=== keypad_grid_writer ===
keypad_grid_writer, logic cells by family:
Scale: 4 px per um.
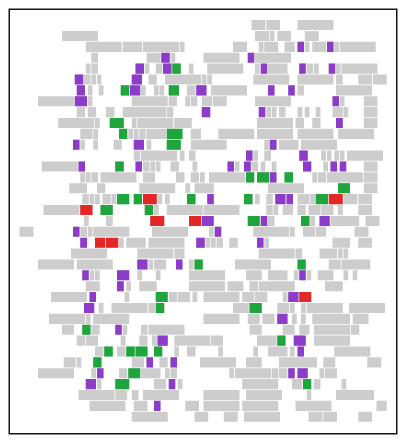
`config.mk`:
```
export PLATFORM = sky130hd
export DESIGN_NAME = keypad_grid_writer
export DESIGN_NICKNAME = d
export VERILOG_FILES = /design/src/rtl/keypad_grid_writer.sv
export SDC_FILE = /design/constraint.sdc
export NUM_CORES = 1
export LEC_CHECK = 0
export CORE_ASPECT_RATIO = 1.1
export CORE_MARGIN = 2
export CORE_UTILIZATION = 43
export CTS_CLUSTER_DIAMETER = 50
export CTS_CLUSTER_SIZE = 25
export DETAILED_ROUTE_END_ITERATION = 7
export SKIP_CTS_REPAIR_TIMING = 1
export SYNTH_ARGS = -nofsm -noshare
export SYNTH_HDL_FRONTEND = slang
export SYNTH_SLANG_ARGS = --single-unit
```
`constraint.sdc`:
```
create_clock -name clock -period 3.96 [get_ports clock]
set_input_delay 0.594 -clock clock [delete_from_list [all_inputs] [get_ports clock]]
set_output_delay 0.594 -clock clock [all_outputs]
set_load 0.005 [all_outputs]
```
`src/rtl/keypad_grid_writer.sv`:
```
// Scans a 4x4 active-low keypad, debounces one key at a time and writes
// X/O moves into a 3x3 grid. Optional single-level undo via KEYPAD_UNDO_EN.
module keypad_grid_writer #(
    parameter int unsigned SCAN_DIV     = 50000,
    parameter int unsigned DEBOUNCE_CNT = 500000
) (
    input  logic       clock,
    input  logic       reset,
    input  logic [3:0] keypadCol,
    output logic [3:0] keypadRow,
    input  logic       game_over,
    output logic [1:0] a1,
    output logic [1:0] a2,
    output logic [1:0] a3,
    output logic [1:0] a4,
    output logic [1:0] a5,
    output logic [1:0] a6,
    output logic [1:0] a7,
    output logic [1:0] a8,
    output logic [1:0] a9,
    output logic       turn,
    output logic       move_valid,
    output logic       move_reject
);

    localparam int unsigned DIV_W = (SCAN_DIV > 1) ? $clog2(SCAN_DIV) : 1;
    localparam int unsigned DB_W  = (DEBOUNCE_CNT > 1) ? $clog2(DEBOUNCE_CNT) : 1;
    localparam logic [DIV_W-1:0] DIV_LAST = DIV_W'(SCAN_DIV - 1);
    localparam logic [DB_W-1:0]  DB_LAST  = DB_W'(DEBOUNCE_CNT - 1);

    typedef enum logic [1:0] {
        S_SCAN     = 2'd0,
        S_DEBOUNCE = 2'd1,
        S_ACT      = 2'd2,
        S_RELEASE  = 2'd3
    } state_t;

    state_t             state_q, state_d;
    logic [3:0]         col_s1_q, col_s2_q;
    logic [DIV_W-1:0]   div_q, div_d;
    logic [DB_W-1:0]    db_q, db_d;
    logic [1:0]         row_q, row_d;
    logic [3:0]         row_drive_q, row_drive_d;
    logic [1:0]         key_r_q, key_r_d;
    logic [1:0]         key_c_q, key_c_d;
    logic [3:0]         pat_q, pat_d;
    logic [8:0][1:0]    cells_q, cells_d;
    logic               turn_q, turn_d;
    logic               valid_q, valid_d;
    logic               reject_q, reject_d;
`ifdef KEYPAD_UNDO_EN
    logic               hist_vld_q, hist_vld_d;
    logic [3:0]         hist_idx_q, hist_idx_d;
`endif

    logic               one_low_c;
    logic [1:0]         col_idx_c;
    logic [3:0]         cell_idx_c;

    // Exactly-one-column-low detection on the synchronized columns
    always_comb begin
        one_low_c = 1'b0;
        col_idx_c = 2'd0;
        case (col_s2_q)
            4'b1110: begin one_low_c = 1'b1; col_idx_c = 2'd0; end
            4'b1101: begin one_low_c = 1'b1; col_idx_c = 2'd1; end
            4'b1011: begin one_low_c = 1'b1; col_idx_c = 2'd2; end
            4'b0111: begin one_low_c = 1'b1; col_idx_c = 2'd3; end
            default: begin one_low_c = 1'b0; col_idx_c = 2'd0; end
        endcase
    end

    assign cell_idx_c = 4'(key_r_q) * 4'd3 + 4'(key_c_q);

    // Next-state and datapath
    always_comb begin
        state_d  = state_q;
        div_d    = div_q;
        db_d     = db_q;
        row_d    = row_q;
        key_r_d  = key_r_q;
        key_c_d  = key_c_q;
        pat_d    = pat_q;
        cells_d  = cells_q;
        turn_d   = turn_q;
        valid_d  = 1'b0;
        reject_d = 1'b0;
`ifdef KEYPAD_UNDO_EN
        hist_vld_d = hist_vld_q;
        hist_idx_d = hist_idx_q;
`endif
        case (state_q)
            S_SCAN: begin
                if (div_q == DIV_LAST) begin
                    div_d = '0;
                    if (one_low_c) begin
                        key_r_d = row_q;
                        key_c_d = col_idx_c;
                        pat_d   = col_s2_q;
                        db_d    = '0;
                        state_d = S_DEBOUNCE;
                    end else begin
                        row_d = row_q + 2'd1;
                    end
                end else begin
                    div_d = div_q + DIV_W'(1);
                end
            end
            S_DEBOUNCE: begin
                if (col_s2_q == pat_q) begin
                    if (db_q == DB_LAST) begin
                        db_d    = '0;
                        state_d = S_ACT;
                    end else begin
                        db_d = db_q + DB_W'(1);
                    end
                end else begin
                    db_d    = '0;
                    state_d = S_SCAN;
                end
            end
            S_ACT: begin
                db_d    = '0;
                state_d = S_RELEASE;
                if (key_r_q != 2'd3 && key_c_q != 2'd3) begin
                    if (game_over || cells_q[cell_idx_c] != 2'b00) begin
                        reject_d = 1'b1;
                    end else begin
                        cells_d[cell_idx_c] = turn_q ? 2'b10 : 2'b01;
                        turn_d  = ~turn_q;
                        valid_d = 1'b1;
`ifdef KEYPAD_UNDO_EN
                        hist_vld_d = 1'b1;
                        hist_idx_d = cell_idx_c;
`endif
                    end
                end else if (key_r_q == 2'd3 && key_c_q == 2'd0) begin
                    cells_d = '0;
                    turn_d  = 1'b0;
`ifdef KEYPAD_UNDO_EN
                    hist_vld_d = 1'b0;
`endif
                end
`ifdef KEYPAD_UNDO_EN
                else if (key_r_q == 2'd3 && key_c_q == 2'd2) begin
                    if (game_over || !hist_vld_q) begin
                        reject_d = 1'b1;
                    end else begin
                        cells_d[hist_idx_q] = 2'b00;
                        turn_d     = ~turn_q;
                        valid_d    = 1'b1;
                        hist_vld_d = 1'b0;
                    end
                end
`endif
            end
            S_RELEASE: begin
                if (col_s2_q == 4'b1111) begin
                    if (db_q == DB_LAST) begin
                        db_d    = '0;
                        state_d = S_SCAN;
                    end else begin
                        db_d = db_q + DB_W'(1);
                    end
                end else begin
                    db_d = '0;
                end
            end
            default: begin
                state_d = S_SCAN;
            end
        endcase
        row_drive_d = ~(4'b0001 << row_d);
    end

    // State register, synchronizer and registered outputs
    always_ff @(posedge clock or negedge reset) begin
        if (!reset) begin
            state_q     <= S_SCAN;
            col_s1_q    <= '0;
            col_s2_q    <= '0;
            div_q       <= '0;
            db_q        <= '0;
            row_q       <= 2'd0;
            row_drive_q <= 4'b1110;
            key_r_q     <= 2'd0;
            key_c_q     <= 2'd0;
            pat_q       <= '0;
            cells_q     <= '0;
            turn_q      <= 1'b0;
            valid_q     <= 1'b0;
            reject_q    <= 1'b0;
`ifdef KEYPAD_UNDO_EN
            hist_vld_q  <= 1'b0;
            hist_idx_q  <= '0;
`endif
        end else begin
            state_q     <= state_d;
            col_s1_q    <= keypadCol;
            col_s2_q    <= col_s1_q;
            div_q       <= div_d;
            db_q        <= db_d;
            row_q       <= row_d;
            row_drive_q <= row_drive_d;
            key_r_q     <= key_r_d;
            key_c_q     <= key_c_d;
            pat_q       <= pat_d;
            cells_q     <= cells_d;
            turn_q      <= turn_d;
            valid_q     <= valid_d;
            reject_q    <= reject_d;
`ifdef KEYPAD_UNDO_EN
            hist_vld_q  <= hist_vld_d;
            hist_idx_q  <= hist_idx_d;
`endif
        end
    end

    assign keypadRow   = row_drive_q;
    assign a1          = cells_q[0];
    assign a2          = cells_q[1];
    assign a3          = cells_q[2];
    assign a4          = cells_q[3];
    assign a5          = cells_q[4];
    assign a6          = cells_q[5];
    assign a7          = cells_q[6];
    assign a8          = cells_q[7];
    assign a9          = cells_q[8];
    assign turn        = turn_q;
    assign move_valid  = valid_q;
    assign move_reject = reject_q;

endmodule

```
==> results.toml <==
# physical design summary
[hold_path]
hp-start = "col_s1_q[1]"
hp-class = "reg -> reg"
whs_path_depth = 0

[pwr]
pwr-share-comb_pct = 2.2
maxPowerGroup = "sequential cells"
power_frac_seq_pct = 56.5
powerClk_uw = 603
p_int_uw = 1140
vdd_drop_max_mv = 0.121
power.share.switching_pct = 22.2

[global_routing]
met1_usage_pct = 26.2
grt_overflow = 0
gr-usage-met3_pct = 2.64
top_usage_layer = "met2"
grt_start_max_net_pins = 81

[timing]
slew_violations = 0
clock_skew_ps = 5.81
finalSetupTns_ps = 0
fin_ws_ps = 696
maxSlewHeadroom_pct = 32.1
hold_viol_final = 0
setup_viol = 0

[floorplan]
die_area_mm2 = 0.0102
tap_cells = 117
io_pins = 32

[routing]
ant_nets = 0
drt-met1-wl_um = 4090
route.met3.wl_um = 287

[worst_setup_path]
rr_endpoint = "a4[0]"
crit_slowest_cell = "fa_1"
crit_start = "key_r_q[0]"
crit_path_end = "a4[0]"
worst_path_most_repeated_cell = "inv_1"
required_ps = 4240
rrSetupSlack_ps = 700
cp_max_fo = 12
start_kind = "register"
path_class = "reg -> reg"
arrival_ps = 3540

[cells_and_area]
logic_gate_count = 315
nNonClkInverters = 14
clk_share_pct = 4.10
lay_top_count = "dfrtp_1"
final-comb-area_mm2 = 0.00191
top_area_cell_class = "sequential cells"
fillCellCount = 888

[synthesis]
synth-main-ff-cell = "dfrtp_1"
synth_nets = 441
adder_share_pct = 2.53
mux_share_pct = 2.66
ys_seq_share_pct = 49.5
ys_sh_simple_pct = 26.8
netlist_area_mm2 = 0.00405
top_cell = "dfrtp_1"
async_flop_share_pct = 100
ys_cells = 427
yosysWarnings = 0
yosys-dominant-comb-family = "simple AND/OR/NAND/NOR gates"
ys_area_mm2 = 0.00405

[clock_network]
htreeDepth = 3
cts_tree = "done"
numCtsBuffers = 9
clock.latency.late_pin_ps = 360

[placed_design]
io_buffer_count = 31
gp_congestion = 0.814

[run_status]
status = "complete, no violations"

[job]
drv_cap = 0
## Picture notes: 'logic cells by family' of keypad_grid_writer
aoi and oai cells -> purple  # cells 67
non-inverting ao/oa cells -> red  # cells 8
and/or cells -> green  # cells 36
multi-input combinational area share: 41.2%
Finished Layout Cells: 576


=== fifo_wr_arbiter ===
### config.mk
export PLATFORM = sky130hd
export DESIGN_NAME = fifo_wr_arbiter
export DESIGN_NICKNAME = d
export VERILOG_FILES = /design/src/rtl/fifo_wr_arbiter.sv
export SDC_FILE = /design/constraint.sdc
export NUM_CORES = 1
export LEC_CHECK = 0
export CELL_PAD_IN_SITES_DETAIL_PLACEMENT = 2
export CELL_PAD_IN_SITES_GLOBAL_PLACEMENT = 2
export CORE_MARGIN = 4
export CORE_UTILIZATION = 18
export CTS_BUF_LIST = sky130_fd_sc_hd__clkbuf_4 sky130_fd_sc_hd__clkbuf_8
export CTS_CLUSTER_SIZE = 40
export DETAILED_ROUTE_END_ITERATION = 16
export GPL_TIMING_DRIVEN = 0
export HOLD_SLACK_MARGIN = 0.06
export PLACE_DENSITY = 0.88
export SYNTH_ARGS = -nofsm -noshare
export SYNTH_HDL_FRONTEND = slang
export SYNTH_SLANG_ARGS = --single-unit
export TNS_END_PERCENT = 100
### constraint.sdc
create_clock -name wclk -period 2.2 [get_ports wclk]
set_input_delay 0.33 -clock wclk [delete_from_list [all_inputs] [get_ports wclk]]
set_output_delay 0.33 -clock wclk [all_outputs]
set_load 0.005 [all_outputs]
### src/rtl/fifo_wr_arbiter.sv
// fifo_wr_arbiter: round-robin, burst-granular arbiter sharing the async FIFO write port.
// Optional: define FIFO_WR_ARB_STALL_CNT_EN to add the stall_cnt/stall_clr full-stall counter.
module fifo_wr_arbiter #(
    parameter int unsigned NREQ      = 4,
    parameter int unsigned DW        = 8,
    parameter int unsigned MAX_BURST = 4
) (
    input  logic                    wclk,
    input  logic                    wrst_n,
    input  logic [NREQ-1:0]         req_valid,
    input  logic [NREQ*DW-1:0]      req_data,
    input  logic [NREQ-1:0]         req_last,
    output logic [NREQ-1:0]         req_ready,
    input  logic                    full,
    output logic                    wenable,
    output logic [DW-1:0]           wdata,
    output logic [$clog2(NREQ)-1:0] grant_id,
    output logic                    busy
`ifdef FIFO_WR_ARB_STALL_CNT_EN
    ,
    input  logic                    stall_clr,
    output logic [15:0]             stall_cnt
`endif
);

    localparam int unsigned   IW        = $clog2(NREQ);
    localparam int unsigned   BW        = $clog2(MAX_BURST) + 1;
    localparam logic [BW-1:0] BEAT_LAST = BW'(MAX_BURST - 1);

    typedef enum logic {
        IDLE,
        BURST
    } state_t;

    state_t        state, state_nxt;
    logic [IW-1:0] owner, owner_nxt;
    logic [IW-1:0] last_owner, last_owner_nxt;
    logic [BW-1:0] beat_cnt, beat_cnt_nxt;
    logic [IW-1:0] rr_winner, rr_pos;
    logic          rr_found;
    logic          own_valid, own_last;

    // Rotating priority: search starts at the requester just after the previous owner.
    always_comb begin
        rr_found  = 1'b0;
        rr_winner = '0;
        rr_pos    = '0;
        for (int unsigned i = 1; i <= NREQ; i++) begin
            rr_pos = IW'((32'(last_owner) + i) % NREQ);
            if (!rr_found && req_valid[rr_pos]) begin
                rr_found  = 1'b1;
                rr_winner = rr_pos;
            end
        end
    end

    assign own_valid = req_valid[owner];
    assign own_last  = req_last[owner];
    assign busy      = (state == BURST);
    assign grant_id  = owner;
    assign wdata     = req_data[owner*DW +: DW];

    // Reset gates the write strobe combinationally so a mid-burst reset never writes.
    assign wenable   = wrst_n && busy && own_valid && !full;
    assign req_ready = wenable ? (NREQ'(1) << owner) : '0;

    always_ff @(posedge wclk) begin
        if (!wrst_n) begin
            state      <= IDLE;
            owner      <= '0;
            last_owner <= IW'(NREQ - 1);
            beat_cnt   <= '0;
        end else begin
            state      <= state_nxt;
            owner      <= owner_nxt;
            last_owner <= last_owner_nxt;
            beat_cnt   <= beat_cnt_nxt;
        end
    end

    always_comb begin
        state_nxt      = state;
        owner_nxt      = owner;
        last_owner_nxt = last_owner;
        beat_cnt_nxt   = beat_cnt;
        case (state)
            IDLE: begin
                if (rr_found) begin
                    owner_nxt    = rr_winner;
                    beat_cnt_nxt = '0;
                    state_nxt    = BURST;
                end
            end
            BURST: begin
                if (!own_valid) begin
                    state_nxt      = IDLE;
                    last_owner_nxt = owner;
                end else if (wenable) begin
                    beat_cnt_nxt = beat_cnt + 1'b1;
                    if (own_last || (beat_cnt == BEAT_LAST)) begin
                        state_nxt      = IDLE;
                        last_owner_nxt = owner;
                    end
                end
            end
            default: state_nxt = IDLE;
        endcase
    end

`ifdef FIFO_WR_ARB_STALL_CNT_EN
    always_ff @(posedge wclk) begin
        if (!wrst_n || stall_clr) begin
            stall_cnt <= '0;
        end else if (busy && own_valid && full && (stall_cnt != 16'hFFFF)) begin
            stall_cnt <= stall_cnt + 16'd1;
        end
    end
`endif

endmodule
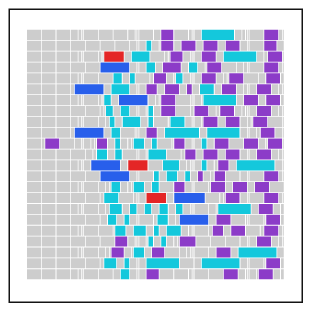
fifo_wr_arbiter: cell classes on the final placement
Scale: 4 px per um. Fill, decap, tap and diode cells in gray.
clock drivers -> red  # cells 3, share of their area 2.9%
remaining buffers and delay cells -> purple  # cells 70, share of their area 46%
sequential cells -> blue  # cells 8, share of their area 11%
combinational and other logic -> cyan  # cells 62, share of their area 40%
utilization after layout: 37.2%
num rows: 23
Seq area share: 10.8%
core area: 0.00403 mm^2
Final Cell Area: 0.00150 mm^2

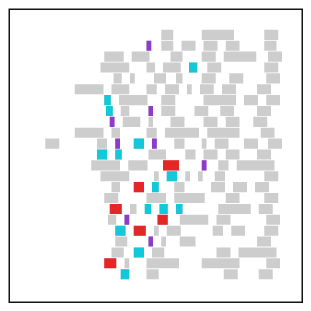
fifo_wr_arbiter: logic cells by family
Scale: 4 px per um.
non-inverting ao/oa cells -> red  # cells 6
inv cells -> purple  # cells 8
aoi and oai cells -> cyan  # cells 14
Commonest Layout Cell: clkdlybuf4s50_1
Finished Layout Cells: 193
multi-input combinational area share: 36.3%

==> results.toml <==
# physical design summary
[run_status]
status = "complete, no violations"

[job]
tool_warnings = 26

[synthesis]
synth_nets = 121
compound_area_share_pct = 18.3
synth.distinct_cells = 33

[timing]
hold_viol_final = 0
tightest_slew_ps = 442

[pwr]
maxPowerGroup = "combinational cells"
p_switching_uw = 193
powerClk_uw = 177
comb_power_uw = 329

[worst_setup_path]
cp_max_fo = 5
crit_slowest_cell = "mux4_1"
critPathTopFamily = "buffers and inverters"
critPathBufInv = 2

[cells_and_area]
flops = 8
syn_to_final_growth_pct = 97.9
fillCellCount = 437

[routing]
route.met3.wl_um = 242
viasPerCell = 4.79
firstDrtPassIters = 2

[clock_network]
cts_root_buffer = "clkbuf_8"

[hold_path]
whs_path_depth = 2

[placed_design]
dp_hpwl_um = 3020

=== mem_arbiter ===
`src/rtl/mem_arb_pkg.sv`:
```
// mem_arb_pkg: state encoding, requester ids and size constants shared by the memory arbiter.
package mem_arb_pkg;
  typedef logic [1:0] state_t;
  localparam state_t IDLE   = 2'd0;
  localparam state_t ACCESS = 2'd1;
  localparam state_t WAIT   = 2'd2;
  localparam state_t RESP   = 2'd3;
  localparam logic CPU = 1'b0;
  localparam logic LDR = 1'b1;
  localparam int ADDR_W_DEF = 5;
  localparam int DATA_W_DEF = 8;
  localparam int RD_LAT_MIN = 1;
  localparam int RD_LAT_MAX = 7;
  localparam int LAT_CNT_W  = 3;
endpackage

```
`src/rtl/mem_arbiter_rr_pick2.sv`:
```
// rr_pick2: two-way round-robin picker; on a tie the requester not granted last wins.
module rr_pick2 (
  input  logic [1:0] req_i,
  input  logic       last_i,
  output logic       win_o,
  output logic       valid_o
);
  assign valid_o = |req_i;
  assign win_o   = &req_i ? ~last_i : req_i[1];
endmodule

```
`src/rtl/mem_arbiter.sv`:
```
// mem_arbiter: shares one single-port memory between the CPU and the loader, one access at a time.
// Define MEM_ARB_LOCK_EN to add ldr_lock, which keeps the memory with the loader for bursts.
module mem_arbiter
  import mem_arb_pkg::*;
#(
  parameter int ADDR_W = ADDR_W_DEF,
  parameter int DATA_W = DATA_W_DEF,
  parameter int RD_LAT = 1
) (
  input  logic              clk,
  input  logic              rst_n,
  input  logic              cpu_req,
  input  logic              cpu_we,
  input  logic [ADDR_W-1:0] cpu_addr,
  input  logic [DATA_W-1:0] cpu_wdata,
  output logic              cpu_gnt,
  output logic              cpu_rvalid,
  output logic [DATA_W-1:0] cpu_rdata,
  input  logic              ldr_req,
  input  logic              ldr_we,
  input  logic [ADDR_W-1:0] ldr_addr,
  input  logic [DATA_W-1:0] ldr_wdata,
`ifdef MEM_ARB_LOCK_EN
  input  logic              ldr_lock,
`endif
  output logic              ldr_gnt,
  output logic              ldr_rvalid,
  output logic [DATA_W-1:0] ldr_rdata,
  output logic [ADDR_W-1:0] mem_addr,
  output logic [DATA_W-1:0] mem_wdata,
  output logic              mem_rd,
  output logic              mem_wr,
  input  logic [DATA_W-1:0] mem_rdata,
  output logic              busy
);
  localparam int LAT = RD_LAT < RD_LAT_MIN ? RD_LAT_MIN : RD_LAT > RD_LAT_MAX ? RD_LAT_MAX : RD_LAT;
  state_t               state_q, state_d;
  logic                 last_q, last_d, we_q, we_d;
  logic [ADDR_W-1:0]    addr_q, addr_d;
  logic [DATA_W-1:0]    wdata_q, wdata_d;
  logic [DATA_W-1:0]    cpu_rdata_q, cpu_rdata_d, ldr_rdata_q, ldr_rdata_d;
  logic [LAT_CNT_W-1:0] cnt_q, cnt_d;
  logic [1:0]           req;
  logic                 win, pick;
`ifdef MEM_ARB_LOCK_EN
  // a locked loader that owned the last grant hides the CPU request entirely
  assign req = {ldr_req, cpu_req & ~(ldr_lock & (last_q == LDR))};
`else
  assign req = {ldr_req, cpu_req};
`endif
  rr_pick2 u_pick (
    .req_i  (req),
    .last_i (last_q),
    .win_o  (win),
    .valid_o(pick)
  );
  always_comb begin
    state_d     = state_q;
    last_d      = last_q;
    we_d        = we_q;
    addr_d      = addr_q;
    wdata_d     = wdata_q;
    cnt_d       = cnt_q;
    cpu_rdata_d = cpu_rdata_q;
    ldr_rdata_d = ldr_rdata_q;
    case (state_q)
      IDLE: if (pick) begin
        state_d = ACCESS;
        last_d  = win;
        we_d    = win ? ldr_we : cpu_we;
        addr_d  = win ? ldr_addr : cpu_addr;
        wdata_d = win ? ldr_wdata : cpu_wdata;
      end
      ACCESS: begin
        state_d = we_q ? IDLE : WAIT;
        cnt_d   = LAT_CNT_W'(LAT - 1);
      end
      WAIT: if (cnt_q != '0) cnt_d = cnt_q - 1'b1;
      else begin
        state_d = RESP;
        if (last_q == LDR) ldr_rdata_d = mem_rdata;
        else cpu_rdata_d = mem_rdata;
      end
      RESP:    state_d = IDLE;
      default: state_d = IDLE;
    endcase
  end
  always_ff @(posedge clk or negedge rst_n) begin
    if (!rst_n) begin
      state_q     <= IDLE;
      last_q      <= LDR;
      we_q        <= 1'b0;
      addr_q      <= '0;
      wdata_q     <= '0;
      cnt_q       <= '0;
      cpu_rdata_q <= '0;
      ldr_rdata_q <= '0;
    end else begin
      state_q     <= state_d;
      last_q      <= last_d;
      we_q        <= we_d;
      addr_q      <= addr_d;
      wdata_q     <= wdata_d;
      cnt_q       <= cnt_d;
      cpu_rdata_q <= cpu_rdata_d;
      ldr_rdata_q <= ldr_rdata_d;
    end
  end
  assign cpu_gnt    = state_q == ACCESS && last_q == CPU;
  assign ldr_gnt    = state_q == ACCESS && last_q == LDR;
  assign cpu_rvalid = state_q == RESP && last_q == CPU;
  assign ldr_rvalid = state_q == RESP && last_q == LDR;
  assign cpu_rdata  = cpu_rdata_q;
  assign ldr_rdata  = ldr_rdata_q;
  assign mem_addr   = addr_q;
  assign mem_wdata  = wdata_q;
  assign mem_rd     = state_q == ACCESS && !we_q;
  assign mem_wr     = state_q == ACCESS && we_q;
  assign busy       = state_q != IDLE;
endmodule
```
`config.mk`:
```
export PLATFORM = sky130hd
export DESIGN_NAME = mem_arbiter
export DESIGN_NICKNAME = d
export VERILOG_FILES = /design/src/rtl/mem_arb_pkg.sv /design/src/rtl/mem_arbiter_rr_pick2.sv /design/src/rtl/mem_arbiter.sv
export SDC_FILE = /design/constraint.sdc
export NUM_CORES = 1
export LEC_CHECK = 0
export CORE_ASPECT_RATIO = 2
export CORE_MARGIN = 5
export CORE_UTILIZATION = 37
export CTS_CLUSTER_DIAMETER = 40
export DETAILED_ROUTE_END_ITERATION = 8
export PLACE_DENSITY = 0.82
export SLEW_MARGIN = 10
export SYNTH_ARGS = -nofsm -noshare
export SYNTH_HDL_FRONTEND = slang
export SYNTH_SLANG_ARGS = --single-unit
```
`constraint.sdc`:
```
create_clock -name clk -period 1.8 [get_ports clk]
set_input_delay 0.36 -clock clk [delete_from_list [all_inputs] [get_ports clk]]
set_output_delay 0.36 -clock clk [all_outputs]
set_load 0.01 [all_outputs]
```
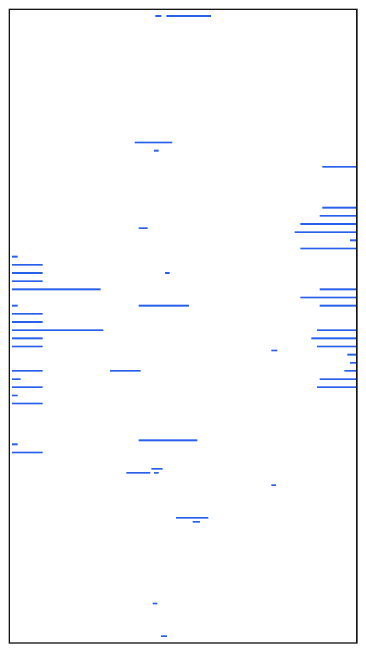
mem_arbiter: metal 3
Scale: 6 px per um.
nets with wire on the layer = 46
longest straight run = 14.9 um
main direction = horizontal
share of all routed wire = 5.2%
wire length on this layer = 238 um
total number of vias: 1,492
DRT Wirelength: 4600 um
grt met3 use: 2.20%

==> results.toml <==
# physical design summary
[synthesis]
yosysTopAreaCell = "dfrtp_1"
ys_sh_simple_pct = 12.4
yosysTopAreaCellShare_pct = 52.0
avgSynthCellArea_um2 = 10.6
synth.distinct_cells = 26
top_cells_by_count = "dfrtp_1, nand2_1, a21oi_1, a31oi_1"
area_leaders = "dfrtp_1, nand2_1, mux2_4"
edf_count = 0

[floorplan]
fp-row-count = 34
core_mm2 = 0.00438
io_pins = 76
tap_cells = 54

[pwr]
p_per_area_mw_per_mm2 = 1700
power_frac_seq_pct = 30.8
power.share.switching_pct = 31.8
p_int_uw = 3120
pwr-share-comb_pct = 47.7

[routing]
top_layer = "met4"
ant_nets = 0
viasPerCell = 4.99

[global_routing]
grt_pass1_wl_um = 7560
grt_pass1_vias = 1587
grt_usage_pct = 15.7

[cells_and_area]
nNonClkInverters = 7
syn_to_final_growth_pct = 60.4
top_area_cell_class = "sequential cells"
seqCellArea_um2 = 902
comb_share_pct = 25.9
stdcell_count = 299
nNetsFinal = 286

[worst_setup_path]
r2r_start = "cnt_q[1]"
critPathCaptureType = "output port"
rrSetupSlack_ps = 160
cp_cell_sequence = "buf_4, nor2_2, inv_1, dlygate4sd2_1"

[clock_network]
htreeDepth = 2
ctsHoldBuffers = 0
cts-resized-gates = 9
clk_pin_slew_worst_paths_ps = 70

[placed_design]
dpl.cell_count = 290
io_buffer_count = 75

[run_status]
status = "complete, no violations"

[job]
drv_cap = 0

[timing]
hold_viol_final = 0
tightest_slew_ps = 461

=== ppm_rx_frame_buffer ===
ppm_rx_frame_buffer, routing congestion:
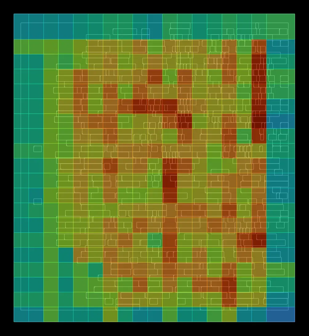
<file path="src/rtl/ppm_rx_frame_buffer.sv">
// ppm_rx_frame_buffer
// Captures the payload bytes of one PPM frame between sof and eof. The sender
// transmits payload last-first, so the held frame is drained from the most
// recently written byte back to the first one, restoring the original order.
// After the final pop the block returns to IDLE and waits for the next sof.

module ppm_rx_frame_buffer #(
  parameter int DEPTH = 16
) (
  input  logic       clk,
  input  logic       rst,
  input  logic       sof,
  input  logic       byte_valid,
  input  logic [7:0] byte_in,
  input  logic       eof,
  input  logic       rd_en,
  output logic [7:0] Dout,
  output logic       dout_valid,
  output logic       frame_ready,
  output logic [4:0] frame_len,
  output logic       frame_done,
  output logic       overflow,
  output logic       frame_err
);

  localparam logic [4:0] DEPTH_W = 5'(DEPTH);

  typedef enum logic [2:0] {
    IDLE  = 3'b001,
    RECV  = 3'b010,
    READY = 3'b100
  } state_t;

  state_t     state, state_nxt;
  logic [4:0] wr_count, wr_count_nxt;
  logic [3:0] rd_ptr, rd_ptr_nxt;
  logic [7:0] dout_nxt;
  logic       dout_valid_nxt;
  logic       frame_ready_nxt;
  logic [4:0] frame_len_nxt;
  logic       frame_done_nxt;
  logic       overflow_nxt;
  logic       frame_err_nxt;

  // Sized for the largest legal DEPTH; entries above DEPTH-1 are never written.
  logic [7:0] frame_mem [0:15];

  logic       restart;
  logic       byte_ok;
  logic       byte_drop;
  logic [4:0] n_len;
  logic [4:0] n_len_m1;
  logic [3:0] last_idx;
  logic [3:0] rd_ptr_m1;

  // A sof without eof while receiving restarts the frame and swallows any
  // same-cycle byte; eof wins over sof when both arrive together.
  assign restart   = (state == RECV) && sof && !eof;
  assign byte_ok   = (state == RECV) && byte_valid && !restart && (wr_count < DEPTH_W);
  assign byte_drop = (state == RECV) && byte_valid && !restart && (wr_count >= DEPTH_W);
  assign n_len     = wr_count + {4'd0, byte_ok};
  assign n_len_m1  = n_len - 5'd1;
  assign last_idx  = n_len_m1[3:0];
  assign rd_ptr_m1 = rd_ptr - 4'd1;

  // Payload storage; contents need no reset since wr_count gates every read.
  always_ff @(posedge clk) begin
    if (byte_ok) begin
      frame_mem[wr_count[3:0]] <= byte_in;
    end
  end

  // State and output registers, all cleared asynchronously.
  always_ff @(posedge clk or posedge rst) begin
    if (rst) begin
      state       <= IDLE;
      wr_count    <= 5'd0;
      rd_ptr      <= 4'd0;
      Dout        <= 8'h00;
      dout_valid  <= 1'b0;
      frame_ready <= 1'b0;
      frame_len   <= 5'd0;
      frame_done  <= 1'b0;
      overflow    <= 1'b0;
      frame_err   <= 1'b0;
    end else begin
      state       <= state_nxt;
      wr_count    <= wr_count_nxt;
      rd_ptr      <= rd_ptr_nxt;
      Dout        <= dout_nxt;
      dout_valid  <= dout_valid_nxt;
      frame_ready <= frame_ready_nxt;
      frame_len   <= frame_len_nxt;
      frame_done  <= frame_done_nxt;
      overflow    <= overflow_nxt;
      frame_err   <= frame_err_nxt;
    end
  end

  // Next-state and output decode; pulses default low, everything else holds.
  always_comb begin
    state_nxt       = state;
    wr_count_nxt    = wr_count;
    rd_ptr_nxt      = rd_ptr;
    dout_nxt        = Dout;
    dout_valid_nxt  = dout_valid;
    frame_ready_nxt = frame_ready;
    frame_len_nxt   = frame_len;
    frame_done_nxt  = 1'b0;
    overflow_nxt    = overflow;
    frame_err_nxt   = 1'b0;

    case (state)
      IDLE: begin
        if (sof) begin
          state_nxt    = RECV;
          wr_count_nxt = 5'd0;
          overflow_nxt = 1'b0;
        end
      end

      RECV: begin
        if (byte_ok) begin
          wr_count_nxt = wr_count + 5'd1;
        end
        if (byte_drop) begin
          overflow_nxt = 1'b1;
        end
        if (eof) begin
          if (n_len == 5'd0) begin
            frame_err_nxt = 1'b1;
            state_nxt     = IDLE;
          end else begin
            state_nxt       = READY;
            frame_len_nxt   = n_len;
            rd_ptr_nxt      = last_idx;
            dout_nxt        = byte_ok ? byte_in : frame_mem[last_idx];
            dout_valid_nxt  = 1'b1;
            frame_ready_nxt = 1'b1;
          end
        end else if (sof) begin
          wr_count_nxt  = 5'd0;
          overflow_nxt  = 1'b0;
          frame_err_nxt = 1'b1;
        end
      end

      READY: begin
        if (rd_en && dout_valid) begin
          if (rd_ptr != 4'd0) begin
            rd_ptr_nxt = rd_ptr_m1;
            dout_nxt   = frame_mem[rd_ptr_m1];
          end else begin
            dout_valid_nxt  = 1'b0;
            frame_ready_nxt = 1'b0;
            frame_len_nxt   = 5'd0;
            frame_done_nxt  = 1'b1;
            state_nxt       = IDLE;
          end
        end
      end

      default: begin
        state_nxt = IDLE;
      end
    endcase
  end

endmodule

</file>
<file path="config.mk">
export PLATFORM = sky130hd
export DESIGN_NAME = ppm_rx_frame_buffer
export DESIGN_NICKNAME = d
export VERILOG_FILES = /design/src/rtl/ppm_rx_frame_buffer.sv
export SDC_FILE = /design/constraint.sdc
export NUM_CORES = 1
export LEC_CHECK = 0
export CORE_ASPECT_RATIO = 1.1
export CORE_MARGIN = 3
export CORE_UTILIZATION = 45
export DETAILED_ROUTE_END_ITERATION = 8
export PLACE_DENSITY_LB_ADDON = 0.2
export SYNTH_ARGS = -nofsm -noshare
export SYNTH_HDL_FRONTEND = slang
export SYNTH_SLANG_ARGS = --single-unit
</file>
<file path="constraint.sdc">
create_clock -name clk -period 4.51 [get_ports clk]
set_clock_uncertainty 0.05 [all_clocks]
set_input_delay 1.1275 -clock clk [delete_from_list [all_inputs] [get_ports clk]]
set_output_delay 1.1275 -clock clk [all_outputs]
set_load 0.1 [all_outputs]
</file>
==> results.toml <==
# physical design summary
[run_status]
status = "complete, no violations"

[hold_path]
hp-start = "frame_len[3]"
hp-class = "reg -> reg"

[floorplan]
io_pins = 32

[placed_design]
dp_hpwl_um = 12300
place_ws_ps = -43.6
dpl_cell_area_mm2 = 0.00839
io_buffer_count = 31

[cells_and_area]
nNonClkInverters = 10
clk_share_pct = 6.53
seq_area_share_pct = 50.9
stdcell_count = 719
top_area_cell_class = "sequential cells"
nNetsFinal = 524
flops = 157
n_clock_buffer = 22

[synthesis]
synth-main-ff-cell = "edfxtp_1"
adder_share_pct = 1.31
mux_share_pct = 24.5
async_flop_share_pct = 18.5
yosysTopAreaCell = "edfxtp_1"
yosysWarnings = 0
area_leaders = "edfxtp_1, mux4_2, dfrtp_1"
top_cells_by_count = "edfxtp_1, mux4_2, nand2_1, dfrtp_1, nor2_1"
ys_area_mm2 = 0.00766
ys_cells = 440

[pwr]
seq_power_uw = 1700
p_switching_uw = 1360
p_per_area_mw_per_mm2 = 488
total_power_uw = 4380
maxPowerGroup = "sequential cells"
power.share.switching_pct = 31.1

[job]
tool_warnings = 29

[routing]
wl_um = 17900
route.met3.wl_um = 1000
drc = 0

[global_routing]
met1_usage_pct = 27.6
antenna_found_initial = 0

[worst_setup_path]
r2r_start = "state[0]"
worst-r2r-cell-count = 15
cp_max_fo = 26
arrival_ps = 4410
worst_path_most_repeated_cell = "ha_1"

[clock_network]
clk_pin_slew_worst_paths_ps = 60
cts_tree = "done"
cts_setup_buffers = 0
htreeDepth = 4

[timing]
fin_crit_ps = 4160
hold_viol_final = 0
Notes on 'routing congestion' of ppm_rx_frame_buffer above:
utilization after layout: 54.2%
met2 usage: 34.6%
drt wl/cell: 24.8 um
Overall Global Routing Usage: 20.7%


=== serial_reader ===
File: config.mk
export PLATFORM = sky130hd
export DESIGN_NAME = serial_reader
export DESIGN_NICKNAME = d
export VERILOG_FILES = /design/src/rtl/serial_reader_pkg.sv /design/src/rtl/serial_reader_hold_reg.sv /design/src/rtl/serial_reader.sv
export SDC_FILE = /design/constraint.sdc
export NUM_CORES = 1
export LEC_CHECK = 0
export CAP_MARGIN = 20
export CELL_PAD_IN_SITES_DETAIL_PLACEMENT = 0
export CELL_PAD_IN_SITES_GLOBAL_PLACEMENT = 1
export CORE_ASPECT_RATIO = 0.5
export CORE_UTILIZATION = 41
export CTS_CLUSTER_DIAMETER = 50
export DETAILED_ROUTE_END_ITERATION = 10
export PLACE_DENSITY_LB_ADDON = 0.08
export SYNTH_ARGS = -nofsm -noshare
export SYNTH_HDL_FRONTEND = slang
export SYNTH_SLANG_ARGS = --single-unit
File: constraint.sdc
create_clock -name sclk -period 2.3 [get_ports sclk]
set_clock_uncertainty 0.2 [all_clocks]
set_input_delay 0.23 -clock sclk [delete_from_list [all_inputs] [get_ports sclk]]
set_output_delay 0.23 -clock sclk [all_outputs]
set_load 0.01 [all_outputs]
File: src/rtl/serial_reader_pkg.sv
// Word format and receive-FSM encodings shared by both ends of the serial link.
package serial_reader_pkg;

  localparam int RW_WIDTH  = 64;
  localparam int RW_CWIDTH = 6;

  typedef enum logic {
    RD_IDLE  = 1'b0,
    RD_SHIFT = 1'b1
  } rd_state_e;

endpackage

File: src/rtl/serial_reader_hold_reg.sv
// One-deep holding register between the shifter and the consumer: accepts,
// drops (flagging a sticky overrun) or releases completed words.
module rx_hold_reg
  import serial_reader_pkg::*;
#(
  parameter int width = RW_WIDTH
) (
  input  logic             sclk,
  input  logic             reset_n,
  input  logic [width-1:0] word,
  input  logic             word_done,
  input  logic             data_ack,
  output logic [width-1:0] data_out,
  output logic             data_valid,
  output logic             overrun
);

  // An ack on the completing edge frees the slot, so the new word is accepted
  // in the same cycle and data_valid never drops between back-to-back words.
  always_ff @(posedge sclk or negedge reset_n) begin
    if (!reset_n) begin
      data_out   <= '0;
      data_valid <= 1'b0;
      overrun    <= 1'b0;
    end else if (word_done) begin
      if (!data_valid || data_ack) begin
        data_out   <= word;
        data_valid <= 1'b1;
      end else begin
        overrun    <= 1'b1;
      end
    end else if (data_ack && data_valid) begin
      data_valid <= 1'b0;
    end
  end

endmodule

File: src/rtl/serial_reader.sv
// LSB-first serial-in, parallel-out receiver: bit counter, shift register and
// input FSM, with completed words handed to rx_hold_reg.
module serial_reader
  import serial_reader_pkg::*;
#(
  parameter int width  = RW_WIDTH,
  parameter int cwidth = RW_CWIDTH
) (
  input  logic             sclk,
  input  logic             reset_n,
  input  logic             enable,
  input  logic             mosi,
  input  logic             restart,
  input  logic             data_ack,
  output logic [width-1:0] data_out,
  output logic             data_valid,
  output logic             busy,
  output logic             overrun,
  output rd_state_e        fsm_state
);

  localparam logic [cwidth-1:0] last_index = cwidth'(width - 1);

  rd_state_e         state, state_next;
  logic [cwidth-1:0] index, index_next;
  logic [width-1:0]  shift, shift_next;
  logic [width-1:0]  word;
  logic              word_done;

  always_ff @(posedge sclk or negedge reset_n) begin
    if (!reset_n) begin
      state <= RD_IDLE;
      index <= '0;
      shift <= '0;
    end else begin
      state <= state_next;
      index <= index_next;
      shift <= shift_next;
    end
  end

  // restart outranks both a normal sample and a completing sample.
  always_comb begin
    state_next = state;
    index_next = index;
    shift_next = shift;
    word_done  = 1'b0;
    word       = {mosi, shift[width-2:0]};
    if (restart) begin
      state_next = RD_IDLE;
      index_next = '0;
    end else if (enable) begin
      case (state)
        RD_IDLE: begin
          shift_next[0] = mosi;
          index_next    = cwidth'(1);
          state_next    = RD_SHIFT;
        end
        RD_SHIFT: begin
          shift_next[index] = mosi;
          index_next        = index + cwidth'(1);
          if (index == last_index) begin
            word_done  = 1'b1;
            state_next = RD_IDLE;
          end
        end
        default: state_next = RD_IDLE;
      endcase
    end
  end

  assign busy      = (state == RD_SHIFT);
  assign fsm_state = state;

  rx_hold_reg #(.width(width)) u_hold (
    .sclk       (sclk),
    .reset_n    (reset_n),
    .word       (word),
    .word_done  (word_done),
    .data_ack   (data_ack),
    .data_out   (data_out),
    .data_valid (data_valid),
    .overrun    (overrun)
  );

endmodule

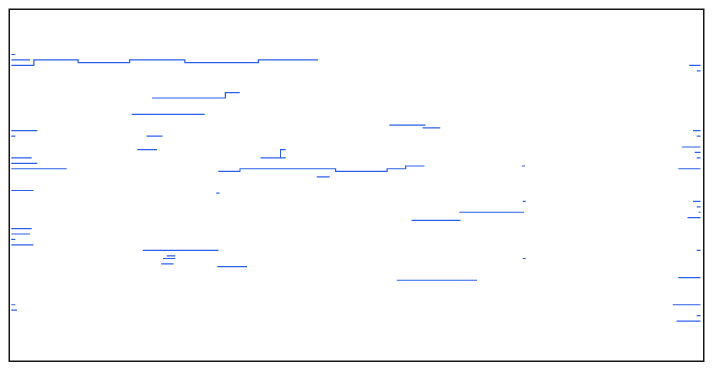
serial_reader: metal 3
Scale: 4 px per um.
wire length on this layer = 391 um
nets with wire on the layer = 42
total number of vias: 3,680
DRT Wirelength: 12,200 um
grt met3 use: 3.99%

==> results.toml <==
# physical design summary
[run_status]
status = "complete, no violations"

[worst_setup_path]
path_class = "reg -> reg"
arrival_ps = 2170
crit_path_end = "shift[17]"

[clock_network]
clk_pin_slew_worst_paths_ps = 60
clock_path_buffers = 2

[routing]
ant_nets = 0
top_layer = "met4"
drt-met1-wl_um = 6030

[floorplan]
fp_util_pct = 43.2
io_pins = 74

[cells_and_area]
syn_to_final_growth_pct = 28.2
top_register = "u_hold.data_out"
design_area_mm2 = 0.00771
final-comb-area_mm2 = 0.00241
clk_share_pct = 7.94

[synthesis]
xor_share_pct = 0
netlist_area_mm2 = 0.00601
adder_share_pct = 0.208

[timing]
tightest_slew_ps = 611

[pwr]
seq_power_uw = 2410
total_power_uw = 5360
power_frac_seq_pct = 45.0

=== inst_encoder ===
===== src/rtl/inst_encoder_pkg.sv =====
// rtl/inst_encoder_pkg.sv - shared widths, format codes, opcodes and the field packer
package inst_encoder_pkg;

    localparam int WORD      = 64;
    localparam int INST_SIZE = 32;

    typedef enum logic [2:0] {
        ENC_FMT_R     = 3'd0,
        ENC_FMT_I     = 3'd1,
        ENC_FMT_D     = 3'd2,
        ENC_FMT_CB    = 3'd3,
        ENC_FMT_B     = 3'd4,
        ENC_FMT_IW    = 3'd5,
        ENC_FMT_SHIFT = 3'd6,
        ENC_FMT_RSVD  = 3'd7
    } enc_fmt_e;

    localparam logic [10:0] OP_ADDI = 11'b10010001000;
    localparam logic [10:0] OP_LDUR = 11'b11111000010;
    localparam logic [10:0] OP_CBZ  = 11'b10110100000;
    localparam logic [10:0] OP_B    = 11'b00010100000;

    // Opcode is left-justified; formats with wide immediates drop its low bits.
    function automatic logic [INST_SIZE-1:0] pack_inst(
        input enc_fmt_e        fmt,
        input logic [10:0]     op,
        input logic [4:0]      rd,
        input logic [4:0]      rn,
        input logic [4:0]      rm,
        input logic [WORD-1:0] imm
    );
        logic [INST_SIZE-1:0] w;
        case (fmt)
            ENC_FMT_R:     w = {op, rm, 6'b0, rn, rd};
            ENC_FMT_SHIFT: w = {op, 5'b0, imm[5:0], rn, rd};
            ENC_FMT_I:     w = {op[10:1], imm[11:0], rn, rd};
            ENC_FMT_D:     w = {op, imm[8:0], 2'b00, rn, rd};
            ENC_FMT_CB:    w = {op[10:3], imm[18:0], rd};
            ENC_FMT_B:     w = {op[10:5], imm[25:0]};
            ENC_FMT_IW:    w = {op[10:2], 2'b00, imm[15:0], rd};
            default:       w = '0;
        endcase
        return w;
    endfunction

endpackage


===== src/rtl/imm_range_chk.sv =====
// rtl/imm_range_chk.sv - combinational check that an immediate fits a signed or unsigned field
module imm_range_chk
    import inst_encoder_pkg::*;
(
    input  logic [WORD-1:0] imm_i,
    input  logic [5:0]      width_i,
    input  logic            signed_i,
    output logic            fits_o
);

    logic [WORD-1:0] hi_mask;
    logic [WORD-1:0] hi_bits;

    // Signed fit: bits [63:N-1] all equal. Unsigned fit: bits [63:N] all zero.
    always_comb begin
        hi_mask = signed_i ? ({WORD{1'b1}} << (width_i - 6'd1)) : ({WORD{1'b1}} << width_i);
        hi_bits = imm_i & hi_mask;
        fits_o  = (hi_bits == '0) || (signed_i && (hi_bits == hi_mask));
    end

endmodule


===== src/rtl/inst_encoder.sv =====
// rtl/inst_encoder.sv - two-stage LEGv8 instruction packer; INST_ENC_PCREL_EN makes CB/B targets absolute
module inst_encoder
    import inst_encoder_pkg::*;
#(
    parameter int ADDR_W    = 64,
    parameter int ERR_CNT_W = 16
) (
    input  logic                 clk,
    input  logic                 rst,
    input  logic                 in_valid,
    output logic                 in_ready,
    input  logic [2:0]           in_fmt,
    input  logic [10:0]          in_opcode,
    input  logic [4:0]           in_rd,
    input  logic [4:0]           in_rn,
    input  logic [4:0]           in_rm,
    input  logic [WORD-1:0]      in_imm,
    input  logic                 addr_load,
    input  logic [ADDR_W-1:0]    addr_init,
    output logic                 out_valid,
    input  logic                 out_ready,
    output logic [INST_SIZE-1:0] out_inst,
    output logic [ADDR_W-1:0]    out_addr,
    output logic                 err_pulse,
    output logic [ERR_CNT_W-1:0] err_cnt
);

    logic                 a_valid_q, a_valid_d;
    enc_fmt_e             a_fmt_q;
    logic [10:0]          a_op_q;
    logic [4:0]           a_rd_q, a_rn_q, a_rm_q;
    logic [WORD-1:0]      a_imm_q;
    logic                 b_valid_q, b_valid_d;
    logic [INST_SIZE-1:0] b_inst_q, b_inst_d;
    logic [ADDR_W-1:0]    b_addr_q, b_addr_d;
    logic [ADDR_W-1:0]    cnt_q, cnt_d;
    logic                 err_pulse_q, err_pulse_d;
    logic [ERR_CNT_W-1:0] err_cnt_q, err_cnt_d;

    logic                 a_adv, accept, reject, fits;
    logic                 need_chk, fmt_bad, align_bad, chk_signed;
    logic [5:0]           chk_w;
    logic [WORD-1:0]      eff_imm;

    assign a_adv    = a_valid_q && (!b_valid_q || out_ready);
    assign in_ready = !a_valid_q || a_adv;

    always_comb begin
        need_chk   = 1'b1;
        fmt_bad    = 1'b0;
        align_bad  = 1'b0;
        chk_signed = 1'b1;
        chk_w      = 6'd0;
        eff_imm    = a_imm_q;
`ifdef INST_ENC_PCREL_EN
        // Branch targets are relative to the address this instruction will be given.
        if (a_fmt_q == ENC_FMT_CB || a_fmt_q == ENC_FMT_B) begin
            eff_imm   = WORD'($signed(a_imm_q - WORD'(cnt_q)) >>> 2);
            align_bad = |a_imm_q[1:0];
        end
`endif
        case (a_fmt_q)
            ENC_FMT_I:     chk_w = 6'd12;
            ENC_FMT_D:     chk_w = 6'd9;
            ENC_FMT_CB:    chk_w = 6'd19;
            ENC_FMT_B:     chk_w = 6'd26;
            ENC_FMT_SHIFT: begin chk_w = 6'd6;  chk_signed = 1'b0; end
            ENC_FMT_IW:    begin chk_w = 6'd16; chk_signed = 1'b0; end
            ENC_FMT_R:     need_chk = 1'b0;
            default:       fmt_bad = 1'b1;
        endcase
    end

    imm_range_chk u_chk (
        .imm_i    (eff_imm),
        .width_i  (chk_w),
        .signed_i (chk_signed),
        .fits_o   (fits)
    );

    assign accept = a_adv && !fmt_bad && !align_bad && (!need_chk || fits);
    assign reject = a_adv && !accept;

    always_comb begin
        a_valid_d = a_valid_q;
        if (a_adv)                 a_valid_d = 1'b0;
        if (in_valid && in_ready)  a_valid_d = 1'b1;

        b_valid_d = b_valid_q;
        b_inst_d  = b_inst_q;
        b_addr_d  = b_addr_q;
        if (accept) begin
            b_valid_d = 1'b1;
            b_inst_d  = pack_inst(a_fmt_q, a_op_q, a_rd_q, a_rn_q, a_rm_q, eff_imm);
            b_addr_d  = cnt_q;
        end else if (out_ready) begin
            b_valid_d = 1'b0;
        end

        cnt_d = cnt_q;
        if (accept)    cnt_d = cnt_q + ADDR_W'(4);
        if (addr_load) cnt_d = addr_init;

        err_pulse_d = reject;
        err_cnt_d   = err_cnt_q;
        if (reject && !(&err_cnt_q)) err_cnt_d = err_cnt_q + 1'b1;
    end

    always_ff @(posedge clk) begin
        if (rst) begin
            a_valid_q   <= 1'b0;
            a_fmt_q     <= ENC_FMT_R;
            a_op_q      <= '0;
            a_rd_q      <= '0;
            a_rn_q      <= '0;
            a_rm_q      <= '0;
            a_imm_q     <= '0;
            b_valid_q   <= 1'b0;
            b_inst_q    <= '0;
            b_addr_q    <= '0;
            cnt_q       <= '0;
            err_pulse_q <= 1'b0;
            err_cnt_q   <= '0;
        end else begin
            a_valid_q   <= a_valid_d;
            b_valid_q   <= b_valid_d;
            b_inst_q    <= b_inst_d;
            b_addr_q    <= b_addr_d;
            cnt_q       <= cnt_d;
            err_pulse_q <= err_pulse_d;
            err_cnt_q   <= err_cnt_d;
            if (in_valid && in_ready) begin
                a_fmt_q <= enc_fmt_e'(in_fmt);
                a_op_q  <= in_opcode;
                a_rd_q  <= in_rd;
                a_rn_q  <= in_rn;
                a_rm_q  <= in_rm;
                a_imm_q <= in_imm;
            end
        end
    end

    assign out_valid = b_valid_q;
    assign out_inst  = b_inst_q;
    assign out_addr  = b_addr_q;
    assign err_pulse = err_pulse_q;
    assign err_cnt   = err_cnt_q;

endmodule


===== config.mk =====
export PLATFORM = sky130hd
export DESIGN_NAME = inst_encoder
export DESIGN_NICKNAME = d
export VERILOG_FILES = /design/src/rtl/inst_encoder_pkg.sv /design/src/rtl/imm_range_chk.sv /design/src/rtl/inst_encoder.sv
export SDC_FILE = /design/constraint.sdc
export NUM_CORES = 1
export LEC_CHECK = 0
export CAP_MARGIN = 20
export CORE_ASPECT_RATIO = 0.75
export CORE_MARGIN = 5
export CORE_UTILIZATION = 40
export DETAILED_ROUTE_END_ITERATION = 12
export PLACE_DENSITY_LB_ADDON = 0.15
export SYNTH_ARGS = -nofsm -noshare
export SYNTH_HDL_FRONTEND = slang
export SYNTH_HIERARCHICAL = 1
export SYNTH_SLANG_ARGS = --single-unit

===== constraint.sdc =====
create_clock -name clk -period 5.9 [get_ports clk]
set_input_delay 1.18 -clock clk [delete_from_list [all_inputs] [get_ports clk]]
set_output_delay 1.18 -clock clk [all_outputs]
set_load 0.01 [all_outputs]

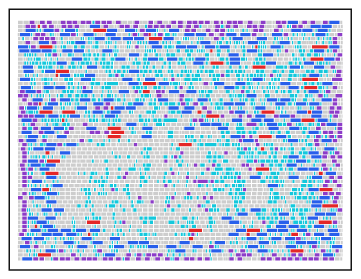
inst_encoder: cell classes on the final placement
Scale: 1.5 px per um. Fill, decap, tap and diode cells in gray.
sequential cells -> blue  # cells 272, share of their area 31%
clock drivers and dummy loads -> red  # cells 52, share of their area 5.4%
combinational and other logic -> cyan  # cells 1,454, share of their area 46%
remaining buffers and delay cells -> purple  # cells 337, share of their area 18%
utilization after layout: 53.0%
core area: 0.0348 mm^2
Seq area share: 29.6%
num rows: 59

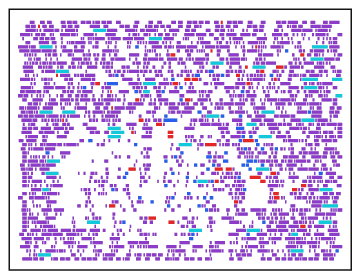
inst_encoder: cells by drive strength
Scale: 1.5 px per um.
_2 cells -> red  # cells 45
_6 and larger -> cyan  # cells 39
_3 and _4 cells -> blue  # cells 74
_0 and _1 cells -> purple  # cells 1,957
area grow syn2layout: 30.3%
Final WS setup: 352 ps

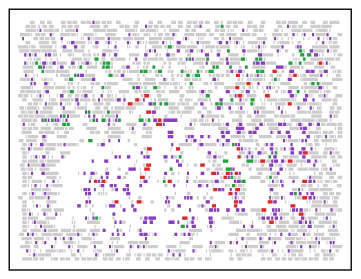
inst_encoder: logic cells by family
Scale: 1.5 px per um.
non-inverting ao/oa cells -> red  # cells 49
aoi and oai cells -> purple  # cells 479, where spread over the die
and/or cells -> green  # cells 88
Finished Layout Cells: 2,575
Commonest Layout Cell: nand2_1
multi-input combinational area share: 43.6%

==> results.toml <==
# physical design summary
[run_status]
status = "complete, no violations"

[routing]
wl_per_cell_um = 22.0

[synthesis]
top_cells_by_count = "nand2_1, dfxtp_1, a21oi_1, nor2_1, clkbuf_1"
adder_share_pct = 0.354

[worst_setup_path]
rr_endpoint = "cnt_q[41]"
cp_max_fo = 20

[cells_and_area]
clk_share_pct = 5.21
n_antenna_cell = 3

[timing]
rsz0062_at_grt = "no"
finalSetupTns_ps = 0
maxSlewHeadroom_pct = 22.9
whs_ps = 454

[floorplan]
io_pins = 277

[placed_design]
io_buffer_count = 276

[clock_network]
htreeDepth = 1

=== ndro_pulse_driver ===
ndro_pulse_driver, cell classes on the final placement:
Scale: 4 px per um. Fill, decap, tap and diode cells in gray.
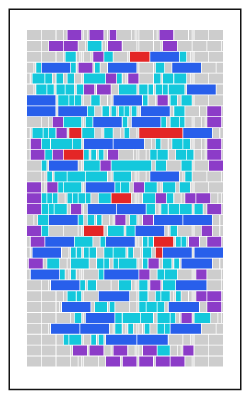
==> config.mk <==
export PLATFORM = sky130hd
export DESIGN_NAME = ndro_pulse_driver
export DESIGN_NICKNAME = d
export VERILOG_FILES = /design/src/rtl/ndro_pulse_driver.sv
export SDC_FILE = /design/constraint.sdc
export NUM_CORES = 1
export LEC_CHECK = 0
export ABC_CLOCK_PERIOD_IN_PS = 1600
export CORE_ASPECT_RATIO = 1.75
export CORE_MARGIN = 4
export CORE_UTILIZATION = 46
export DETAILED_ROUTE_END_ITERATION = 7
export PLACE_DENSITY = 0.73
export SYNTH_ARGS = -nofsm -noshare
export SYNTH_HDL_FRONTEND = slang
export SYNTH_SLANG_ARGS = --single-unit
==> constraint.sdc <==
create_clock -name clk -period 1.6 [get_ports clk]
set_input_delay 0.16 -clock clk [delete_from_list [all_inputs] [get_ports clk]]
set_output_delay 0.16 -clock clk [all_outputs]
set_load 0.02 [all_outputs]
==> src/rtl/ndro_pulse_driver.sv <==
// ndro_pulse_driver: turns a SET/RESET/CLK/NOP command stream into toggle-encoded pulse lines
// for an RSFQ NDRO cell, with timing guards and a shadow cell model. Option macro: NDRO_DRV_GUARD_EN.
module ndro_pulse_driver #(
  parameter int GAP_W       = 8,
  parameter int CNT_W       = 16,
  parameter int RST_SET_CYC = 3,
  parameter int CLK_RST_CYC = 4,
  parameter int CLK_CLK_CYC = 8
) (
  input  logic             clk,
  input  logic             reset,
  input  logic             cmd_valid,
  output logic             cmd_ready,
  input  logic [1:0]       cmd_op,
  input  logic [GAP_W-1:0] cmd_gap,
  output logic             set_o,
  output logic             reset_o,
  output logic             clk_o,
  output logic             exp_state,
  output logic             exp_out,
  output logic [CNT_W-1:0] out_cnt,
  output logic             busy,
  output logic             viol
);

  typedef enum logic [1:0] {
    OP_SET = 2'd0,
    OP_RST = 2'd1,
    OP_CLK = 2'd2,
    OP_NOP = 2'd3
  } op_e;

  typedef enum logic [1:0] {
    S_IDLE  = 2'd0,
    S_GUARD = 2'd1,
    S_FIRE  = 2'd2,
    S_GAP   = 2'd3
  } state_e;

  localparam int GRD_N  = 3;
  localparam int GMAX_A = (RST_SET_CYC > CLK_RST_CYC) ? RST_SET_CYC : CLK_RST_CYC;
  localparam int GMAX   = (GMAX_A > CLK_CLK_CYC) ? GMAX_A : CLK_CLK_CYC;
  localparam int GRD_W  = (GMAX > 2) ? $clog2(GMAX) : 1;

  // A guard loaded with N-1 at the guarding pulse reaches 0 in the cycle ahead of
  // edge +N, so the guarded pulse can land no earlier than N edges later.
  function automatic logic [GRD_W-1:0] guard_load(input int idx);
    int n;
    n = (idx == 0) ? RST_SET_CYC : (idx == 1) ? CLK_RST_CYC : CLK_CLK_CYC;
    return (n > 0) ? GRD_W'(n - 1) : '0;
  endfunction

  state_e           state_q, state_d;
  op_e              op_q, op_d;
  logic [GAP_W-1:0] gap_q, gap_d;
  logic             set_line_q, set_line_d;
  logic             rst_line_q, rst_line_d;
  logic             clk_line_q, clk_line_d;
  logic             exp_state_q, exp_state_d;
  logic             exp_out_q, exp_out_d;
  logic [CNT_W-1:0] cnt_q, cnt_d;
  logic             viol_q, viol_d;

  // Guard index matches the op it holds off: 0 = g_set, 1 = g_rst, 2 = g_clk.
  logic [GRD_N-1:0] g_ld;
  logic [GRD_N-1:0] g_cur_zero;
  logic [GRD_N-1:0] g_nxt_zero;
  logic [3:0]       cur_clear_v;
  logic [3:0]       nxt_clear_v;
  logic [1:0]       sel_op;
  logic             may_fire;
  logic             hit_viol;
  logic             accept;

  genvar gi;
  generate
    for (gi = 0; gi < GRD_N; gi++) begin : g_guard
      localparam logic [GRD_W-1:0] LD_VAL = guard_load(gi);
      logic [GRD_W-1:0] grd_q, grd_d, grd_dec;

      always_comb begin
        grd_dec = (grd_q == '0) ? '0 : grd_q - 1'b1;
        grd_d   = g_ld[gi] ? LD_VAL : grd_dec;
      end

      always_ff @(posedge clk) begin
        if (reset) begin
          grd_q <= '0;
        end else begin
          grd_q <= grd_d;
        end
      end

      assign g_cur_zero[gi] = (grd_q == '0);
      assign g_nxt_zero[gi] = (grd_dec == '0);
    end
  endgenerate

  // NOP has no guard, so its slot is permanently clear.
  assign cur_clear_v = {1'b1, g_cur_zero};
  assign nxt_clear_v = {1'b1, g_nxt_zero};

  assign sel_op    = (state_q == S_IDLE) ? cmd_op : op_q;
  assign cmd_ready = (state_q == S_IDLE) && !reset;
  assign accept    = cmd_valid && cmd_ready;

`ifdef NDRO_DRV_GUARD_EN
  assign may_fire = nxt_clear_v[sel_op];
  assign hit_viol = 1'b0;
`else
  assign may_fire = 1'b1;
  assign hit_viol = (state_q == S_FIRE) && !cur_clear_v[op_q];
`endif

  always_comb begin
    state_d     = state_q;
    op_d        = op_q;
    gap_d       = gap_q;
    set_line_d  = set_line_q;
    rst_line_d  = rst_line_q;
    clk_line_d  = clk_line_q;
    exp_state_d = exp_state_q;
    exp_out_d   = exp_out_q;
    cnt_d       = cnt_q;
    viol_d      = viol_q | hit_viol;
    g_ld        = '0;

    case (state_q)
      S_IDLE: begin
        if (accept) begin
          op_d    = op_e'(cmd_op);
          gap_d   = cmd_gap;
          state_d = may_fire ? S_FIRE : S_GUARD;
        end
      end

      S_GUARD: begin
        if (may_fire) begin
          state_d = S_FIRE;
        end
      end

      S_FIRE: begin
        case (op_q)
          OP_SET: begin
            set_line_d  = ~set_line_q;
            exp_state_d = 1'b1;
          end
          OP_RST: begin
            rst_line_d  = ~rst_line_q;
            exp_state_d = 1'b0;
            g_ld[0]     = 1'b1;
          end
          OP_CLK: begin
            clk_line_d = ~clk_line_q;
            // Only a clock read of a stored 1 produces an output pulse.
            if (exp_state_q) begin
              exp_out_d = ~exp_out_q;
              cnt_d     = cnt_q + 1'b1;
              g_ld[1]   = 1'b1;
              g_ld[2]   = 1'b1;
            end
          end
          default: begin
          end
        endcase
        state_d = (gap_q == '0) ? S_IDLE : S_GAP;
      end

      S_GAP: begin
        gap_d = gap_q - 1'b1;
        if (gap_q == GAP_W'(1)) begin
          state_d = S_IDLE;
        end
      end

      default: begin
        state_d = S_IDLE;
      end
    endcase
  end

  always_ff @(posedge clk) begin
    if (reset) begin
      state_q     <= S_IDLE;
      op_q        <= OP_NOP;
      gap_q       <= '0;
      set_line_q  <= 1'b0;
      rst_line_q  <= 1'b0;
      clk_line_q  <= 1'b0;
      exp_state_q <= 1'b0;
      exp_out_q   <= 1'b0;
      cnt_q       <= '0;
      viol_q      <= 1'b0;
    end else begin
      state_q     <= state_d;
      op_q        <= op_d;
      gap_q       <= gap_d;
      set_line_q  <= set_line_d;
      rst_line_q  <= rst_line_d;
      clk_line_q  <= clk_line_d;
      exp_state_q <= exp_state_d;
      exp_out_q   <= exp_out_d;
      cnt_q       <= cnt_d;
      viol_q      <= viol_d;
    end
  end

  assign set_o     = set_line_q;
  assign reset_o   = rst_line_q;
  assign clk_o     = clk_line_q;
  assign exp_state = exp_state_q;
  assign exp_out   = exp_out_q;
  assign out_cnt   = cnt_q;
  assign busy      = (state_q != S_IDLE);
  assign viol      = viol_q;

endmodule

==> results.toml <==
# physical design summary
[run_status]
status = "complete, no violations"

[floorplan]
fp_util_pct = 47.6
io_pins = 37

[worst_setup_path]
required_ps = 1830
worst-r2r-cell-count = 5
rr_endpoint = "out_cnt[14]"
cp_max_fo = 10
crit_slowest_cell = "or4_1"
slowest_delay_ps = 510
r2r_start = "out_cnt[6]"
arrival_ps = 1800
path_class = "reg -> reg"
critPathTopFamily = "simple AND/OR/NAND/NOR gates"
crit_cells = 5

[hold_path]
whs_path_depth = 3
hp-class = "in -> reg"

[job]
tool_warnings = 30
drv_cap = 0

[timing]
maxSlewHeadroom_pct = 66.5
finalSetupTns_ps = 0
hold_viol_final = 0
whs_ps = 434

[synthesis]
yosysWarnings = 0
edf_count = 0
adder_share_pct = 4.44
area_leaders = "dfxtp_1, nor2_1, ha_1"
netlist_area_mm2 = 0.00197
async_flop_share_pct = 0
mux_share_pct = 1.14
top_cell = "dfxtp_1"
ys_seq_share_pct = 43.6
synth-main-ff-cell = "dfxtp_1"

[pwr]
power.share.switching_pct = 28.2
p_int_uw = 1940
comb_power_uw = 609
pwr-share-clk_pct = 31.0
p_per_area_mw_per_mm2 = 1000
maxPowerGroup = "sequential cells"

[global_routing]
grt_pass1_vias = 1762
gr-usage-met3_pct = 3.83
grt_overflow = 0
top_usage_layer = "met2"
grt_usage_pct = 17.1

[cells_and_area]
syn_to_final_growth_pct = 36.4
stdcell_count = 337
logic_gate_count = 164
largest_register_ffs = 16
clk_share_pct = 4.18
buffers = 63
n_antenna_cell = 0
buf_share_pct = 20.7
nNetsFinal = 307
lay_top_count = "nor2_1"
final_layout_top_logic_cells = "nor2_1, dfxtp_1, clkdlybuf4s50_1"
fillCellCount = 352
flops = 43

[clock_network]
clock_path_buffers = 2
cts_sinks = 43
clock.latency.late_pin_ps = 300
cts_setup_buffers = 0

[placed_design]
io_buffer_count = 36
dp_hpwl_um = 3200

[routing]
wl_um = 4420
dr.first_iter.drc_count = 29
route.met3.wl_um = 141
firstDrtPassIters = 4
About 'cell classes on the final placement' of ndro_pulse_driver:
remaining buffers and delay cells -> purple  # cells 63, share of their area 21%
sequential cells -> blue  # cells 43, share of their area 33%
combinational and other logic -> cyan  # cells 174, share of their area 41%
clock drivers and dummy loads -> red  # cells 8, share of their area 4.3%
Final Cell Area: 0.00269 mm^2
num rows: 31
core area: 0.00415 mm^2
Seq area share: 32.5%


=== leg_recover ===
===== config.mk =====
export PLATFORM = sky130hd
export DESIGN_NAME = leg_recover
export DESIGN_NICKNAME = d
export VERILOG_FILES = /design/src/rtl/leg_recover_pkg.sv /design/src/rtl/isqrt_step.sv /design/src/rtl/leg_recover.sv
export SDC_FILE = /design/constraint.sdc
export NUM_CORES = 1
export LEC_CHECK = 0
export ABC_AREA = 1
export CAP_MARGIN = 0
export CORE_MARGIN = 2
export CORE_UTILIZATION = 55
export CTS_BUF_LIST = sky130_fd_sc_hd__clkbuf_2
export CTS_CLUSTER_SIZE = 40
export DETAILED_ROUTE_END_ITERATION = 10
export GPL_TIMING_DRIVEN = 0
export PLACE_DENSITY = 0.71
export SLEW_MARGIN = 25
export SYNTH_ARGS = -nofsm -noshare
export SYNTH_HDL_FRONTEND = slang
export SYNTH_SLANG_ARGS = --single-unit
export TNS_END_PERCENT = 1

===== constraint.sdc =====
create_clock -name clk -period 6.3 [get_ports clk]
set_input_delay 0.63 -clock clk [delete_from_list [all_inputs] [get_ports clk]]
set_output_delay 0.63 -clock clk [all_outputs]
set_load 0.005 [all_outputs]

===== src/rtl/leg_recover_pkg.sv =====
// Shared FSM state encoding and default operand width for leg_recover.
package leg_recover_pkg;

  localparam int DEFAULT_WIDTH = 8;

  typedef enum logic [1:0] {
    IDLE   = 2'd0,
    SQUARE = 2'd1,
    ROOT   = 2'd2,
    DONE   = 2'd3
  } state_e;

endpackage


===== src/rtl/isqrt_step.sv =====
// One restoring square-root step: keep the trial bit if (y | bit)^2 still fits under d.
module isqrt_step
  import leg_recover_pkg::*;
#(
  parameter int WIDTH = DEFAULT_WIDTH
) (
  input  logic [WIDTH-1:0]   y,
  input  logic [WIDTH-1:0]   bit_in,
  input  logic [2*WIDTH-1:0] d,
  output logic [WIDTH-1:0]   y_next
);

  logic [WIDTH-1:0]   trial;
  logic [2*WIDTH-1:0] trial_ext;
  logic [2*WIDTH-1:0] trial_sq;

  assign trial     = y | bit_in;
  assign trial_ext = {{WIDTH{1'b0}}, trial};
  assign trial_sq  = trial_ext * trial_ext;
  assign y_next    = (trial_sq <= d) ? trial : y;

endmodule


===== src/rtl/leg_recover.sv =====
// Recovers leg y = isqrt(r^2 - x^2) one bit per cycle; define LEG_RECOVER_ROUND_EN to round to nearest.
module leg_recover
  import leg_recover_pkg::*;
#(
  parameter int WIDTH = DEFAULT_WIDTH
) (
  input  logic             clk,
  input  logic             rst,
  input  logic [WIDTH-1:0] r_in,
  input  logic [WIDTH-1:0] x_in,
  input  logic             in_valid,
  output logic             in_ready,
  output logic [WIDTH-1:0] y_out,
  output logic             err,
  output logic             out_valid,
  input  logic             out_ready
);

  localparam int DW = 2 * WIDTH;

  state_e           state_q, state_d;
  logic [WIDTH-1:0] r_q, r_d, x_q, x_d;
  logic [WIDTH-1:0] acc_q, acc_d, bit_q, bit_d;
  logic [WIDTH-1:0] y_q, y_d;
  logic [DW-1:0]    d_q, d_d;
  logic             err_q, err_d, out_valid_q, out_valid_d, in_ready_q, in_ready_d;

  logic [DW-1:0]    r_sq, x_sq;
  logic [WIDTH-1:0] step_y, final_y;

  assign r_sq = {{WIDTH{1'b0}}, r_q} * {{WIDTH{1'b0}}, r_q};
  assign x_sq = {{WIDTH{1'b0}}, x_q} * {{WIDTH{1'b0}}, x_q};

  isqrt_step #(.WIDTH(WIDTH)) u_step (
    .y      (acc_q),
    .bit_in (bit_q),
    .d      (d_q),
    .y_next (step_y)
  );

`ifdef LEG_RECOVER_ROUND_EN
  logic [DW-1:0] step_sq, rem;
  assign step_sq = {{WIDTH{1'b0}}, step_y} * {{WIDTH{1'b0}}, step_y};
  assign rem     = d_q - step_sq;
  // Remainder above y means d sits past (y + 0.5)^2, so round up unless already saturated.
  assign final_y = (rem > {{WIDTH{1'b0}}, step_y} && step_y != {WIDTH{1'b1}}) ?
                   step_y + 1'b1 : step_y;
`else
  assign final_y = step_y;
`endif

  always_comb begin
    state_d = state_q;
    r_d     = r_q;
    x_d     = x_q;
    acc_d   = acc_q;
    bit_d   = bit_q;
    d_d     = d_q;
    y_d     = y_q;
    err_d   = err_q;
    case (state_q)
      IDLE: begin
        if (in_valid && in_ready_q) begin
          r_d     = r_in;
          x_d     = x_in;
          y_d     = '0;
          err_d   = 1'b0;
          state_d = SQUARE;
        end
      end
      SQUARE: begin
        if (x_q > r_q) begin
          err_d   = 1'b1;
          y_d     = '0;
          state_d = DONE;
        end else begin
          d_d     = r_sq - x_sq;
          acc_d   = '0;
          bit_d   = {1'b1, {(WIDTH-1){1'b0}}};
          state_d = ROOT;
        end
      end
      ROOT: begin
        acc_d = step_y;
        bit_d = bit_q >> 1;
        if (bit_q[0]) begin
          y_d     = final_y;
          state_d = DONE;
        end
      end
      DONE: begin
        if (out_ready) state_d = IDLE;
      end
      default: state_d = IDLE;
    endcase
    out_valid_d = (state_d == DONE);
    in_ready_d  = (state_d == IDLE);
  end

  always_ff @(posedge clk) begin
    if (rst) begin
      state_q     <= IDLE;
      r_q         <= '0;
      x_q         <= '0;
      acc_q       <= '0;
      bit_q       <= '0;
      d_q         <= '0;
      y_q         <= '0;
      err_q       <= 1'b0;
      out_valid_q <= 1'b0;
      in_ready_q  <= 1'b0;
    end else begin
      state_q     <= state_d;
      r_q         <= r_d;
      x_q         <= x_d;
      acc_q       <= acc_d;
      bit_q       <= bit_d;
      d_q         <= d_d;
      y_q         <= y_d;
      err_q       <= err_d;
      out_valid_q <= out_valid_d;
      in_ready_q  <= in_ready_d;
    end
  end

  assign in_ready  = in_ready_q;
  assign out_valid = out_valid_q;
  assign y_out     = y_q;
  assign err       = err_q;

endmodule


==> results.toml <==
# physical design summary
[run_status]
status = "complete, no violations"

[timing]
finalSetupTns_ps = 0
maxSlewHeadroom_pct = 49.9
hold_viol_final = 0
tightest_slew_ps = 744
fin_crit_ps = 5830
max_freq_ghz = 0.171

[worst_setup_path]
r2r_start = "acc_q[3]"
cp_max_fo = 8
worst_path_most_repeated_cell = "inv_1"
critPathBufInv = 5
critPathTopFamily = "adder cells"
crit_cells = 26
crit_start = "acc_q[3]"
slowest_delay_ps = 550
arrival_ps = 6300

[pwr]
p_switching_uw = 2690
p_int_uw = 2070
pwr-share-clk_pct = 5.6
vdd_drop_max_mv = 0.443
comb_power_uw = 3980
power_frac_seq_pct = 10.9

[synthesis]
yosys-dominant-comb-family = "adder cells"
top_cell = "inv_1"
async_flop_share_pct = 0
top_cells_by_count = "inv_1, nand2_1, ha_1, fa_1, nor2_1"
adder_share_pct = 41.3
synth-main-ff-cell = "dfxtp_1"
compound_area_share_pct = 8.52
ys_area_mm2 = 0.00826
xor_share_pct = 3.61

[floorplan]
fp-row-count = 44
die_w_um = 127
tap_cells = 184
fp_util_pct = 56.6
die_h_um = 127
core_mm2 = 0.0146

[global_routing]
grt_pass1_wl_um = 31900
grt_usage_pct = 24.4
met1_usage_pct = 36.4
grt_overflow = 0
use_met2_pct = 37.8
grt_start_max_net_pins = 14

[cells_and_area]
lay_top_count = "inv_1"
seq_area_share_pct = 13.6
clk_share_pct = 1.38
n_antenna_cell = 0
flops = 61
top_register = "d_q"
largest_register_ffs = 16
nNetsFinal = 1368
final-comb-area_mm2 = 0.00595
top_area_cell_class = "multi-input combinational cells"

[routing]
top_layer = "met4"
ant_nets = 0
drc = 0
viasPerCell = 5.08
firstDrtPassIters = 5

[placed_design]
dp_hpwl_um = 14600
io_buffer_count = 30
dpl.cell_count = 1311

[hold_path]
hold_end = "d_q[7]"
hp-start = "d_q[7]"

[clock_network]
clk_pin_slew_worst_paths_ps = 230
cts_tree = "done"
cts_root_buffer = "clkbuf_2"
numCtsBuffers = 9
htreeDepth = 3
ctsHoldBuffers = 0
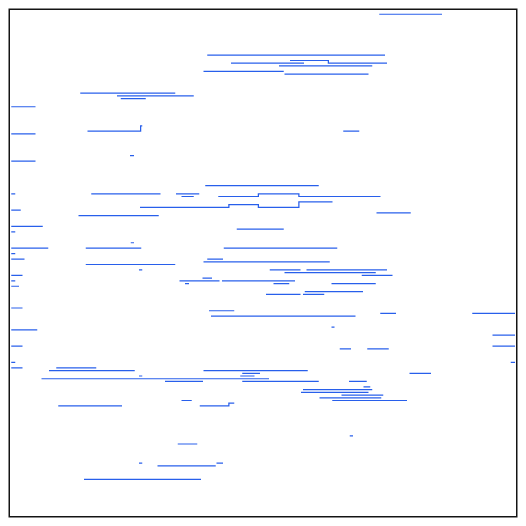
leg_recover: metal 3
Scale: 4 px per um.
longest straight run = 56.6 um
share of all routed wire = 6.2%
total number of vias: 6,744
DRT Wirelength: 17,700 um
grt met3 use: 3.84%

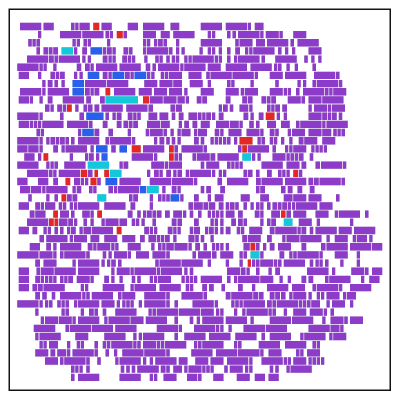
leg_recover: cells by drive strength
Scale: 3 px per um.
_0 and _1 cells -> purple  # cells 1,093
_2 cells -> red  # cells 27
_6 and larger -> cyan  # cells 9
_3 and _4 cells -> blue  # cells 14
Final Cell Area: 0.00897 mm^2
area grow syn2layout: 8.68%
Non-Clock Buffer Count: 62


=== trap_report_arbiter ===
trap_report_arbiter, logic cells by family:
Scale: 2 px per um.
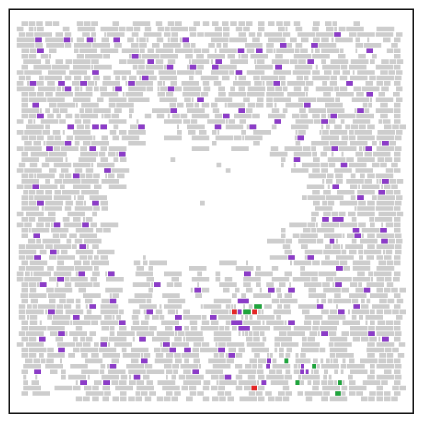
trap_report_arbiter, cell classes on the final placement:
Scale: 2 px per um. Fill, decap, tap and diode cells in gray.
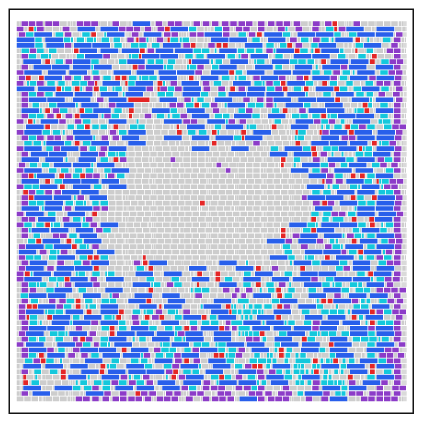
`src/rtl/trap_report_arbiter.sv`:
```
// trap_report_arbiter
// Collects one-shot trap reports from NUM_HARTS harts and serialises them onto a single
// valid/ready monitor port. Each hart has a one-deep holding slot. A round-robin arbiter
// moves pending slots into a registered output stage. End-of-simulation status is also kept.
//
// Ports:
//   clk, reset            clock; asynchronous active-high reset
//   in_valid[i]           one-cycle report strobe from hart i
//   in_code/pc/cycle/instr  32-bit fields per hart, hart i at [32i+31:32i]
//   out_valid/out_ready   output handshake; out_* fields are held while stalled
//   out_hart, out_code, out_pc, out_cycle, out_instr   held report
//   reported              sticky per-hart "delivered at least once"
//   all_done              every hart reported, no slot pending, output empty
//   first_bad_valid/code/hart  first delivered report with a nonzero code
//   overflow              sticky: a report arrived while its slot was still occupied
//   deliv_cnt             delivered-report count, saturating
module trap_report_arbiter #(
  parameter int unsigned NUM_HARTS = 2,
  localparam int unsigned HW = (NUM_HARTS > 1) ? $clog2(NUM_HARTS) : 1
) (
  input  logic                      clk,
  input  logic                      reset,
  input  logic [NUM_HARTS-1:0]      in_valid,
  input  logic [32*NUM_HARTS-1:0]   in_code,
  input  logic [32*NUM_HARTS-1:0]   in_pc,
  input  logic [32*NUM_HARTS-1:0]   in_cycle,
  input  logic [32*NUM_HARTS-1:0]   in_instr,
  output logic                      out_valid,
  input  logic                      out_ready,
  output logic [HW-1:0]             out_hart,
  output logic [31:0]               out_code,
  output logic [31:0]               out_pc,
  output logic [31:0]               out_cycle,
  output logic [31:0]               out_instr,
  output logic [NUM_HARTS-1:0]      reported,
  output logic                      all_done,
  output logic                      first_bad_valid,
  output logic [31:0]               first_bad_code,
  output logic [HW-1:0]             first_bad_hart,
  output logic                      overflow,
  output logic [15:0]               deliv_cnt
);

  // Slot payload packing: {instr, cycle, pc, code}.
  logic [NUM_HARTS-1:0] pending;
  logic [127:0]         slotData [NUM_HARTS];
  logic [HW-1:0]        rrPtr;

  logic                 fire;
  logic                 canGrant;
  logic                 grantFound;
  logic [HW-1:0]        grantIdx;
  logic [HW-1:0]        rrNext;
  logic [NUM_HARTS-1:0] freed;

  assign fire     = out_valid && out_ready;
  assign canGrant = !out_valid || out_ready;

  // First pending slot at or after rrPtr, wrapping.
  always_comb begin
    int unsigned cand;
    cand       = 0;
    grantFound = 1'b0;
    grantIdx   = '0;
    for (int unsigned k = 0; k < NUM_HARTS; k++) begin
      cand = int'(rrPtr) + k;
      if (cand >= NUM_HARTS) cand = cand - NUM_HARTS;
      if (!grantFound && pending[cand[HW-1:0]]) begin
        grantFound = 1'b1;
        grantIdx   = cand[HW-1:0];
      end
    end
  end

  always_comb begin
    rrNext = (grantIdx == HW'(NUM_HARTS - 1)) ? '0 : grantIdx + HW'(1);
    freed  = '0;
    if (canGrant && grantFound) freed[grantIdx] = 1'b1;
  end

  // Holding slots. A slot granted this cycle may be refilled at the same edge.
  always_ff @(posedge clk or posedge reset) begin
    if (reset) begin
      pending  <= '0;
      overflow <= 1'b0;
      for (int i = 0; i < NUM_HARTS; i++) slotData[i] <= '0;
    end else begin
      for (int i = 0; i < NUM_HARTS; i++) begin
        if (in_valid[i] && (!pending[i] || freed[i])) begin
          pending[i]  <= 1'b1;
          slotData[i] <= {in_instr[32*i +: 32], in_cycle[32*i +: 32],
                          in_pc[32*i +: 32], in_code[32*i +: 32]};
        end else if (freed[i]) begin
          pending[i] <= 1'b0;
        end
      end
      if (|(in_valid & pending & ~freed)) overflow <= 1'b1;
    end
  end

  // Registered output stage.
  always_ff @(posedge clk or posedge reset) begin
    if (reset) begin
      out_valid <= 1'b0;
      out_hart  <= '0;
      out_code  <= '0;
      out_pc    <= '0;
      out_cycle <= '0;
      out_instr <= '0;
      rrPtr     <= '0;
    end else if (canGrant) begin
      if (grantFound) begin
        out_valid <= 1'b1;
        out_hart  <= grantIdx;
        out_code  <= slotData[grantIdx][31:0];
        out_pc    <= slotData[grantIdx][63:32];
        out_cycle <= slotData[grantIdx][95:64];
        out_instr <= slotData[grantIdx][127:96];
        rrPtr     <= rrNext;
      end else begin
        out_valid <= 1'b0;
      end
    end
  end

  // Delivery status.
  always_ff @(posedge clk or posedge reset) begin
    if (reset) begin
      reported        <= '0;
      deliv_cnt       <= '0;
      first_bad_valid <= 1'b0;
      first_bad_code  <= '0;
      first_bad_hart  <= '0;
    end else if (fire) begin
      reported[out_hart] <= 1'b1;
      if (deliv_cnt != 16'hFFFF) deliv_cnt <= deliv_cnt + 16'd1;
      if (out_code != 32'd0 && !first_bad_valid) begin
        first_bad_valid <= 1'b1;
        first_bad_code  <= out_code;
        first_bad_hart  <= out_hart;
      end
    end
  end

  assign all_done = (&reported) && !(|pending) && !out_valid;

endmodule
```
`config.mk`:
```
export PLATFORM = sky130hd
export DESIGN_NAME = trap_report_arbiter
export DESIGN_NICKNAME = d
export VERILOG_FILES = /design/src/rtl/trap_report_arbiter.sv
export SDC_FILE = /design/constraint.sdc
export NUM_CORES = 1
export LEC_CHECK = 0
export CORE_MARGIN = 3
export CORE_UTILIZATION = 45
export CTS_BUF_LIST = sky130_fd_sc_hd__clkbuf_4
export CTS_CLUSTER_DIAMETER = 200
export DETAILED_ROUTE_END_ITERATION = 16
export MAX_ROUTING_LAYER = met4
export PLACE_DENSITY = 0.75
export SYNTH_ARGS = -nofsm -noshare
export SYNTH_HDL_FRONTEND = slang
export SYNTH_SLANG_ARGS = --single-unit
export TNS_END_PERCENT = 50
```
`constraint.sdc`:
```
create_clock -name clk -period 28.3 [get_ports clk]
set_input_delay 5.66 -clock clk [delete_from_list [all_inputs] [get_ports clk]]
set_output_delay 5.66 -clock clk [all_outputs]
set_load 0.02 [all_outputs]
```
==> results.toml <==
# physical design summary
[worst_setup_path]
critPathCaptureType = "async pin"
slowest_delay_ps = 910
crit_start = "reset"
crit_cells = 5
rr_endpoint = "slotData[34]"
worst-r2r-cell-count = 5
crit_slowest_cell = "buf_4"
critPathBufInv = 5
r2r_start = "out_valid"

[synthesis]
ys_cells = 1157
async_flop_share_pct = 100
mux_share_pct = 19.0
top_cells_by_count = "dfrtp_1, mux2_2, inv_1, a222oi_1, mux2_1"
numSynthFlops = 442

[timing]
slew_violations = 0
rsz0062_at_grt = "no"
clock_skew_ps = 53.9

[routing]
dr.first_iter.drc_count = 1075
wl_per_cell_um = 21.0
drt-met1-wl_um = 18400
ant_nets = 0

[global_routing]
top_usage_layer = "met2"
grt_overflow = 0
grt_usage_pct = 23.6

[floorplan]
die_h_um = 201
io_pins = 445
die_w_um = 201

[placed_design]
io_buffer_count = 444

[clock_network]
cts_sinks = 442

[pwr]
comb_power_uw = 792
seq_power_uw = 1100
powerClk_uw = 514

[run_status]
status = "complete, no violations"

[cells_and_area]
post-route-util_pct = 62.7
final-comb-area_mm2 = 0.00518

[hold_path]
hp-start = "slotData[22]"
Notes on 'logic cells by family' of trap_report_arbiter above:
non-inverting ao/oa cells -> red  # cells 3
aoi and oai cells -> purple  # cells 140, where spread over the die
and/or cells -> green  # cells 7
Commonest Layout Cell: clkdlybuf4s50_1
multi-input combinational area share: 22.2%
Finished Layout Cells: 2,239

Notes on 'cell classes on the final placement' of trap_report_arbiter above:
clock drivers and dummy loads -> red  # cells 188, share of their area 6.0%
combinational and other logic -> cyan  # cells 640, share of their area 25%
remaining buffers and delay cells -> purple  # cells 457, share of their area 20%
sequential cells -> blue  # cells 442, share of their area 49%
Seq area share: 47.5%
Final Cell Area: 0.0233 mm^2


=== sr_bank_driver ===
--- src/rtl/sr_drive_pkg.sv ---
// Shared definitions for the SR bank driver: FSM state encoding and width helpers.
package sr_drive_pkg;

    localparam logic [2:0] ST_IDLE   = 3'd0;
    localparam logic [2:0] ST_DRIVE  = 3'd1;
    localparam logic [2:0] ST_SETTLE = 3'd2;
    localparam logic [2:0] ST_CHECK  = 3'd3;
    localparam logic [2:0] ST_RESP   = 3'd4;

    // Bits needed to hold a try count of 1..max_retry+1.
    function automatic int tries_w(input int max_retry);
        return (max_retry + 2 > 2) ? $clog2(max_retry + 2) : 1;
    endfunction

endpackage

--- src/rtl/sr_excite.sv ---
// SR flip-flop excitation: per bit, set when q must rise, reset when q must fall, else hold.
// s and r are never both high for the same bit.
module sr_excite #(
    parameter int WIDTH = 8
) (
    input  logic [WIDTH-1:0] q,
    input  logic [WIDTH-1:0] t,
    output logic [WIDTH-1:0] s,
    output logic [WIDTH-1:0] r
);

    assign s = ~q & t;
    assign r = q & ~t;

endmodule

--- src/rtl/sr_bank_driver.sv ---
// Drives a bank of SR flip-flops towards a requested word, verifies the read-back,
// retries on mismatch and reports the outcome on a valid/ready response channel.
module sr_bank_driver
    import sr_drive_pkg::*;
#(
    parameter int WIDTH         = 8,
    parameter int MAX_RETRY     = 3,
    parameter int SETTLE_CYCLES = 0,
    parameter int ERR_W         = 8
) (
    input  logic                            clk,
    input  logic                            rst,
    input  logic                            req_valid,
    input  logic [WIDTH-1:0]                req_data,
    output logic                            req_ready,
    output logic [WIDTH-1:0]                s_out,
    output logic [WIDTH-1:0]                r_out,
    input  logic [WIDTH-1:0]                q_in,
    output logic                            resp_valid,
    input  logic                            resp_ready,
    output logic                            resp_ok,
    output logic [tries_w(MAX_RETRY)-1:0]   resp_tries,
    output logic [ERR_W-1:0]                err_count
);

    localparam int TW = tries_w(MAX_RETRY);
    localparam int SW = (SETTLE_CYCLES > 1) ? $clog2(SETTLE_CYCLES) : 1;

    logic [2:0]       state_q, state_d;
    logic [WIDTH-1:0] target_q, target_d;
    logic [TW-1:0]    tries_q, tries_d;
    logic [SW-1:0]    settle_q, settle_d;
    logic             resp_ok_q, resp_ok_d;
    logic [ERR_W-1:0] err_q, err_d;
    logic [WIDTH-1:0] s_q, s_d, r_q, r_d;
    logic [WIDTH-1:0] exc_t, exc_s, exc_r;

    // Excitation target: the incoming word on accept, otherwise the latched target for retries.
    assign exc_t = (state_q == ST_IDLE) ? req_data : target_q;

    sr_excite #(.WIDTH(WIDTH)) u_excite (
        .q (q_in),
        .t (exc_t),
        .s (exc_s),
        .r (exc_r)
    );

    // Next-state logic for the drive/check/retry sequence and the error counter.
    always_comb begin
        state_d   = state_q;
        target_d  = target_q;
        tries_d   = tries_q;
        settle_d  = settle_q;
        resp_ok_d = resp_ok_q;
        err_d     = err_q;
        case (state_q)
            ST_IDLE: begin
                if (req_valid) begin
                    target_d = req_data;
                    tries_d  = '0;
                    state_d  = ST_DRIVE;
                end
            end
            ST_DRIVE: begin
                tries_d  = tries_q + 1'b1;
                settle_d = '0;
                state_d  = (SETTLE_CYCLES > 0) ? ST_SETTLE : ST_CHECK;
            end
            ST_SETTLE: begin
                if (settle_q == SW'(SETTLE_CYCLES - 1)) begin
                    state_d = ST_CHECK;
                end else begin
                    settle_d = settle_q + 1'b1;
                end
            end
            ST_CHECK: begin
                if (q_in == target_q) begin
                    resp_ok_d = 1'b1;
                    state_d   = ST_RESP;
                end else if (tries_q <= TW'(MAX_RETRY)) begin
                    state_d = ST_DRIVE;
                end else begin
                    resp_ok_d = 1'b0;
                    state_d   = ST_RESP;
                    if (err_q != '1) begin
                        err_d = err_q + 1'b1;
                    end
                end
            end
            ST_RESP: begin
                if (resp_ready) begin
                    state_d = ST_IDLE;
                end
            end
            default: state_d = ST_IDLE;
        endcase
    end

    // Drive lines are loaded only on entry to DRIVE, so they are high for exactly that one cycle.
    always_comb begin
        s_d = '0;
        r_d = '0;
        if (state_d == ST_DRIVE) begin
            s_d = exc_s;
            r_d = exc_r;
        end
    end

    // Control and output registers; reset clears everything visible to the bank and the requester.
    always_ff @(posedge clk or posedge rst) begin
        if (rst) begin
            state_q   <= ST_IDLE;
            tries_q   <= '0;
            settle_q  <= '0;
            resp_ok_q <= 1'b0;
            err_q     <= '0;
            s_q       <= '0;
            r_q       <= '0;
        end else begin
            state_q   <= state_d;
            tries_q   <= tries_d;
            settle_q  <= settle_d;
            resp_ok_q <= resp_ok_d;
            err_q     <= err_d;
            s_q       <= s_d;
            r_q       <= r_d;
        end
    end

    // Target word is pure data; it is always rewritten before use.
    always_ff @(posedge clk) begin
        target_q <= target_d;
    end

    assign req_ready  = (state_q == ST_IDLE);
    assign resp_valid = (state_q == ST_RESP);
    assign resp_ok    = resp_ok_q;
    assign resp_tries = tries_q;
    assign err_count  = err_q;
    assign s_out      = s_q;
    assign r_out      = r_q;

endmodule

--- config.mk ---
export PLATFORM = sky130hd
export DESIGN_NAME = sr_bank_driver
export DESIGN_NICKNAME = d
export VERILOG_FILES = /design/src/rtl/sr_drive_pkg.sv /design/src/rtl/sr_excite.sv /design/src/rtl/sr_bank_driver.sv
export SDC_FILE = /design/constraint.sdc
export NUM_CORES = 1
export LEC_CHECK = 0
export CAP_MARGIN = 0
export CORE_MARGIN = 3
export CORE_UTILIZATION = 45
export CTS_CLUSTER_DIAMETER = 50
export DETAILED_ROUTE_END_ITERATION = 12
export GPL_TIMING_DRIVEN = 0
export PLACE_DENSITY = 0.86
export SKIP_CTS_REPAIR_TIMING = 1
export SYNTH_ARGS = -nofsm -noshare
export SYNTH_HDL_FRONTEND = slang
export SYNTH_SLANG_ARGS = --single-unit
--- constraint.sdc ---
create_clock -name clk -period 4.1 [get_ports clk]
set_clock_uncertainty 0.2 [all_clocks]
set_input_delay 0.615 -clock clk [delete_from_list [all_inputs] [get_ports clk]]
set_output_delay 0.615 -clock clk [all_outputs]
set_load 0.01 [all_outputs]
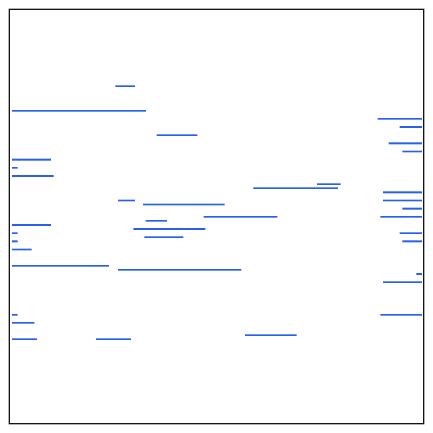
sr_bank_driver: metal 3
Scale: 6 px per um.
main direction = horizontal
longest straight run = 22.1 um
share of all routed wire = 6.2%
DRT Wirelength: 3870 um
total number of vias: 1,319
grt met3 use: 4.38%

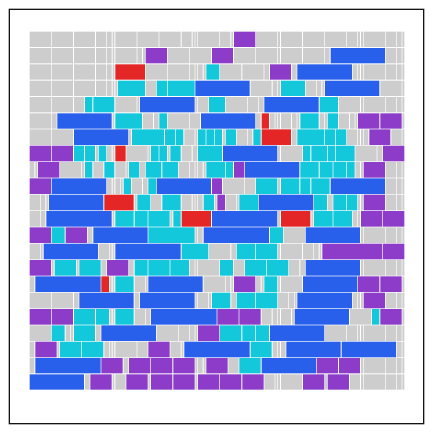
sr_bank_driver: cell classes on the final placement
Scale: 6 px per um. Fill, decap, tap and diode cells in gray.
sequential cells -> blue  # cells 40, share of their area 44%
clock drivers and dummy loads -> red  # cells 8, share of their area 3.4%
combinational and other logic -> cyan  # cells 97, share of their area 30%
remaining buffers and delay cells -> purple  # cells 53, share of their area 22%
utilization after layout: 65.0%
num rows: 22
Seq area share: 42.8%
core area: 0.00374 mm^2

==> results.toml <==
# physical design summary
[cells_and_area]
lay_top_count = "clkdlybuf4s50_1"
seqCellArea_mm2 = 0.00104

[global_routing]
grt_usage_pct = 18.7

[synthesis]
ys_cells = 140
ys_sh_simple_pct = 18.4

[pwr]
pwr-share-comb_pct = 48.0
comb_power_uw = 798

[routing]
firstDrtPassIters = 4

[worst_setup_path]
worst-r2r-cell-count = 6
critPathTopFamily = "buffers and inverters"
crit_slowest_cell = "clkdlybuf4s50_1"
cp_max_fo = 10
start_kind = "register"
cp_cell_sequence = "buf_2, nor3_1, buf_1, clkdlybuf4s50_1"

[timing]
setup_viol = 0

[placed_design]
io_buffer_count = 49

[run_status]
status = "complete, no violations"

=== uart_tx ===
uart_tx, cells by drive strength:
Scale: 6 px per um.
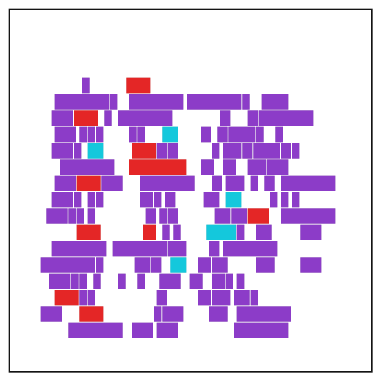
uart_tx, cell classes on the final placement:
Scale: 6 px per um. Fill, decap, tap and diode cells in gray.
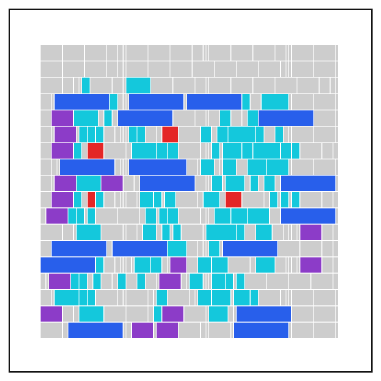
===== src/rtl/uart_pkg.sv =====
// Shared UART definitions: FSM state encoding, line idle level and legal frame bounds.
// Used by uart_tx (optional parity via UART_TX_PARITY_EN) and the future uart_rx.
package uart_pkg;

  typedef enum logic [2:0] {
    StIdle,
    StSync,
    StStart,
    StData,
    StParity,
    StStop
  } uart_tx_state_t;

  localparam logic UART_IDLE_LEVEL = 1'b1;

  localparam int unsigned UART_DATA_BITS_MIN = 5;
  localparam int unsigned UART_DATA_BITS_MAX = 8;
  localparam int unsigned UART_STOP_BITS_MIN = 1;
  localparam int unsigned UART_STOP_BITS_MAX = 2;

endpackage


===== src/rtl/uart_tx.sv =====
// UART transmitter: start bit, LSB-first data, optional even parity, stop bit(s), one bit per tick.
// Define UART_TX_PARITY_EN to insert the even-parity bit between data and stop.
module uart_tx
  import uart_pkg::*;
#(
  parameter int unsigned DATA_BITS = 8,
  parameter int unsigned STOP_BITS = 1
) (
  input  logic                 clk,
  input  logic                 rst_n,
  input  logic                 BaudTick,
  input  logic [DATA_BITS-1:0] tx_data,
  input  logic                 tx_valid,
  output logic                 tx_ready,
  output logic                 tx,
  output logic                 tx_busy,
  output logic                 tx_done
);

  localparam int unsigned CntW = $clog2(DATA_BITS + 1);

  uart_tx_state_t         state_q, state_d;
  logic [DATA_BITS-1:0]   shift_q, shift_d;
  logic [CntW-1:0]        cnt_q, cnt_d;
  logic                   tx_q, tx_d;
  logic                   done_q, done_d;
`ifdef UART_TX_PARITY_EN
  logic                   parity_q, parity_d;
`endif

  always_comb begin
    state_d = state_q;
    shift_d = shift_q;
    cnt_d   = cnt_q;
    tx_d    = tx_q;
    done_d  = 1'b0;
`ifdef UART_TX_PARITY_EN
    parity_d = parity_q;
`endif
    case (state_q)
      StIdle: begin
        tx_d = UART_IDLE_LEVEL;
        // A tick coinciding with acceptance is ignored: SYNC waits for the next one.
        if (tx_valid) begin
          shift_d = tx_data;
          cnt_d   = '0;
`ifdef UART_TX_PARITY_EN
          parity_d = ^tx_data;
`endif
          state_d = StSync;
        end
      end
      StSync: begin
        if (BaudTick) begin
          tx_d    = ~UART_IDLE_LEVEL;
          state_d = StStart;
        end
      end
      StStart: begin
        if (BaudTick) begin
          tx_d    = shift_q[0];
          shift_d = shift_q >> 1;
          cnt_d   = CntW'(1);
          state_d = StData;
        end
      end
      StData: begin
        if (BaudTick) begin
          if (cnt_q < CntW'(DATA_BITS)) begin
            tx_d    = shift_q[0];
            shift_d = shift_q >> 1;
            cnt_d   = cnt_q + CntW'(1);
          end else begin
            cnt_d = '0;
`ifdef UART_TX_PARITY_EN
            tx_d    = parity_q;
            state_d = StParity;
`else
            tx_d    = UART_IDLE_LEVEL;
            state_d = StStop;
`endif
          end
        end
      end
`ifdef UART_TX_PARITY_EN
      StParity: begin
        if (BaudTick) begin
          tx_d    = UART_IDLE_LEVEL;
          state_d = StStop;
        end
      end
`endif
      StStop: begin
        tx_d = UART_IDLE_LEVEL;
        if (BaudTick) begin
          if (cnt_q == CntW'(STOP_BITS - 1)) begin
            done_d  = 1'b1;
            state_d = StIdle;
          end else begin
            cnt_d = cnt_q + CntW'(1);
          end
        end
      end
      default: begin
        tx_d    = UART_IDLE_LEVEL;
        state_d = StIdle;
      end
    endcase
  end

  always_ff @(posedge clk or negedge rst_n) begin
    if (!rst_n) begin
      state_q <= StIdle;
      shift_q <= '0;
      cnt_q   <= '0;
      tx_q    <= UART_IDLE_LEVEL;
      done_q  <= 1'b0;
`ifdef UART_TX_PARITY_EN
      parity_q <= 1'b0;
`endif
    end else begin
      state_q <= state_d;
      shift_q <= shift_d;
      cnt_q   <= cnt_d;
      tx_q    <= tx_d;
      done_q  <= done_d;
`ifdef UART_TX_PARITY_EN
      parity_q <= parity_d;
`endif
    end
  end

  assign tx       = tx_q;
  assign tx_done  = done_q;
  assign tx_ready = (state_q == StIdle);
  assign tx_busy  = (state_q != StIdle);

endmodule


===== config.mk =====
export PLATFORM = sky130hd
export DESIGN_NAME = uart_tx
export DESIGN_NICKNAME = d
export VERILOG_FILES = /design/src/rtl/uart_pkg.sv /design/src/rtl/uart_tx.sv
export SDC_FILE = /design/constraint.sdc
export NUM_CORES = 1
export LEC_CHECK = 0
export ABC_CLOCK_PERIOD_IN_PS = 2400
export CAP_MARGIN = 20
export CORE_MARGIN = 5
export CORE_UTILIZATION = 40
export DETAILED_ROUTE_END_ITERATION = 6
export PLACE_DENSITY = 0.66
export SLEW_MARGIN = 20
export SYNTH_ARGS = -nofsm -noshare
export SYNTH_HDL_FRONTEND = slang
export SYNTH_SLANG_ARGS = --single-unit

===== constraint.sdc =====
create_clock -name clk -period 2.4 [get_ports clk]
set_clock_uncertainty 0.1 [all_clocks]
set_input_delay 0.24 -clock clk [delete_from_list [all_inputs] [get_ports clk]]
set_output_delay 0.24 -clock clk [all_outputs]
set_load 0.01 [all_outputs]

==> results.toml <==
# physical design summary
[cells_and_area]
final_layout_top_logic_cells = "nand2_1, dfrtp_1, clkdlybuf4s50_1"
n_clock_buffer = 4

[synthesis]
yosysTopAreaCell = "dfrtp_1"

[run_status]
status = "complete, no violations"

[floorplan]
die_w_um = 60.2
io_pins = 16

[pwr]
power_frac_seq_pct = 40.6

[timing]
tightest_slew_ps = 768

[hold_path]
hp-class = "in -> async"

[clock_network]
clock_path_buffers = 2

[worst_setup_path]
crit_start = "state_q[0]"

[global_routing]
grt_pass1_vias = 815
antenna_found_initial = 0
gr-usage-met3_pct = 5.18

[routing]
met2_length_um = 1040
Notes on 'cells by drive strength' of uart_tx above:
_2 cells -> red  # cells 10
_0 and _1 cells -> purple  # cells 113
_3 and _4 cells -> cyan  # cells 5
Non-Clock Buffer Count: 16
Final WS setup: 313 ps

Notes on 'cell classes on the final placement' of uart_tx above:
combinational and other logic -> cyan  # cells 91, share of their area 47%
sequential cells -> blue  # cells 17, share of their area 37%
remaining buffers and delay cells -> purple  # cells 16, share of their area 14%
clock drivers and dummy loads -> red  # cells 4, share of their area 2.3%
Seq area share: 35.8%
num rows: 18
Final Cell Area: 0.00119 mm^2
utilization after layout: 49.0%


=== display_timing ===
===== config.mk =====
export PLATFORM = sky130hd
export DESIGN_NAME = display_timing
export DESIGN_NICKNAME = d
export VERILOG_FILES = /design/src/rtl/display_pkg.sv /design/src/rtl/display_axis_counter.sv /design/src/rtl/display_timing.sv
export SDC_FILE = /design/constraint.sdc
export NUM_CORES = 1
export LEC_CHECK = 0
export CAP_MARGIN = 10
export CORE_AREA = 2 2 76 60
export DETAILED_ROUTE_END_ITERATION = 10
export DIE_AREA = 0 0 78 62
export PLACE_DENSITY = 0.81
export SYNTH_ARGS = -nofsm -noshare
export SYNTH_HDL_FRONTEND = slang
export SYNTH_SLANG_ARGS = --single-unit

===== constraint.sdc =====
create_clock -name i_clk_pix -period 6.08 [get_ports i_clk_pix]
set_input_delay 1.216 -clock i_clk_pix [delete_from_list [all_inputs] [get_ports i_clk_pix]]
set_output_delay 1.216 -clock i_clk_pix [all_outputs]
set_load 0.02 [all_outputs]

===== src/rtl/display_pkg.sv =====
// Shared display types and default 800x600 timing constants.
package display_pkg;

  localparam int unsigned CORDW = 16;

  typedef logic signed [CORDW-1:0] coord_t;

  localparam int DEF_H_RES  = 800;
  localparam int DEF_V_RES  = 600;
  localparam int DEF_H_FP   = 40;
  localparam int DEF_H_SYNC = 128;
  localparam int DEF_H_BP   = 88;
  localparam int DEF_V_FP   = 1;
  localparam int DEF_V_SYNC = 4;
  localparam int DEF_V_BP   = 23;
  localparam int DEF_H_POL  = 1;
  localparam int DEF_V_POL  = 1;

  // Blanking start coordinate: the whole blanking interval sits at negative coordinates.
  function automatic int blank_start(input int fp, input int sync, input int bp);
    return -(fp + sync + bp);
  endfunction

endpackage


===== src/rtl/display_axis_counter.sv =====
// One display axis: counts i_start..i_end by one per enabled clock and wraps.
module display_axis_counter
  import display_pkg::*;
#(
  parameter int unsigned CORDW = display_pkg::CORDW
) (
  input  logic                    i_clk_pix,
  input  logic                    i_rst_n,
  input  logic                    i_en,
  input  logic signed [CORDW-1:0] i_start,
  input  logic signed [CORDW-1:0] i_end,
  output logic signed [CORDW-1:0] o_cnt,
  output logic signed [CORDW-1:0] o_cnt_next_c,
  output logic                    o_wrap_c
);

  logic signed [CORDW-1:0] cnt_q;
  logic signed [CORDW-1:0] cnt_d;
  logic                    wrap;

  // Next count: hold, step, or wrap back to the start coordinate.
  always_comb begin
    cnt_d = cnt_q;
    wrap  = i_en && (cnt_q == i_end);
    if (wrap) begin
      cnt_d = i_start;
    end else if (i_en) begin
      cnt_d = cnt_q + $signed(CORDW'(1));
    end
  end

  // Count register, forced to the start coordinate while in reset.
  always_ff @(posedge i_clk_pix) begin
    if (!i_rst_n) begin
      cnt_q <= i_start;
    end else begin
      cnt_q <= cnt_d;
    end
  end

  assign o_cnt        = cnt_q;
  assign o_cnt_next_c = cnt_d;
  assign o_wrap_c     = wrap;

endmodule


===== src/rtl/display_timing.sv =====
// Display timing generator: signed pixel coordinates with blanking at negative
// positions, plus sync, data-enable and line/frame strobes aligned to (o_sx, o_sy).
// Optional frame counter output o_frame_cnt when DISPLAY_TIMING_FCOUNT_EN is defined.
module display_timing
  import display_pkg::*;
#(
  parameter int unsigned CORDW  = display_pkg::CORDW,
  parameter int          H_RES  = DEF_H_RES,
  parameter int          V_RES  = DEF_V_RES,
  parameter int          H_FP   = DEF_H_FP,
  parameter int          H_SYNC = DEF_H_SYNC,
  parameter int          H_BP   = DEF_H_BP,
  parameter int          V_FP   = DEF_V_FP,
  parameter int          V_SYNC = DEF_V_SYNC,
  parameter int          V_BP   = DEF_V_BP,
  parameter int          H_POL  = DEF_H_POL,
  parameter int          V_POL  = DEF_V_POL
) (
  input  logic                    i_clk_pix,
  input  logic                    i_rst_n,
  output logic signed [CORDW-1:0] o_sx,
  output logic signed [CORDW-1:0] o_sy,
  output logic                    o_hsync,
  output logic                    o_vsync,
  output logic                    o_de,
  output logic                    o_frame,
  output logic                    o_line
`ifdef DISPLAY_TIMING_FCOUNT_EN
  ,
  output logic [15:0]             o_frame_cnt
`endif
);

  localparam int H_STA  = blank_start(H_FP, H_SYNC, H_BP);
  localparam int HS_STA = H_STA + H_FP;
  localparam int HS_END = HS_STA + H_SYNC;
  localparam int V_STA  = blank_start(V_FP, V_SYNC, V_BP);
  localparam int VS_STA = V_STA + V_FP;
  localparam int VS_END = VS_STA + V_SYNC;
  localparam int C_MAX  = (1 << (CORDW - 1)) - 1;
  localparam int C_MIN  = -(1 << (CORDW - 1));

  localparam logic signed [CORDW-1:0] H_STA_C  = CORDW'(H_STA);
  localparam logic signed [CORDW-1:0] H_END_C  = CORDW'(H_RES - 1);
  localparam logic signed [CORDW-1:0] HS_STA_C = CORDW'(HS_STA);
  localparam logic signed [CORDW-1:0] HS_END_C = CORDW'(HS_END);
  localparam logic signed [CORDW-1:0] V_STA_C  = CORDW'(V_STA);
  localparam logic signed [CORDW-1:0] V_END_C  = CORDW'(V_RES - 1);
  localparam logic signed [CORDW-1:0] VS_STA_C = CORDW'(VS_STA);
  localparam logic signed [CORDW-1:0] VS_END_C = CORDW'(VS_END);
  localparam logic                    H_ACT    = 1'(H_POL);
  localparam logic                    V_ACT    = 1'(V_POL);

  // Elaboration guards: positive active/sync sizes and extents within the signed range.
  if (H_RES <= 0 || V_RES <= 0 || H_SYNC <= 0 || V_SYNC <= 0) begin : g_bad_size
    $error("display_timing: H_RES, V_RES, H_SYNC and V_SYNC must be positive");
  end
  if (H_RES - 1 > C_MAX || V_RES - 1 > C_MAX || H_STA < C_MIN || V_STA < C_MIN) begin : g_bad_range
    $error("display_timing: timing extents do not fit in CORDW signed bits");
  end

  logic signed [CORDW-1:0] sx_d;
  logic signed [CORDW-1:0] sy_d;
  logic                    h_wrap_c;
  logic                    v_wrap_c;
  logic                    hsync_q, hsync_d;
  logic                    vsync_q, vsync_d;
  logic                    de_q,    de_d;
  logic                    frame_q, frame_d;
  logic                    line_q,  line_d;

  display_axis_counter #(.CORDW(CORDW)) u_h_cnt (
    .i_clk_pix    (i_clk_pix),
    .i_rst_n      (i_rst_n),
    .i_en         (1'b1),
    .i_start      (H_STA_C),
    .i_end        (H_END_C),
    .o_cnt        (o_sx),
    .o_cnt_next_c (sx_d),
    .o_wrap_c     (h_wrap_c)
  );

  display_axis_counter #(.CORDW(CORDW)) u_v_cnt (
    .i_clk_pix    (i_clk_pix),
    .i_rst_n      (i_rst_n),
    .i_en         (h_wrap_c),
    .i_start      (V_STA_C),
    .i_end        (V_END_C),
    .o_cnt        (o_sy),
    .o_cnt_next_c (sy_d),
    .o_wrap_c     (v_wrap_c)
  );

  // Decode flags from the next coordinates so the registered flags line up with o_sx/o_sy.
  always_comb begin
    hsync_d = ~H_ACT;
    vsync_d = ~V_ACT;
    de_d    = 1'b0;
    line_d  = 1'b0;
    frame_d = 1'b0;
    if (sx_d >= HS_STA_C && sx_d < HS_END_C) hsync_d = H_ACT;
    if (sy_d >= VS_STA_C && sy_d < VS_END_C) vsync_d = V_ACT;
    de_d    = !sx_d[CORDW-1] && !sy_d[CORDW-1];
    line_d  = (sx_d == H_STA_C);
    frame_d = line_d && (sy_d == V_STA_C);
  end

  // Registered sync, enable and strobe outputs.
  always_ff @(posedge i_clk_pix) begin
    if (!i_rst_n) begin
      hsync_q <= ~H_ACT;
      vsync_q <= ~V_ACT;
      de_q    <= 1'b0;
      frame_q <= 1'b0;
      line_q  <= 1'b0;
    end else begin
      hsync_q <= hsync_d;
      vsync_q <= vsync_d;
      de_q    <= de_d;
      frame_q <= frame_d;
      line_q  <= line_d;
    end
  end

  assign o_hsync = hsync_q;
  assign o_vsync = vsync_q;
  assign o_de    = de_q;
  assign o_frame = frame_q;
  assign o_line  = line_q;

`ifdef DISPLAY_TIMING_FCOUNT_EN
  logic [15:0] frame_cnt_q;
  logic [15:0] frame_cnt_d;

  // Frame count steps in the same edge that raises o_frame.
  always_comb begin
    frame_cnt_d = frame_cnt_q;
    if (frame_d) frame_cnt_d = frame_cnt_q + 16'(1);
  end

  // Frame counter register.
  always_ff @(posedge i_clk_pix) begin
    if (!i_rst_n) begin
      frame_cnt_q <= 16'(0);
    end else begin
      frame_cnt_q <= frame_cnt_d;
    end
  end

  assign o_frame_cnt = frame_cnt_q;
`endif

  // Vertical wrap is implied by the horizontal wrap at the last line; not needed here.
  logic unused_v_wrap;
  assign unused_v_wrap = v_wrap_c;

endmodule

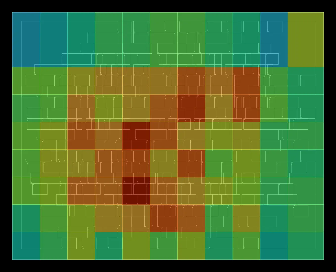
display_timing: routing congestion
met1 global-route usage: 36.4%
Top Usage Layer GRT: met1

==> results.toml <==
# physical design summary
[synthesis]
ys_sh_simple_pct = 38.9
adder_share_pct = 1.14
netlist_instances = 274
synth.distinct_cells = 57
yosysTopAreaCellShare_pct = 33.8
ys_seq_share_pct = 33.8
top_cells_by_count = "dfxtp_1, nand2_1, nor2_1, xnor2_1, nand3_1"
async_flop_share_pct = 0
ys_area_mm2 = 0.00219
avgSynthCellArea_um2 = 7.99
edf_count = 0

[pwr]
maxPowerGroup = "sequential cells"
vdd_drop_max_mv = 0.0983
p_per_area_mw_per_mm2 = 164
pwr-share-comb_pct = 3.5
pwr-share-clk_pct = 39.3
comb_power_uw = 15.2

[floorplan]
die_w_um = 78
tap_cells = 57
io_pins = 39
die_h_um = 62

[cells_and_area]
lay_top_count = "clkdlybuf4s50_1"
logic_gate_count = 213
buf_share_pct = 14.4
design_area_mm2 = 0.00264
seq_area_share_pct = 28.1

[timing]
clock_skew_ps = 9.35
fin_crit_ps = 3450

[routing]
route.met3.wl_um = 526
viasPerCell = 5.95
top_layer = "met4"
ant_nets = 0

[worst_setup_path]
crit_slowest_cell = "nor4_4"
cp_cell_sequence = "ha_1, nand4_1, nor4_4, nand4_1, xor2_1, nor2_1, or3_1, a2111oi_2"
required_ps = 6260
worst-r2r-cell-count = 8
r2r_start = "u_h_cnt.o_cnt[0]"
critPathBufInv = 0

[hold_path]
whs_path_depth = 1

[global_routing]
grt_pass1_wl_um = 8740
grt_overflow = 0
gr-usage-met3_pct = 6.94

[run_status]
status = "complete, no violations"

[clock_network]
htreeDepth = 2
ctsHoldBuffers = 0
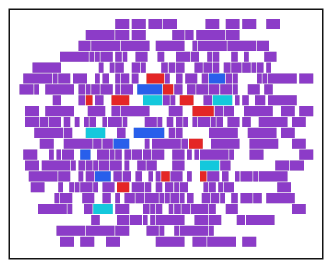
display_timing: cells by drive strength
Scale: 4 px per um.
_3 and _4 cells -> blue  # cells 6
_6 and larger -> cyan  # cells 5
_0 and _1 cells -> purple  # cells 281
_2 cells -> red  # cells 10
Non-Clock Buffer Count: 38
area grow syn2layout: 20.5%


=== insn_decoder ===
insn_decoder, cell classes on the final placement:
Scale: 8 px per um. Fill, decap, tap and diode cells in gray.
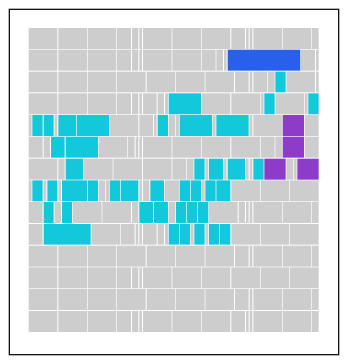
==> src/rtl/insn_decoder_pkg.sv <==
// insn_decoder_pkg
//   Shared definitions for the instruction decoder: the 5-bit opcode
//   enumeration, the accumulator source-select encodings and the FSM
//   state type with its two state constants.
`timescale 1ns/1ps
package insn_decoder_pkg;

  typedef enum logic [4:0] {
    OP_HLT  = 5'b00000,
    OP_STO  = 5'b00001,
    OP_LD   = 5'b00010,
    OP_LDI  = 5'b00011,
    OP_ADD  = 5'b00100,
    OP_ADDI = 5'b00101,
    OP_SUB  = 5'b00110,
    OP_SUBI = 5'b00111,
    OP_BEQ  = 5'b01000,
    OP_BNE  = 5'b01001,
    OP_BGT  = 5'b01010,
    OP_BGE  = 5'b01011,
    OP_BLT  = 5'b01100,
    OP_BLE  = 5'b01101,
    OP_JMP  = 5'b01110
  } opcode_t;

  // Accumulator source select
  localparam logic [1:0] SEL_A_MEM = 2'b00;
  localparam logic [1:0] SEL_A_IMM = 2'b01;
  localparam logic [1:0] SEL_A_ALU = 2'b10;

  // FSM state type and states
  typedef logic [0:0] state_t;
  localparam state_t ST_FETCH = 1'b0;
  localparam state_t ST_EXEC  = 1'b1;

endpackage

==> src/rtl/insn_decoder.sv <==
// insn_decoder
//   Two-state (FETCH/EXEC) control unit for a small accumulator machine.
//   FETCH loads the instruction register; EXEC decodes op_code and the
//   Z/N status flags combinationally into datapath controls.
// Ports:
//   clock_in            - clock, state advances on rising edge
//   reset_in            - asynchronous active-high reset
//   op_code             - opcode from IR; bit 5 set decodes as NOP
//   status_Z_in/N_in    - zero / negative flags
//   branch_out          - PC loads operand instead of PC+1
//   sel_A_out           - accumulator source (mem / imm / alu)
//   sel_B_out           - ALU operand B (0 mem, 1 imm)
//   alu_op_out          - 0 add, 1 subtract
//   *_wr_out            - register / memory write enables
//   *_reset_out         - register clears, equal to reset_in
//   state_out           - current FSM state, for observation
`timescale 1ns/1ps
module insn_decoder
  import insn_decoder_pkg::*;
#(
  parameter int DATA_WIDTH        = 11,
  parameter int INSTRUCTION_WIDTH = 16
) (
  input  logic                                  clock_in,
  input  logic                                  reset_in,
  input  logic [INSTRUCTION_WIDTH-DATA_WIDTH:0] op_code,
  input  logic                                  status_Z_in,
  input  logic                                  status_N_in,
  output logic                                  branch_out,
  output logic [1:0]                            sel_A_out,
  output logic                                  sel_B_out,
  output logic                                  alu_op_out,
  output logic                                  data_memory_wr_out,
  output logic                                  acc_wr_out,
  output logic                                  pc_wr_out,
  output logic                                  status_wr_out,
  output logic                                  ir_wr_out,
  output logic                                  acc_reset_out,
  output logic                                  pc_reset_out,
  output logic                                  status_reset_out,
  output logic                                  ir_reset_out,
  output state_t                                state_out
);

  state_t state;
  logic [4:0] op5;
  logic       op_unused;

  assign op5       = op_code[4:0];
  assign op_unused = op_code[5];
  assign state_out = state;

  always_ff @(posedge clock_in or posedge reset_in) begin
    if (reset_in) begin
      state <= ST_FETCH;
    end else begin
      state <= (state == ST_FETCH) ? ST_EXEC : ST_FETCH;
    end
  end

  // Clears follow reset_in directly so they act without a clock edge.
  assign acc_reset_out    = reset_in;
  assign pc_reset_out     = reset_in;
  assign status_reset_out = reset_in;
  assign ir_reset_out     = reset_in;

  // All enables are gated by reset so an EXEC in progress is aborted
  // the moment reset rises, before the state register is even cleared.
  always_comb begin
    branch_out         = 1'b0;
    sel_A_out          = SEL_A_MEM;
    sel_B_out          = 1'b0;
    alu_op_out         = 1'b0;
    data_memory_wr_out = 1'b0;
    acc_wr_out         = 1'b0;
    pc_wr_out          = 1'b0;
    status_wr_out      = 1'b0;
    ir_wr_out          = 1'b0;
    if (!reset_in) begin
      if (state == ST_FETCH) begin
        ir_wr_out = 1'b1;
      end else if (op_unused) begin
        pc_wr_out = 1'b1;
      end else begin
        case (op5)
          OP_HLT: begin
            // PC not advanced: the same HLT is refetched forever.
          end
          OP_STO: begin
            data_memory_wr_out = 1'b1;
            pc_wr_out          = 1'b1;
          end
          OP_LD: begin
            sel_A_out  = SEL_A_MEM;
            acc_wr_out = 1'b1;
            pc_wr_out  = 1'b1;
          end
          OP_LDI: begin
            sel_A_out  = SEL_A_IMM;
            acc_wr_out = 1'b1;
            pc_wr_out  = 1'b1;
          end
          OP_ADD, OP_ADDI, OP_SUB, OP_SUBI: begin
            // op5[0] selects immediate operand, op5[1] selects subtract.
            sel_A_out     = SEL_A_ALU;
            sel_B_out     = op5[0];
            alu_op_out    = op5[1];
            acc_wr_out    = 1'b1;
            status_wr_out = 1'b1;
            pc_wr_out     = 1'b1;
          end
          OP_BEQ: begin branch_out = status_Z_in;                  pc_wr_out = 1'b1; end
          OP_BNE: begin branch_out = !status_Z_in;                 pc_wr_out = 1'b1; end
          OP_BGT: begin branch_out = !status_Z_in && !status_N_in; pc_wr_out = 1'b1; end
          OP_BGE: begin branch_out = !status_N_in;                 pc_wr_out = 1'b1; end
          OP_BLT: begin branch_out = status_N_in;                  pc_wr_out = 1'b1; end
          OP_BLE: begin branch_out = status_Z_in || status_N_in;   pc_wr_out = 1'b1; end
          OP_JMP: begin branch_out = 1'b1;                         pc_wr_out = 1'b1; end
          default: begin
            pc_wr_out = 1'b1;
          end
        endcase
      end
    end
  end

endmodule

==> config.mk <==
export PLATFORM = sky130hd
export DESIGN_NAME = insn_decoder
export DESIGN_NICKNAME = d
export VERILOG_FILES = /design/src/rtl/insn_decoder_pkg.sv /design/src/rtl/insn_decoder.sv
export SDC_FILE = /design/constraint.sdc
export NUM_CORES = 1
export LEC_CHECK = 0
export ABC_AREA = 1
export CORE_AREA = 2 2 39 41
export DETAILED_ROUTE_END_ITERATION = 6
export DIE_AREA = 0 0 41 43
export DONT_BUFFER_PORTS = 1
export GPL_ROUTABILITY_DRIVEN = 0
export GPL_TIMING_DRIVEN = 0
export SETUP_SLACK_MARGIN = 0.5
export SYNTH_ARGS = -nofsm -noshare
export SYNTH_HDL_FRONTEND = slang
export SYNTH_SLANG_ARGS = --single-unit
export TNS_END_PERCENT = 10
==> constraint.sdc <==
create_clock -name clock_in -period 3 [get_ports clock_in]
set_clock_uncertainty 0.1 [all_clocks]
set_input_delay 0.75 -clock clock_in [delete_from_list [all_inputs] [get_ports clock_in]]
set_output_delay 0.75 -clock clock_in [all_outputs]
set_load 0.05 [all_outputs]
==> results.toml <==
# physical design summary
[synthesis]
synth-main-ff-cell = "dfrtp_1"
ys_cells = 47
area_leaders = "inv_1, nand2_1, buf_4"
ys_area_um2 = 253

[placed_design]
dpl_cell_area_um2 = 278

[cells_and_area]
seqCellArea_um2 = 25.0
n_antenna_cell = 0

[worst_setup_path]
critPathCaptureType = "output port"
crit_path_end = "sel_B_out"
critPathTopFamily = "simple AND/OR/NAND/NOR gates"
arrival_ps = 1730

[clock_network]
cts-resized-gates = 3

[pwr]
maxPowerGroup = "combinational cells"
comb_power_uw = 43.1
power_frac_seq_pct = 24.2
p_switching_uw = 33.0

[timing]
finalSetupTns_ps = 0
slew_violations = 0
hold_viol_final = 0
tightest_slew_ps = 876
max_freq_ghz = 0.387

[global_routing]
top_usage_layer = "met2"
antenna_found_initial = 0

[floorplan]
tap_cells = 16
fp-row-count = 14

[run_status]
status = "complete, no violations"
## Picture notes: 'cell classes on the final placement' of insn_decoder
sequential cells -> blue  # cells 1, share of their area 8.8%
combinational and other logic -> cyan  # cells 42, share of their area 81%
remaining buffers and delay cells -> purple  # cells 4, share of their area 11%
Final Cell Area: 305 um^2
utilization after layout: 22.1%


=== wb_arbiter ===
wb_arbiter, logic cells by family:
Scale: 3 px per um.
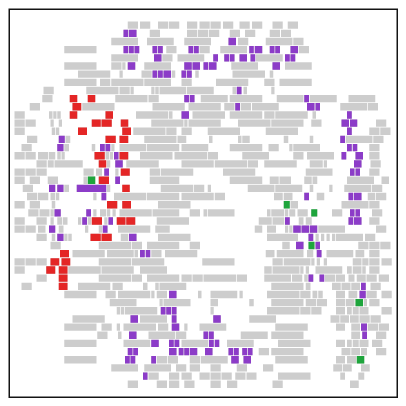
wb_arbiter, routing congestion:
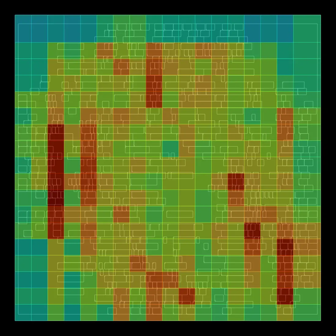
wb_arbiter, cell classes on the final placement:
Scale: 3 px per um. Fill, decap, tap and diode cells in gray.
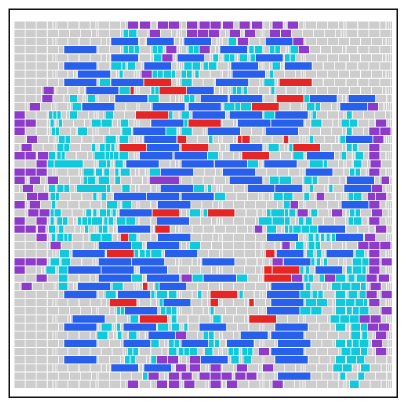
[config.mk]
export PLATFORM = sky130hd
export DESIGN_NAME = wb_arbiter
export DESIGN_NICKNAME = d
export VERILOG_FILES = /design/src/rtl/wb_arbiter.sv
export SDC_FILE = /design/constraint.sdc
export NUM_CORES = 1
export LEC_CHECK = 0
export CAP_MARGIN = 20
export CELL_PAD_IN_SITES_DETAIL_PLACEMENT = 0
export CELL_PAD_IN_SITES_GLOBAL_PLACEMENT = 1
export CORE_UTILIZATION = 36
export CTS_CLUSTER_SIZE = 20
export DETAILED_ROUTE_END_ITERATION = 12
export PLACE_DENSITY = 0.85
export SLEW_MARGIN = 20
export SYNTH_ARGS = -nofsm -noshare
export SYNTH_HDL_FRONTEND = slang
export SYNTH_SLANG_ARGS = --single-unit
[constraint.sdc]
create_clock -name clk -period 7.18 [get_ports clk]
set_input_delay 1.077 -clock clk [delete_from_list [all_inputs] [get_ports clk]]
set_output_delay 1.077 -clock clk [all_outputs]
set_load 0.02 [all_outputs]
[src/rtl/wb_arbiter.sv]
// Write-back arbiter: merges single-cycle ALU results and queued load results
// onto one register-file write port, with anti-starvation for loads and
// pending-write hazard lookups for the decode stage.
module wb_arbiter (
    input  logic        clk,
    input  logic        reset_n,
    input  logic        alu_valid,
    output logic        alu_ready,
    input  logic [4:0]  alu_rd,
    input  logic [31:0] alu_data,
    input  logic        lsu_valid,
    output logic        lsu_ready,
    input  logic [4:0]  lsu_rd,
    input  logic [31:0] lsu_data,
    input  logic [2:0]  lsu_funct3,
    input  logic [1:0]  lsu_byte_off,
    output logic        reg_write,
    output logic [4:0]  waddr,
    output logic [31:0] wdata,
    input  logic [4:0]  chk_addr1,
    input  logic [4:0]  chk_addr2,
    output logic        chk_hit1,
    output logic        chk_hit2
);

    // Two-slot circular load queue; head points at the oldest entry.
    logic [4:0]  fifo_rd   [2];
    logic [31:0] fifo_data [2];
    logic        head;
    logic [1:0]  count;
    logic [1:0]  starve_cnt;

    logic        fifo_empty;
    logic        fifo_full;
    logic        tail;
    logic        force_load;
    logic        alu_accept;
    logic        enq;
    logic        deq;
    logic        slot0_valid;
    logic        slot1_valid;

    logic [7:0]  byte_val;
    logic [15:0] half_val;
    logic [31:0] ext_data;

    logic        sel_valid;
    logic [4:0]  sel_rd;
    logic [31:0] sel_data;

    // Queue status, handshakes and the per-cycle arbitration decision.
    always_comb begin
        fifo_empty  = (count == 2'd0);
        fifo_full   = (count == 2'd2);
        tail        = head ^ count[0];
        force_load  = !fifo_empty && (starve_cnt == 2'd3);
        alu_ready   = !force_load;
        lsu_ready   = !fifo_full;
        alu_accept  = alu_valid && alu_ready;
        enq         = lsu_valid && lsu_ready;
        deq         = !fifo_empty && (force_load || !alu_valid);
        slot0_valid = fifo_full || (count == 2'd1 && head == 1'b0);
        slot1_valid = fifo_full || (count == 2'd1 && head == 1'b1);
    end

    // Align and extend the incoming load word before it is queued.
    always_comb begin
        byte_val = lsu_data[{lsu_byte_off, 3'b000} +: 8];
        half_val = lsu_byte_off[1] ? lsu_data[31:16] : lsu_data[15:0];
        case (lsu_funct3)
            3'b000:  ext_data = {{24{byte_val[7]}}, byte_val};
            3'b001:  ext_data = {{16{half_val[15]}}, half_val};
            3'b100:  ext_data = {24'd0, byte_val};
            3'b101:  ext_data = {16'd0, half_val};
            default: ext_data = lsu_data;
        endcase
    end

    // Pick the result that owns the write port this cycle.
    always_comb begin
        sel_valid = 1'b0;
        sel_rd    = 5'd0;
        sel_data  = 32'd0;
        if (deq) begin
            sel_valid = 1'b1;
            sel_rd    = fifo_rd[head];
            sel_data  = fifo_data[head];
        end else if (alu_accept) begin
            sel_valid = 1'b1;
            sel_rd    = alu_rd;
            sel_data  = alu_data;
        end
    end

    // Queue pointers and the starvation counter.
    always_ff @(posedge clk or negedge reset_n) begin
        if (!reset_n) begin
            head       <= 1'b0;
            count      <= 2'd0;
            starve_cnt <= 2'd0;
        end else begin
            head  <= head ^ deq;
            count <= count + {1'b0, enq} - {1'b0, deq};
            if (deq || fifo_empty) begin
                starve_cnt <= 2'd0;
            end else if (alu_accept) begin
                starve_cnt <= starve_cnt + 2'd1;
            end
        end
    end

    // Queue payload storage; validity is tracked by head/count alone.
    always_ff @(posedge clk) begin
        if (enq) begin
            fifo_rd[tail]   <= lsu_rd;
            fifo_data[tail] <= ext_data;
        end
    end

    // Registered write port; writes to x0 are consumed but never asserted.
    always_ff @(posedge clk or negedge reset_n) begin
        if (!reset_n) begin
            reg_write <= 1'b0;
            waddr     <= 5'd0;
            wdata     <= 32'd0;
        end else begin
            reg_write <= sel_valid && (sel_rd != 5'd0);
            if (sel_valid) begin
                waddr <= sel_rd;
                wdata <= sel_data;
            end
        end
    end

    // Hazard lookup against queued loads and the write in flight.
    always_comb begin
        chk_hit1 = (chk_addr1 != 5'd0) &&
                   ((slot0_valid && fifo_rd[0] == chk_addr1) ||
                    (slot1_valid && fifo_rd[1] == chk_addr1) ||
                    (reg_write && waddr == chk_addr1));
        chk_hit2 = (chk_addr2 != 5'd0) &&
                   ((slot0_valid && fifo_rd[0] == chk_addr2) ||
                    (slot1_valid && fifo_rd[1] == chk_addr2) ||
                    (reg_write && waddr == chk_addr2));
    end

endmodule

==> results.toml <==
# physical design summary
[global_routing]
grt_overflow = 0

[routing]
drc = 0
viasPerCell = 5.36

[cells_and_area]
reg_top3 = "fifo_data x64, wdata x32, fifo_rd x10"
final_layout_top_logic_cells = "clkdlybuf4s50_1, edfxtp_1, dfrtp_1"
flops = 117

[run_status]
status = "complete, no violations"

[placed_design]
io_buffer_count = 134

[synthesis]
yosysTopAreaCell = "edfxtp_1"
ys_sh_simple_pct = 8.54
yosysWarnings = 0
yosysTopAreaCellShare_pct = 38.4
edf_count = 74
adder_share_pct = 0.648

[pwr]
pwr-share-clk_pct = 26.6

[floorplan]
tap_cells = 211
io_pins = 135
fp_util_pct = 37.5

[timing]
fin_crit_ps = 4130
whs_ps = 442

[clock_network]
cts-resized-gates = 0
cts_setup_buffers = 0

[worst_setup_path]
r2r_start = "count[1]"
cp_max_fo = 4
crit_cells = 6
About 'logic cells by family' of wb_arbiter:
non-inverting ao/oa cells -> red  # cells 32
aoi and oai cells -> purple  # cells 130, where spread over the die
and/or cells -> green  # cells 6
Finished Layout Cells: 859
Commonest Layout Cell: clkdlybuf4s50_1
multi-input combinational area share: 29.0%

About 'routing congestion' of wb_arbiter:
Overall Global Routing Usage: 18.8%
met1 global-route usage: 25.2%
utilization after layout: 51.3%
met2 usage: 29.5%

About 'cell classes on the final placement' of wb_arbiter:
combinational and other logic -> cyan  # cells 358, share of their area 31%
clock drivers and dummy loads -> red  # cells 32, share of their area 7.8%
sequential cells -> blue  # cells 117, share of their area 43%
remaining buffers and delay cells -> purple  # cells 141, share of their area 18%
core area: 0.0154 mm^2
num rows: 45
Final Cell Area: 0.00792 mm^2
Seq area share: 41.7%



==> layout pictures side by side <==
Metal 3.
image #1
Scale: 6 px per um.
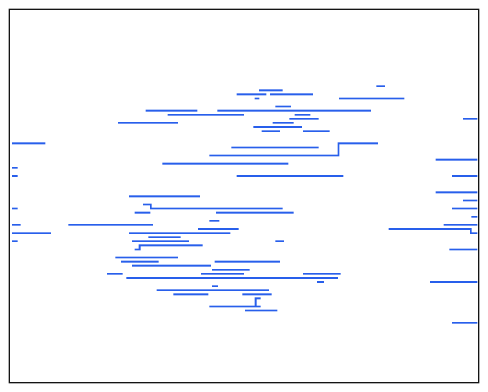
image #2
Scale: 3 px per um.
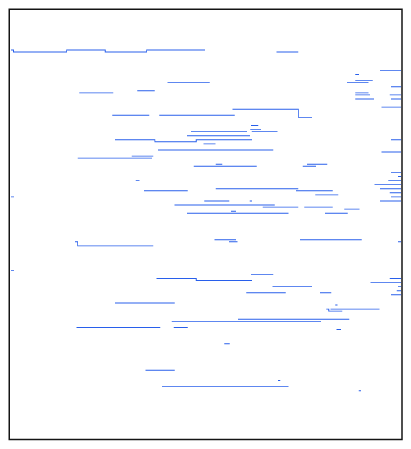
image #3
Scale: 2 px per um.
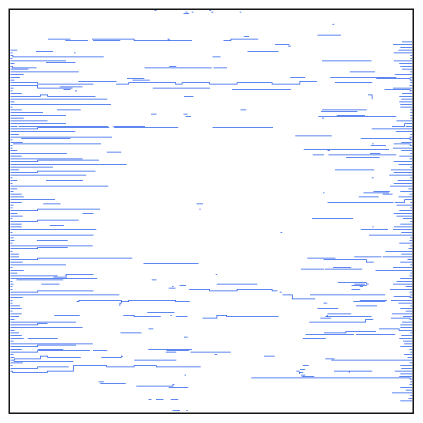
image #4
Scale: 6 px per um.
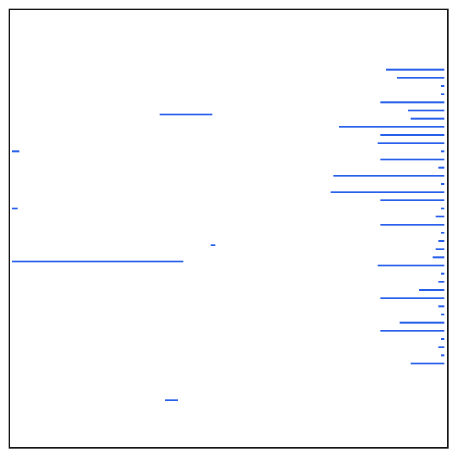
image #5
Scale: 4 px per um.
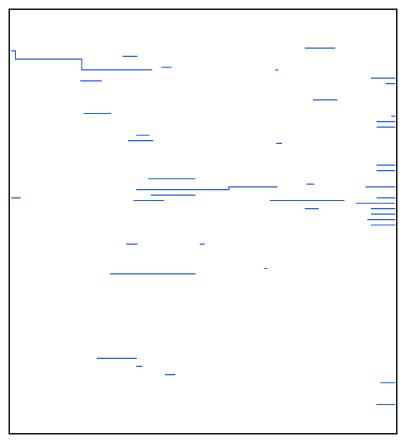
image #6
Scale: 12 px per um.
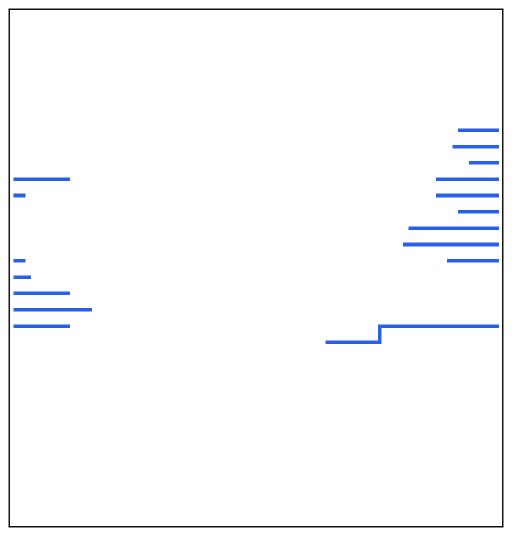
- image #3 = trap_report_arbiter
- image #1 = display_timing
- image #4 = fifo_wr_arbiter
- image #6 = insn_decoder
- image #2 = ppm_rx_frame_buffer
- image #5 = keypad_grid_writer
- largest die: image #3
- smallest die: image #6


## Gallery

Logic cells by family.
picture 1
Scale: 3 px per um.
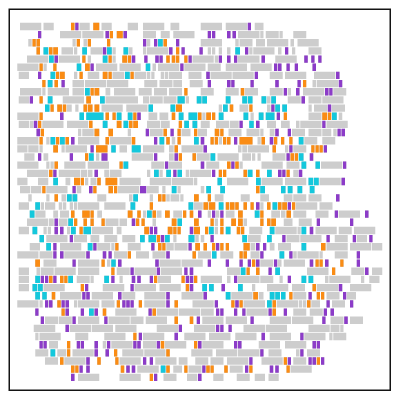
picture 2
Scale: 3 px per um.
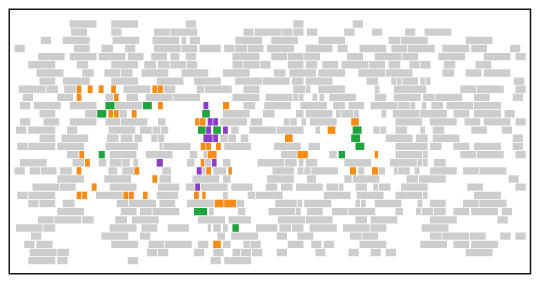
picture 3
Scale: 4 px per um.
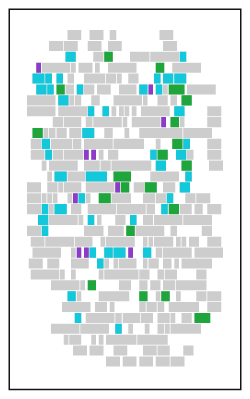
picture 4
Scale: 6 px per um.
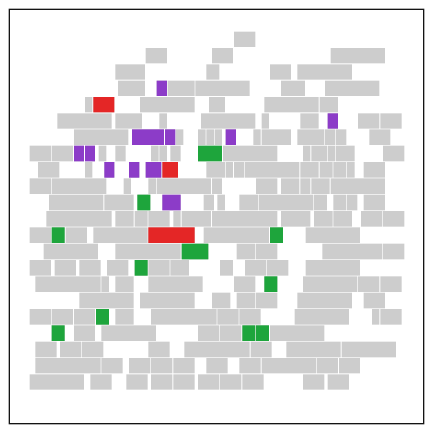
picture 5
Scale: 2 px per um.
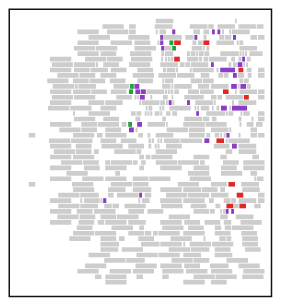
picture 6
Scale: 4 px per um.
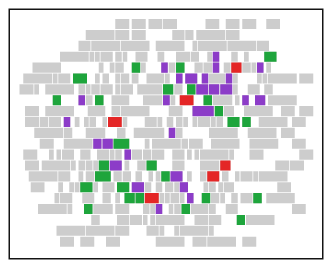
Picture 5 is ppm_rx_frame_buffer.
Picture 2 is serial_reader.
Picture 4 is sr_bank_driver.
Picture 6 is display_timing.
Picture 1 is leg_recover.
Picture 3 is ndro_pulse_driver.
Of these, largest die: picture 5

Key to picture 6:
and/or cells -> green  # cells 26
non-inverting ao/oa cells -> red  # cells 6
aoi and oai cells -> purple  # cells 27

Power is estimated from default activity; no workload was simulated.
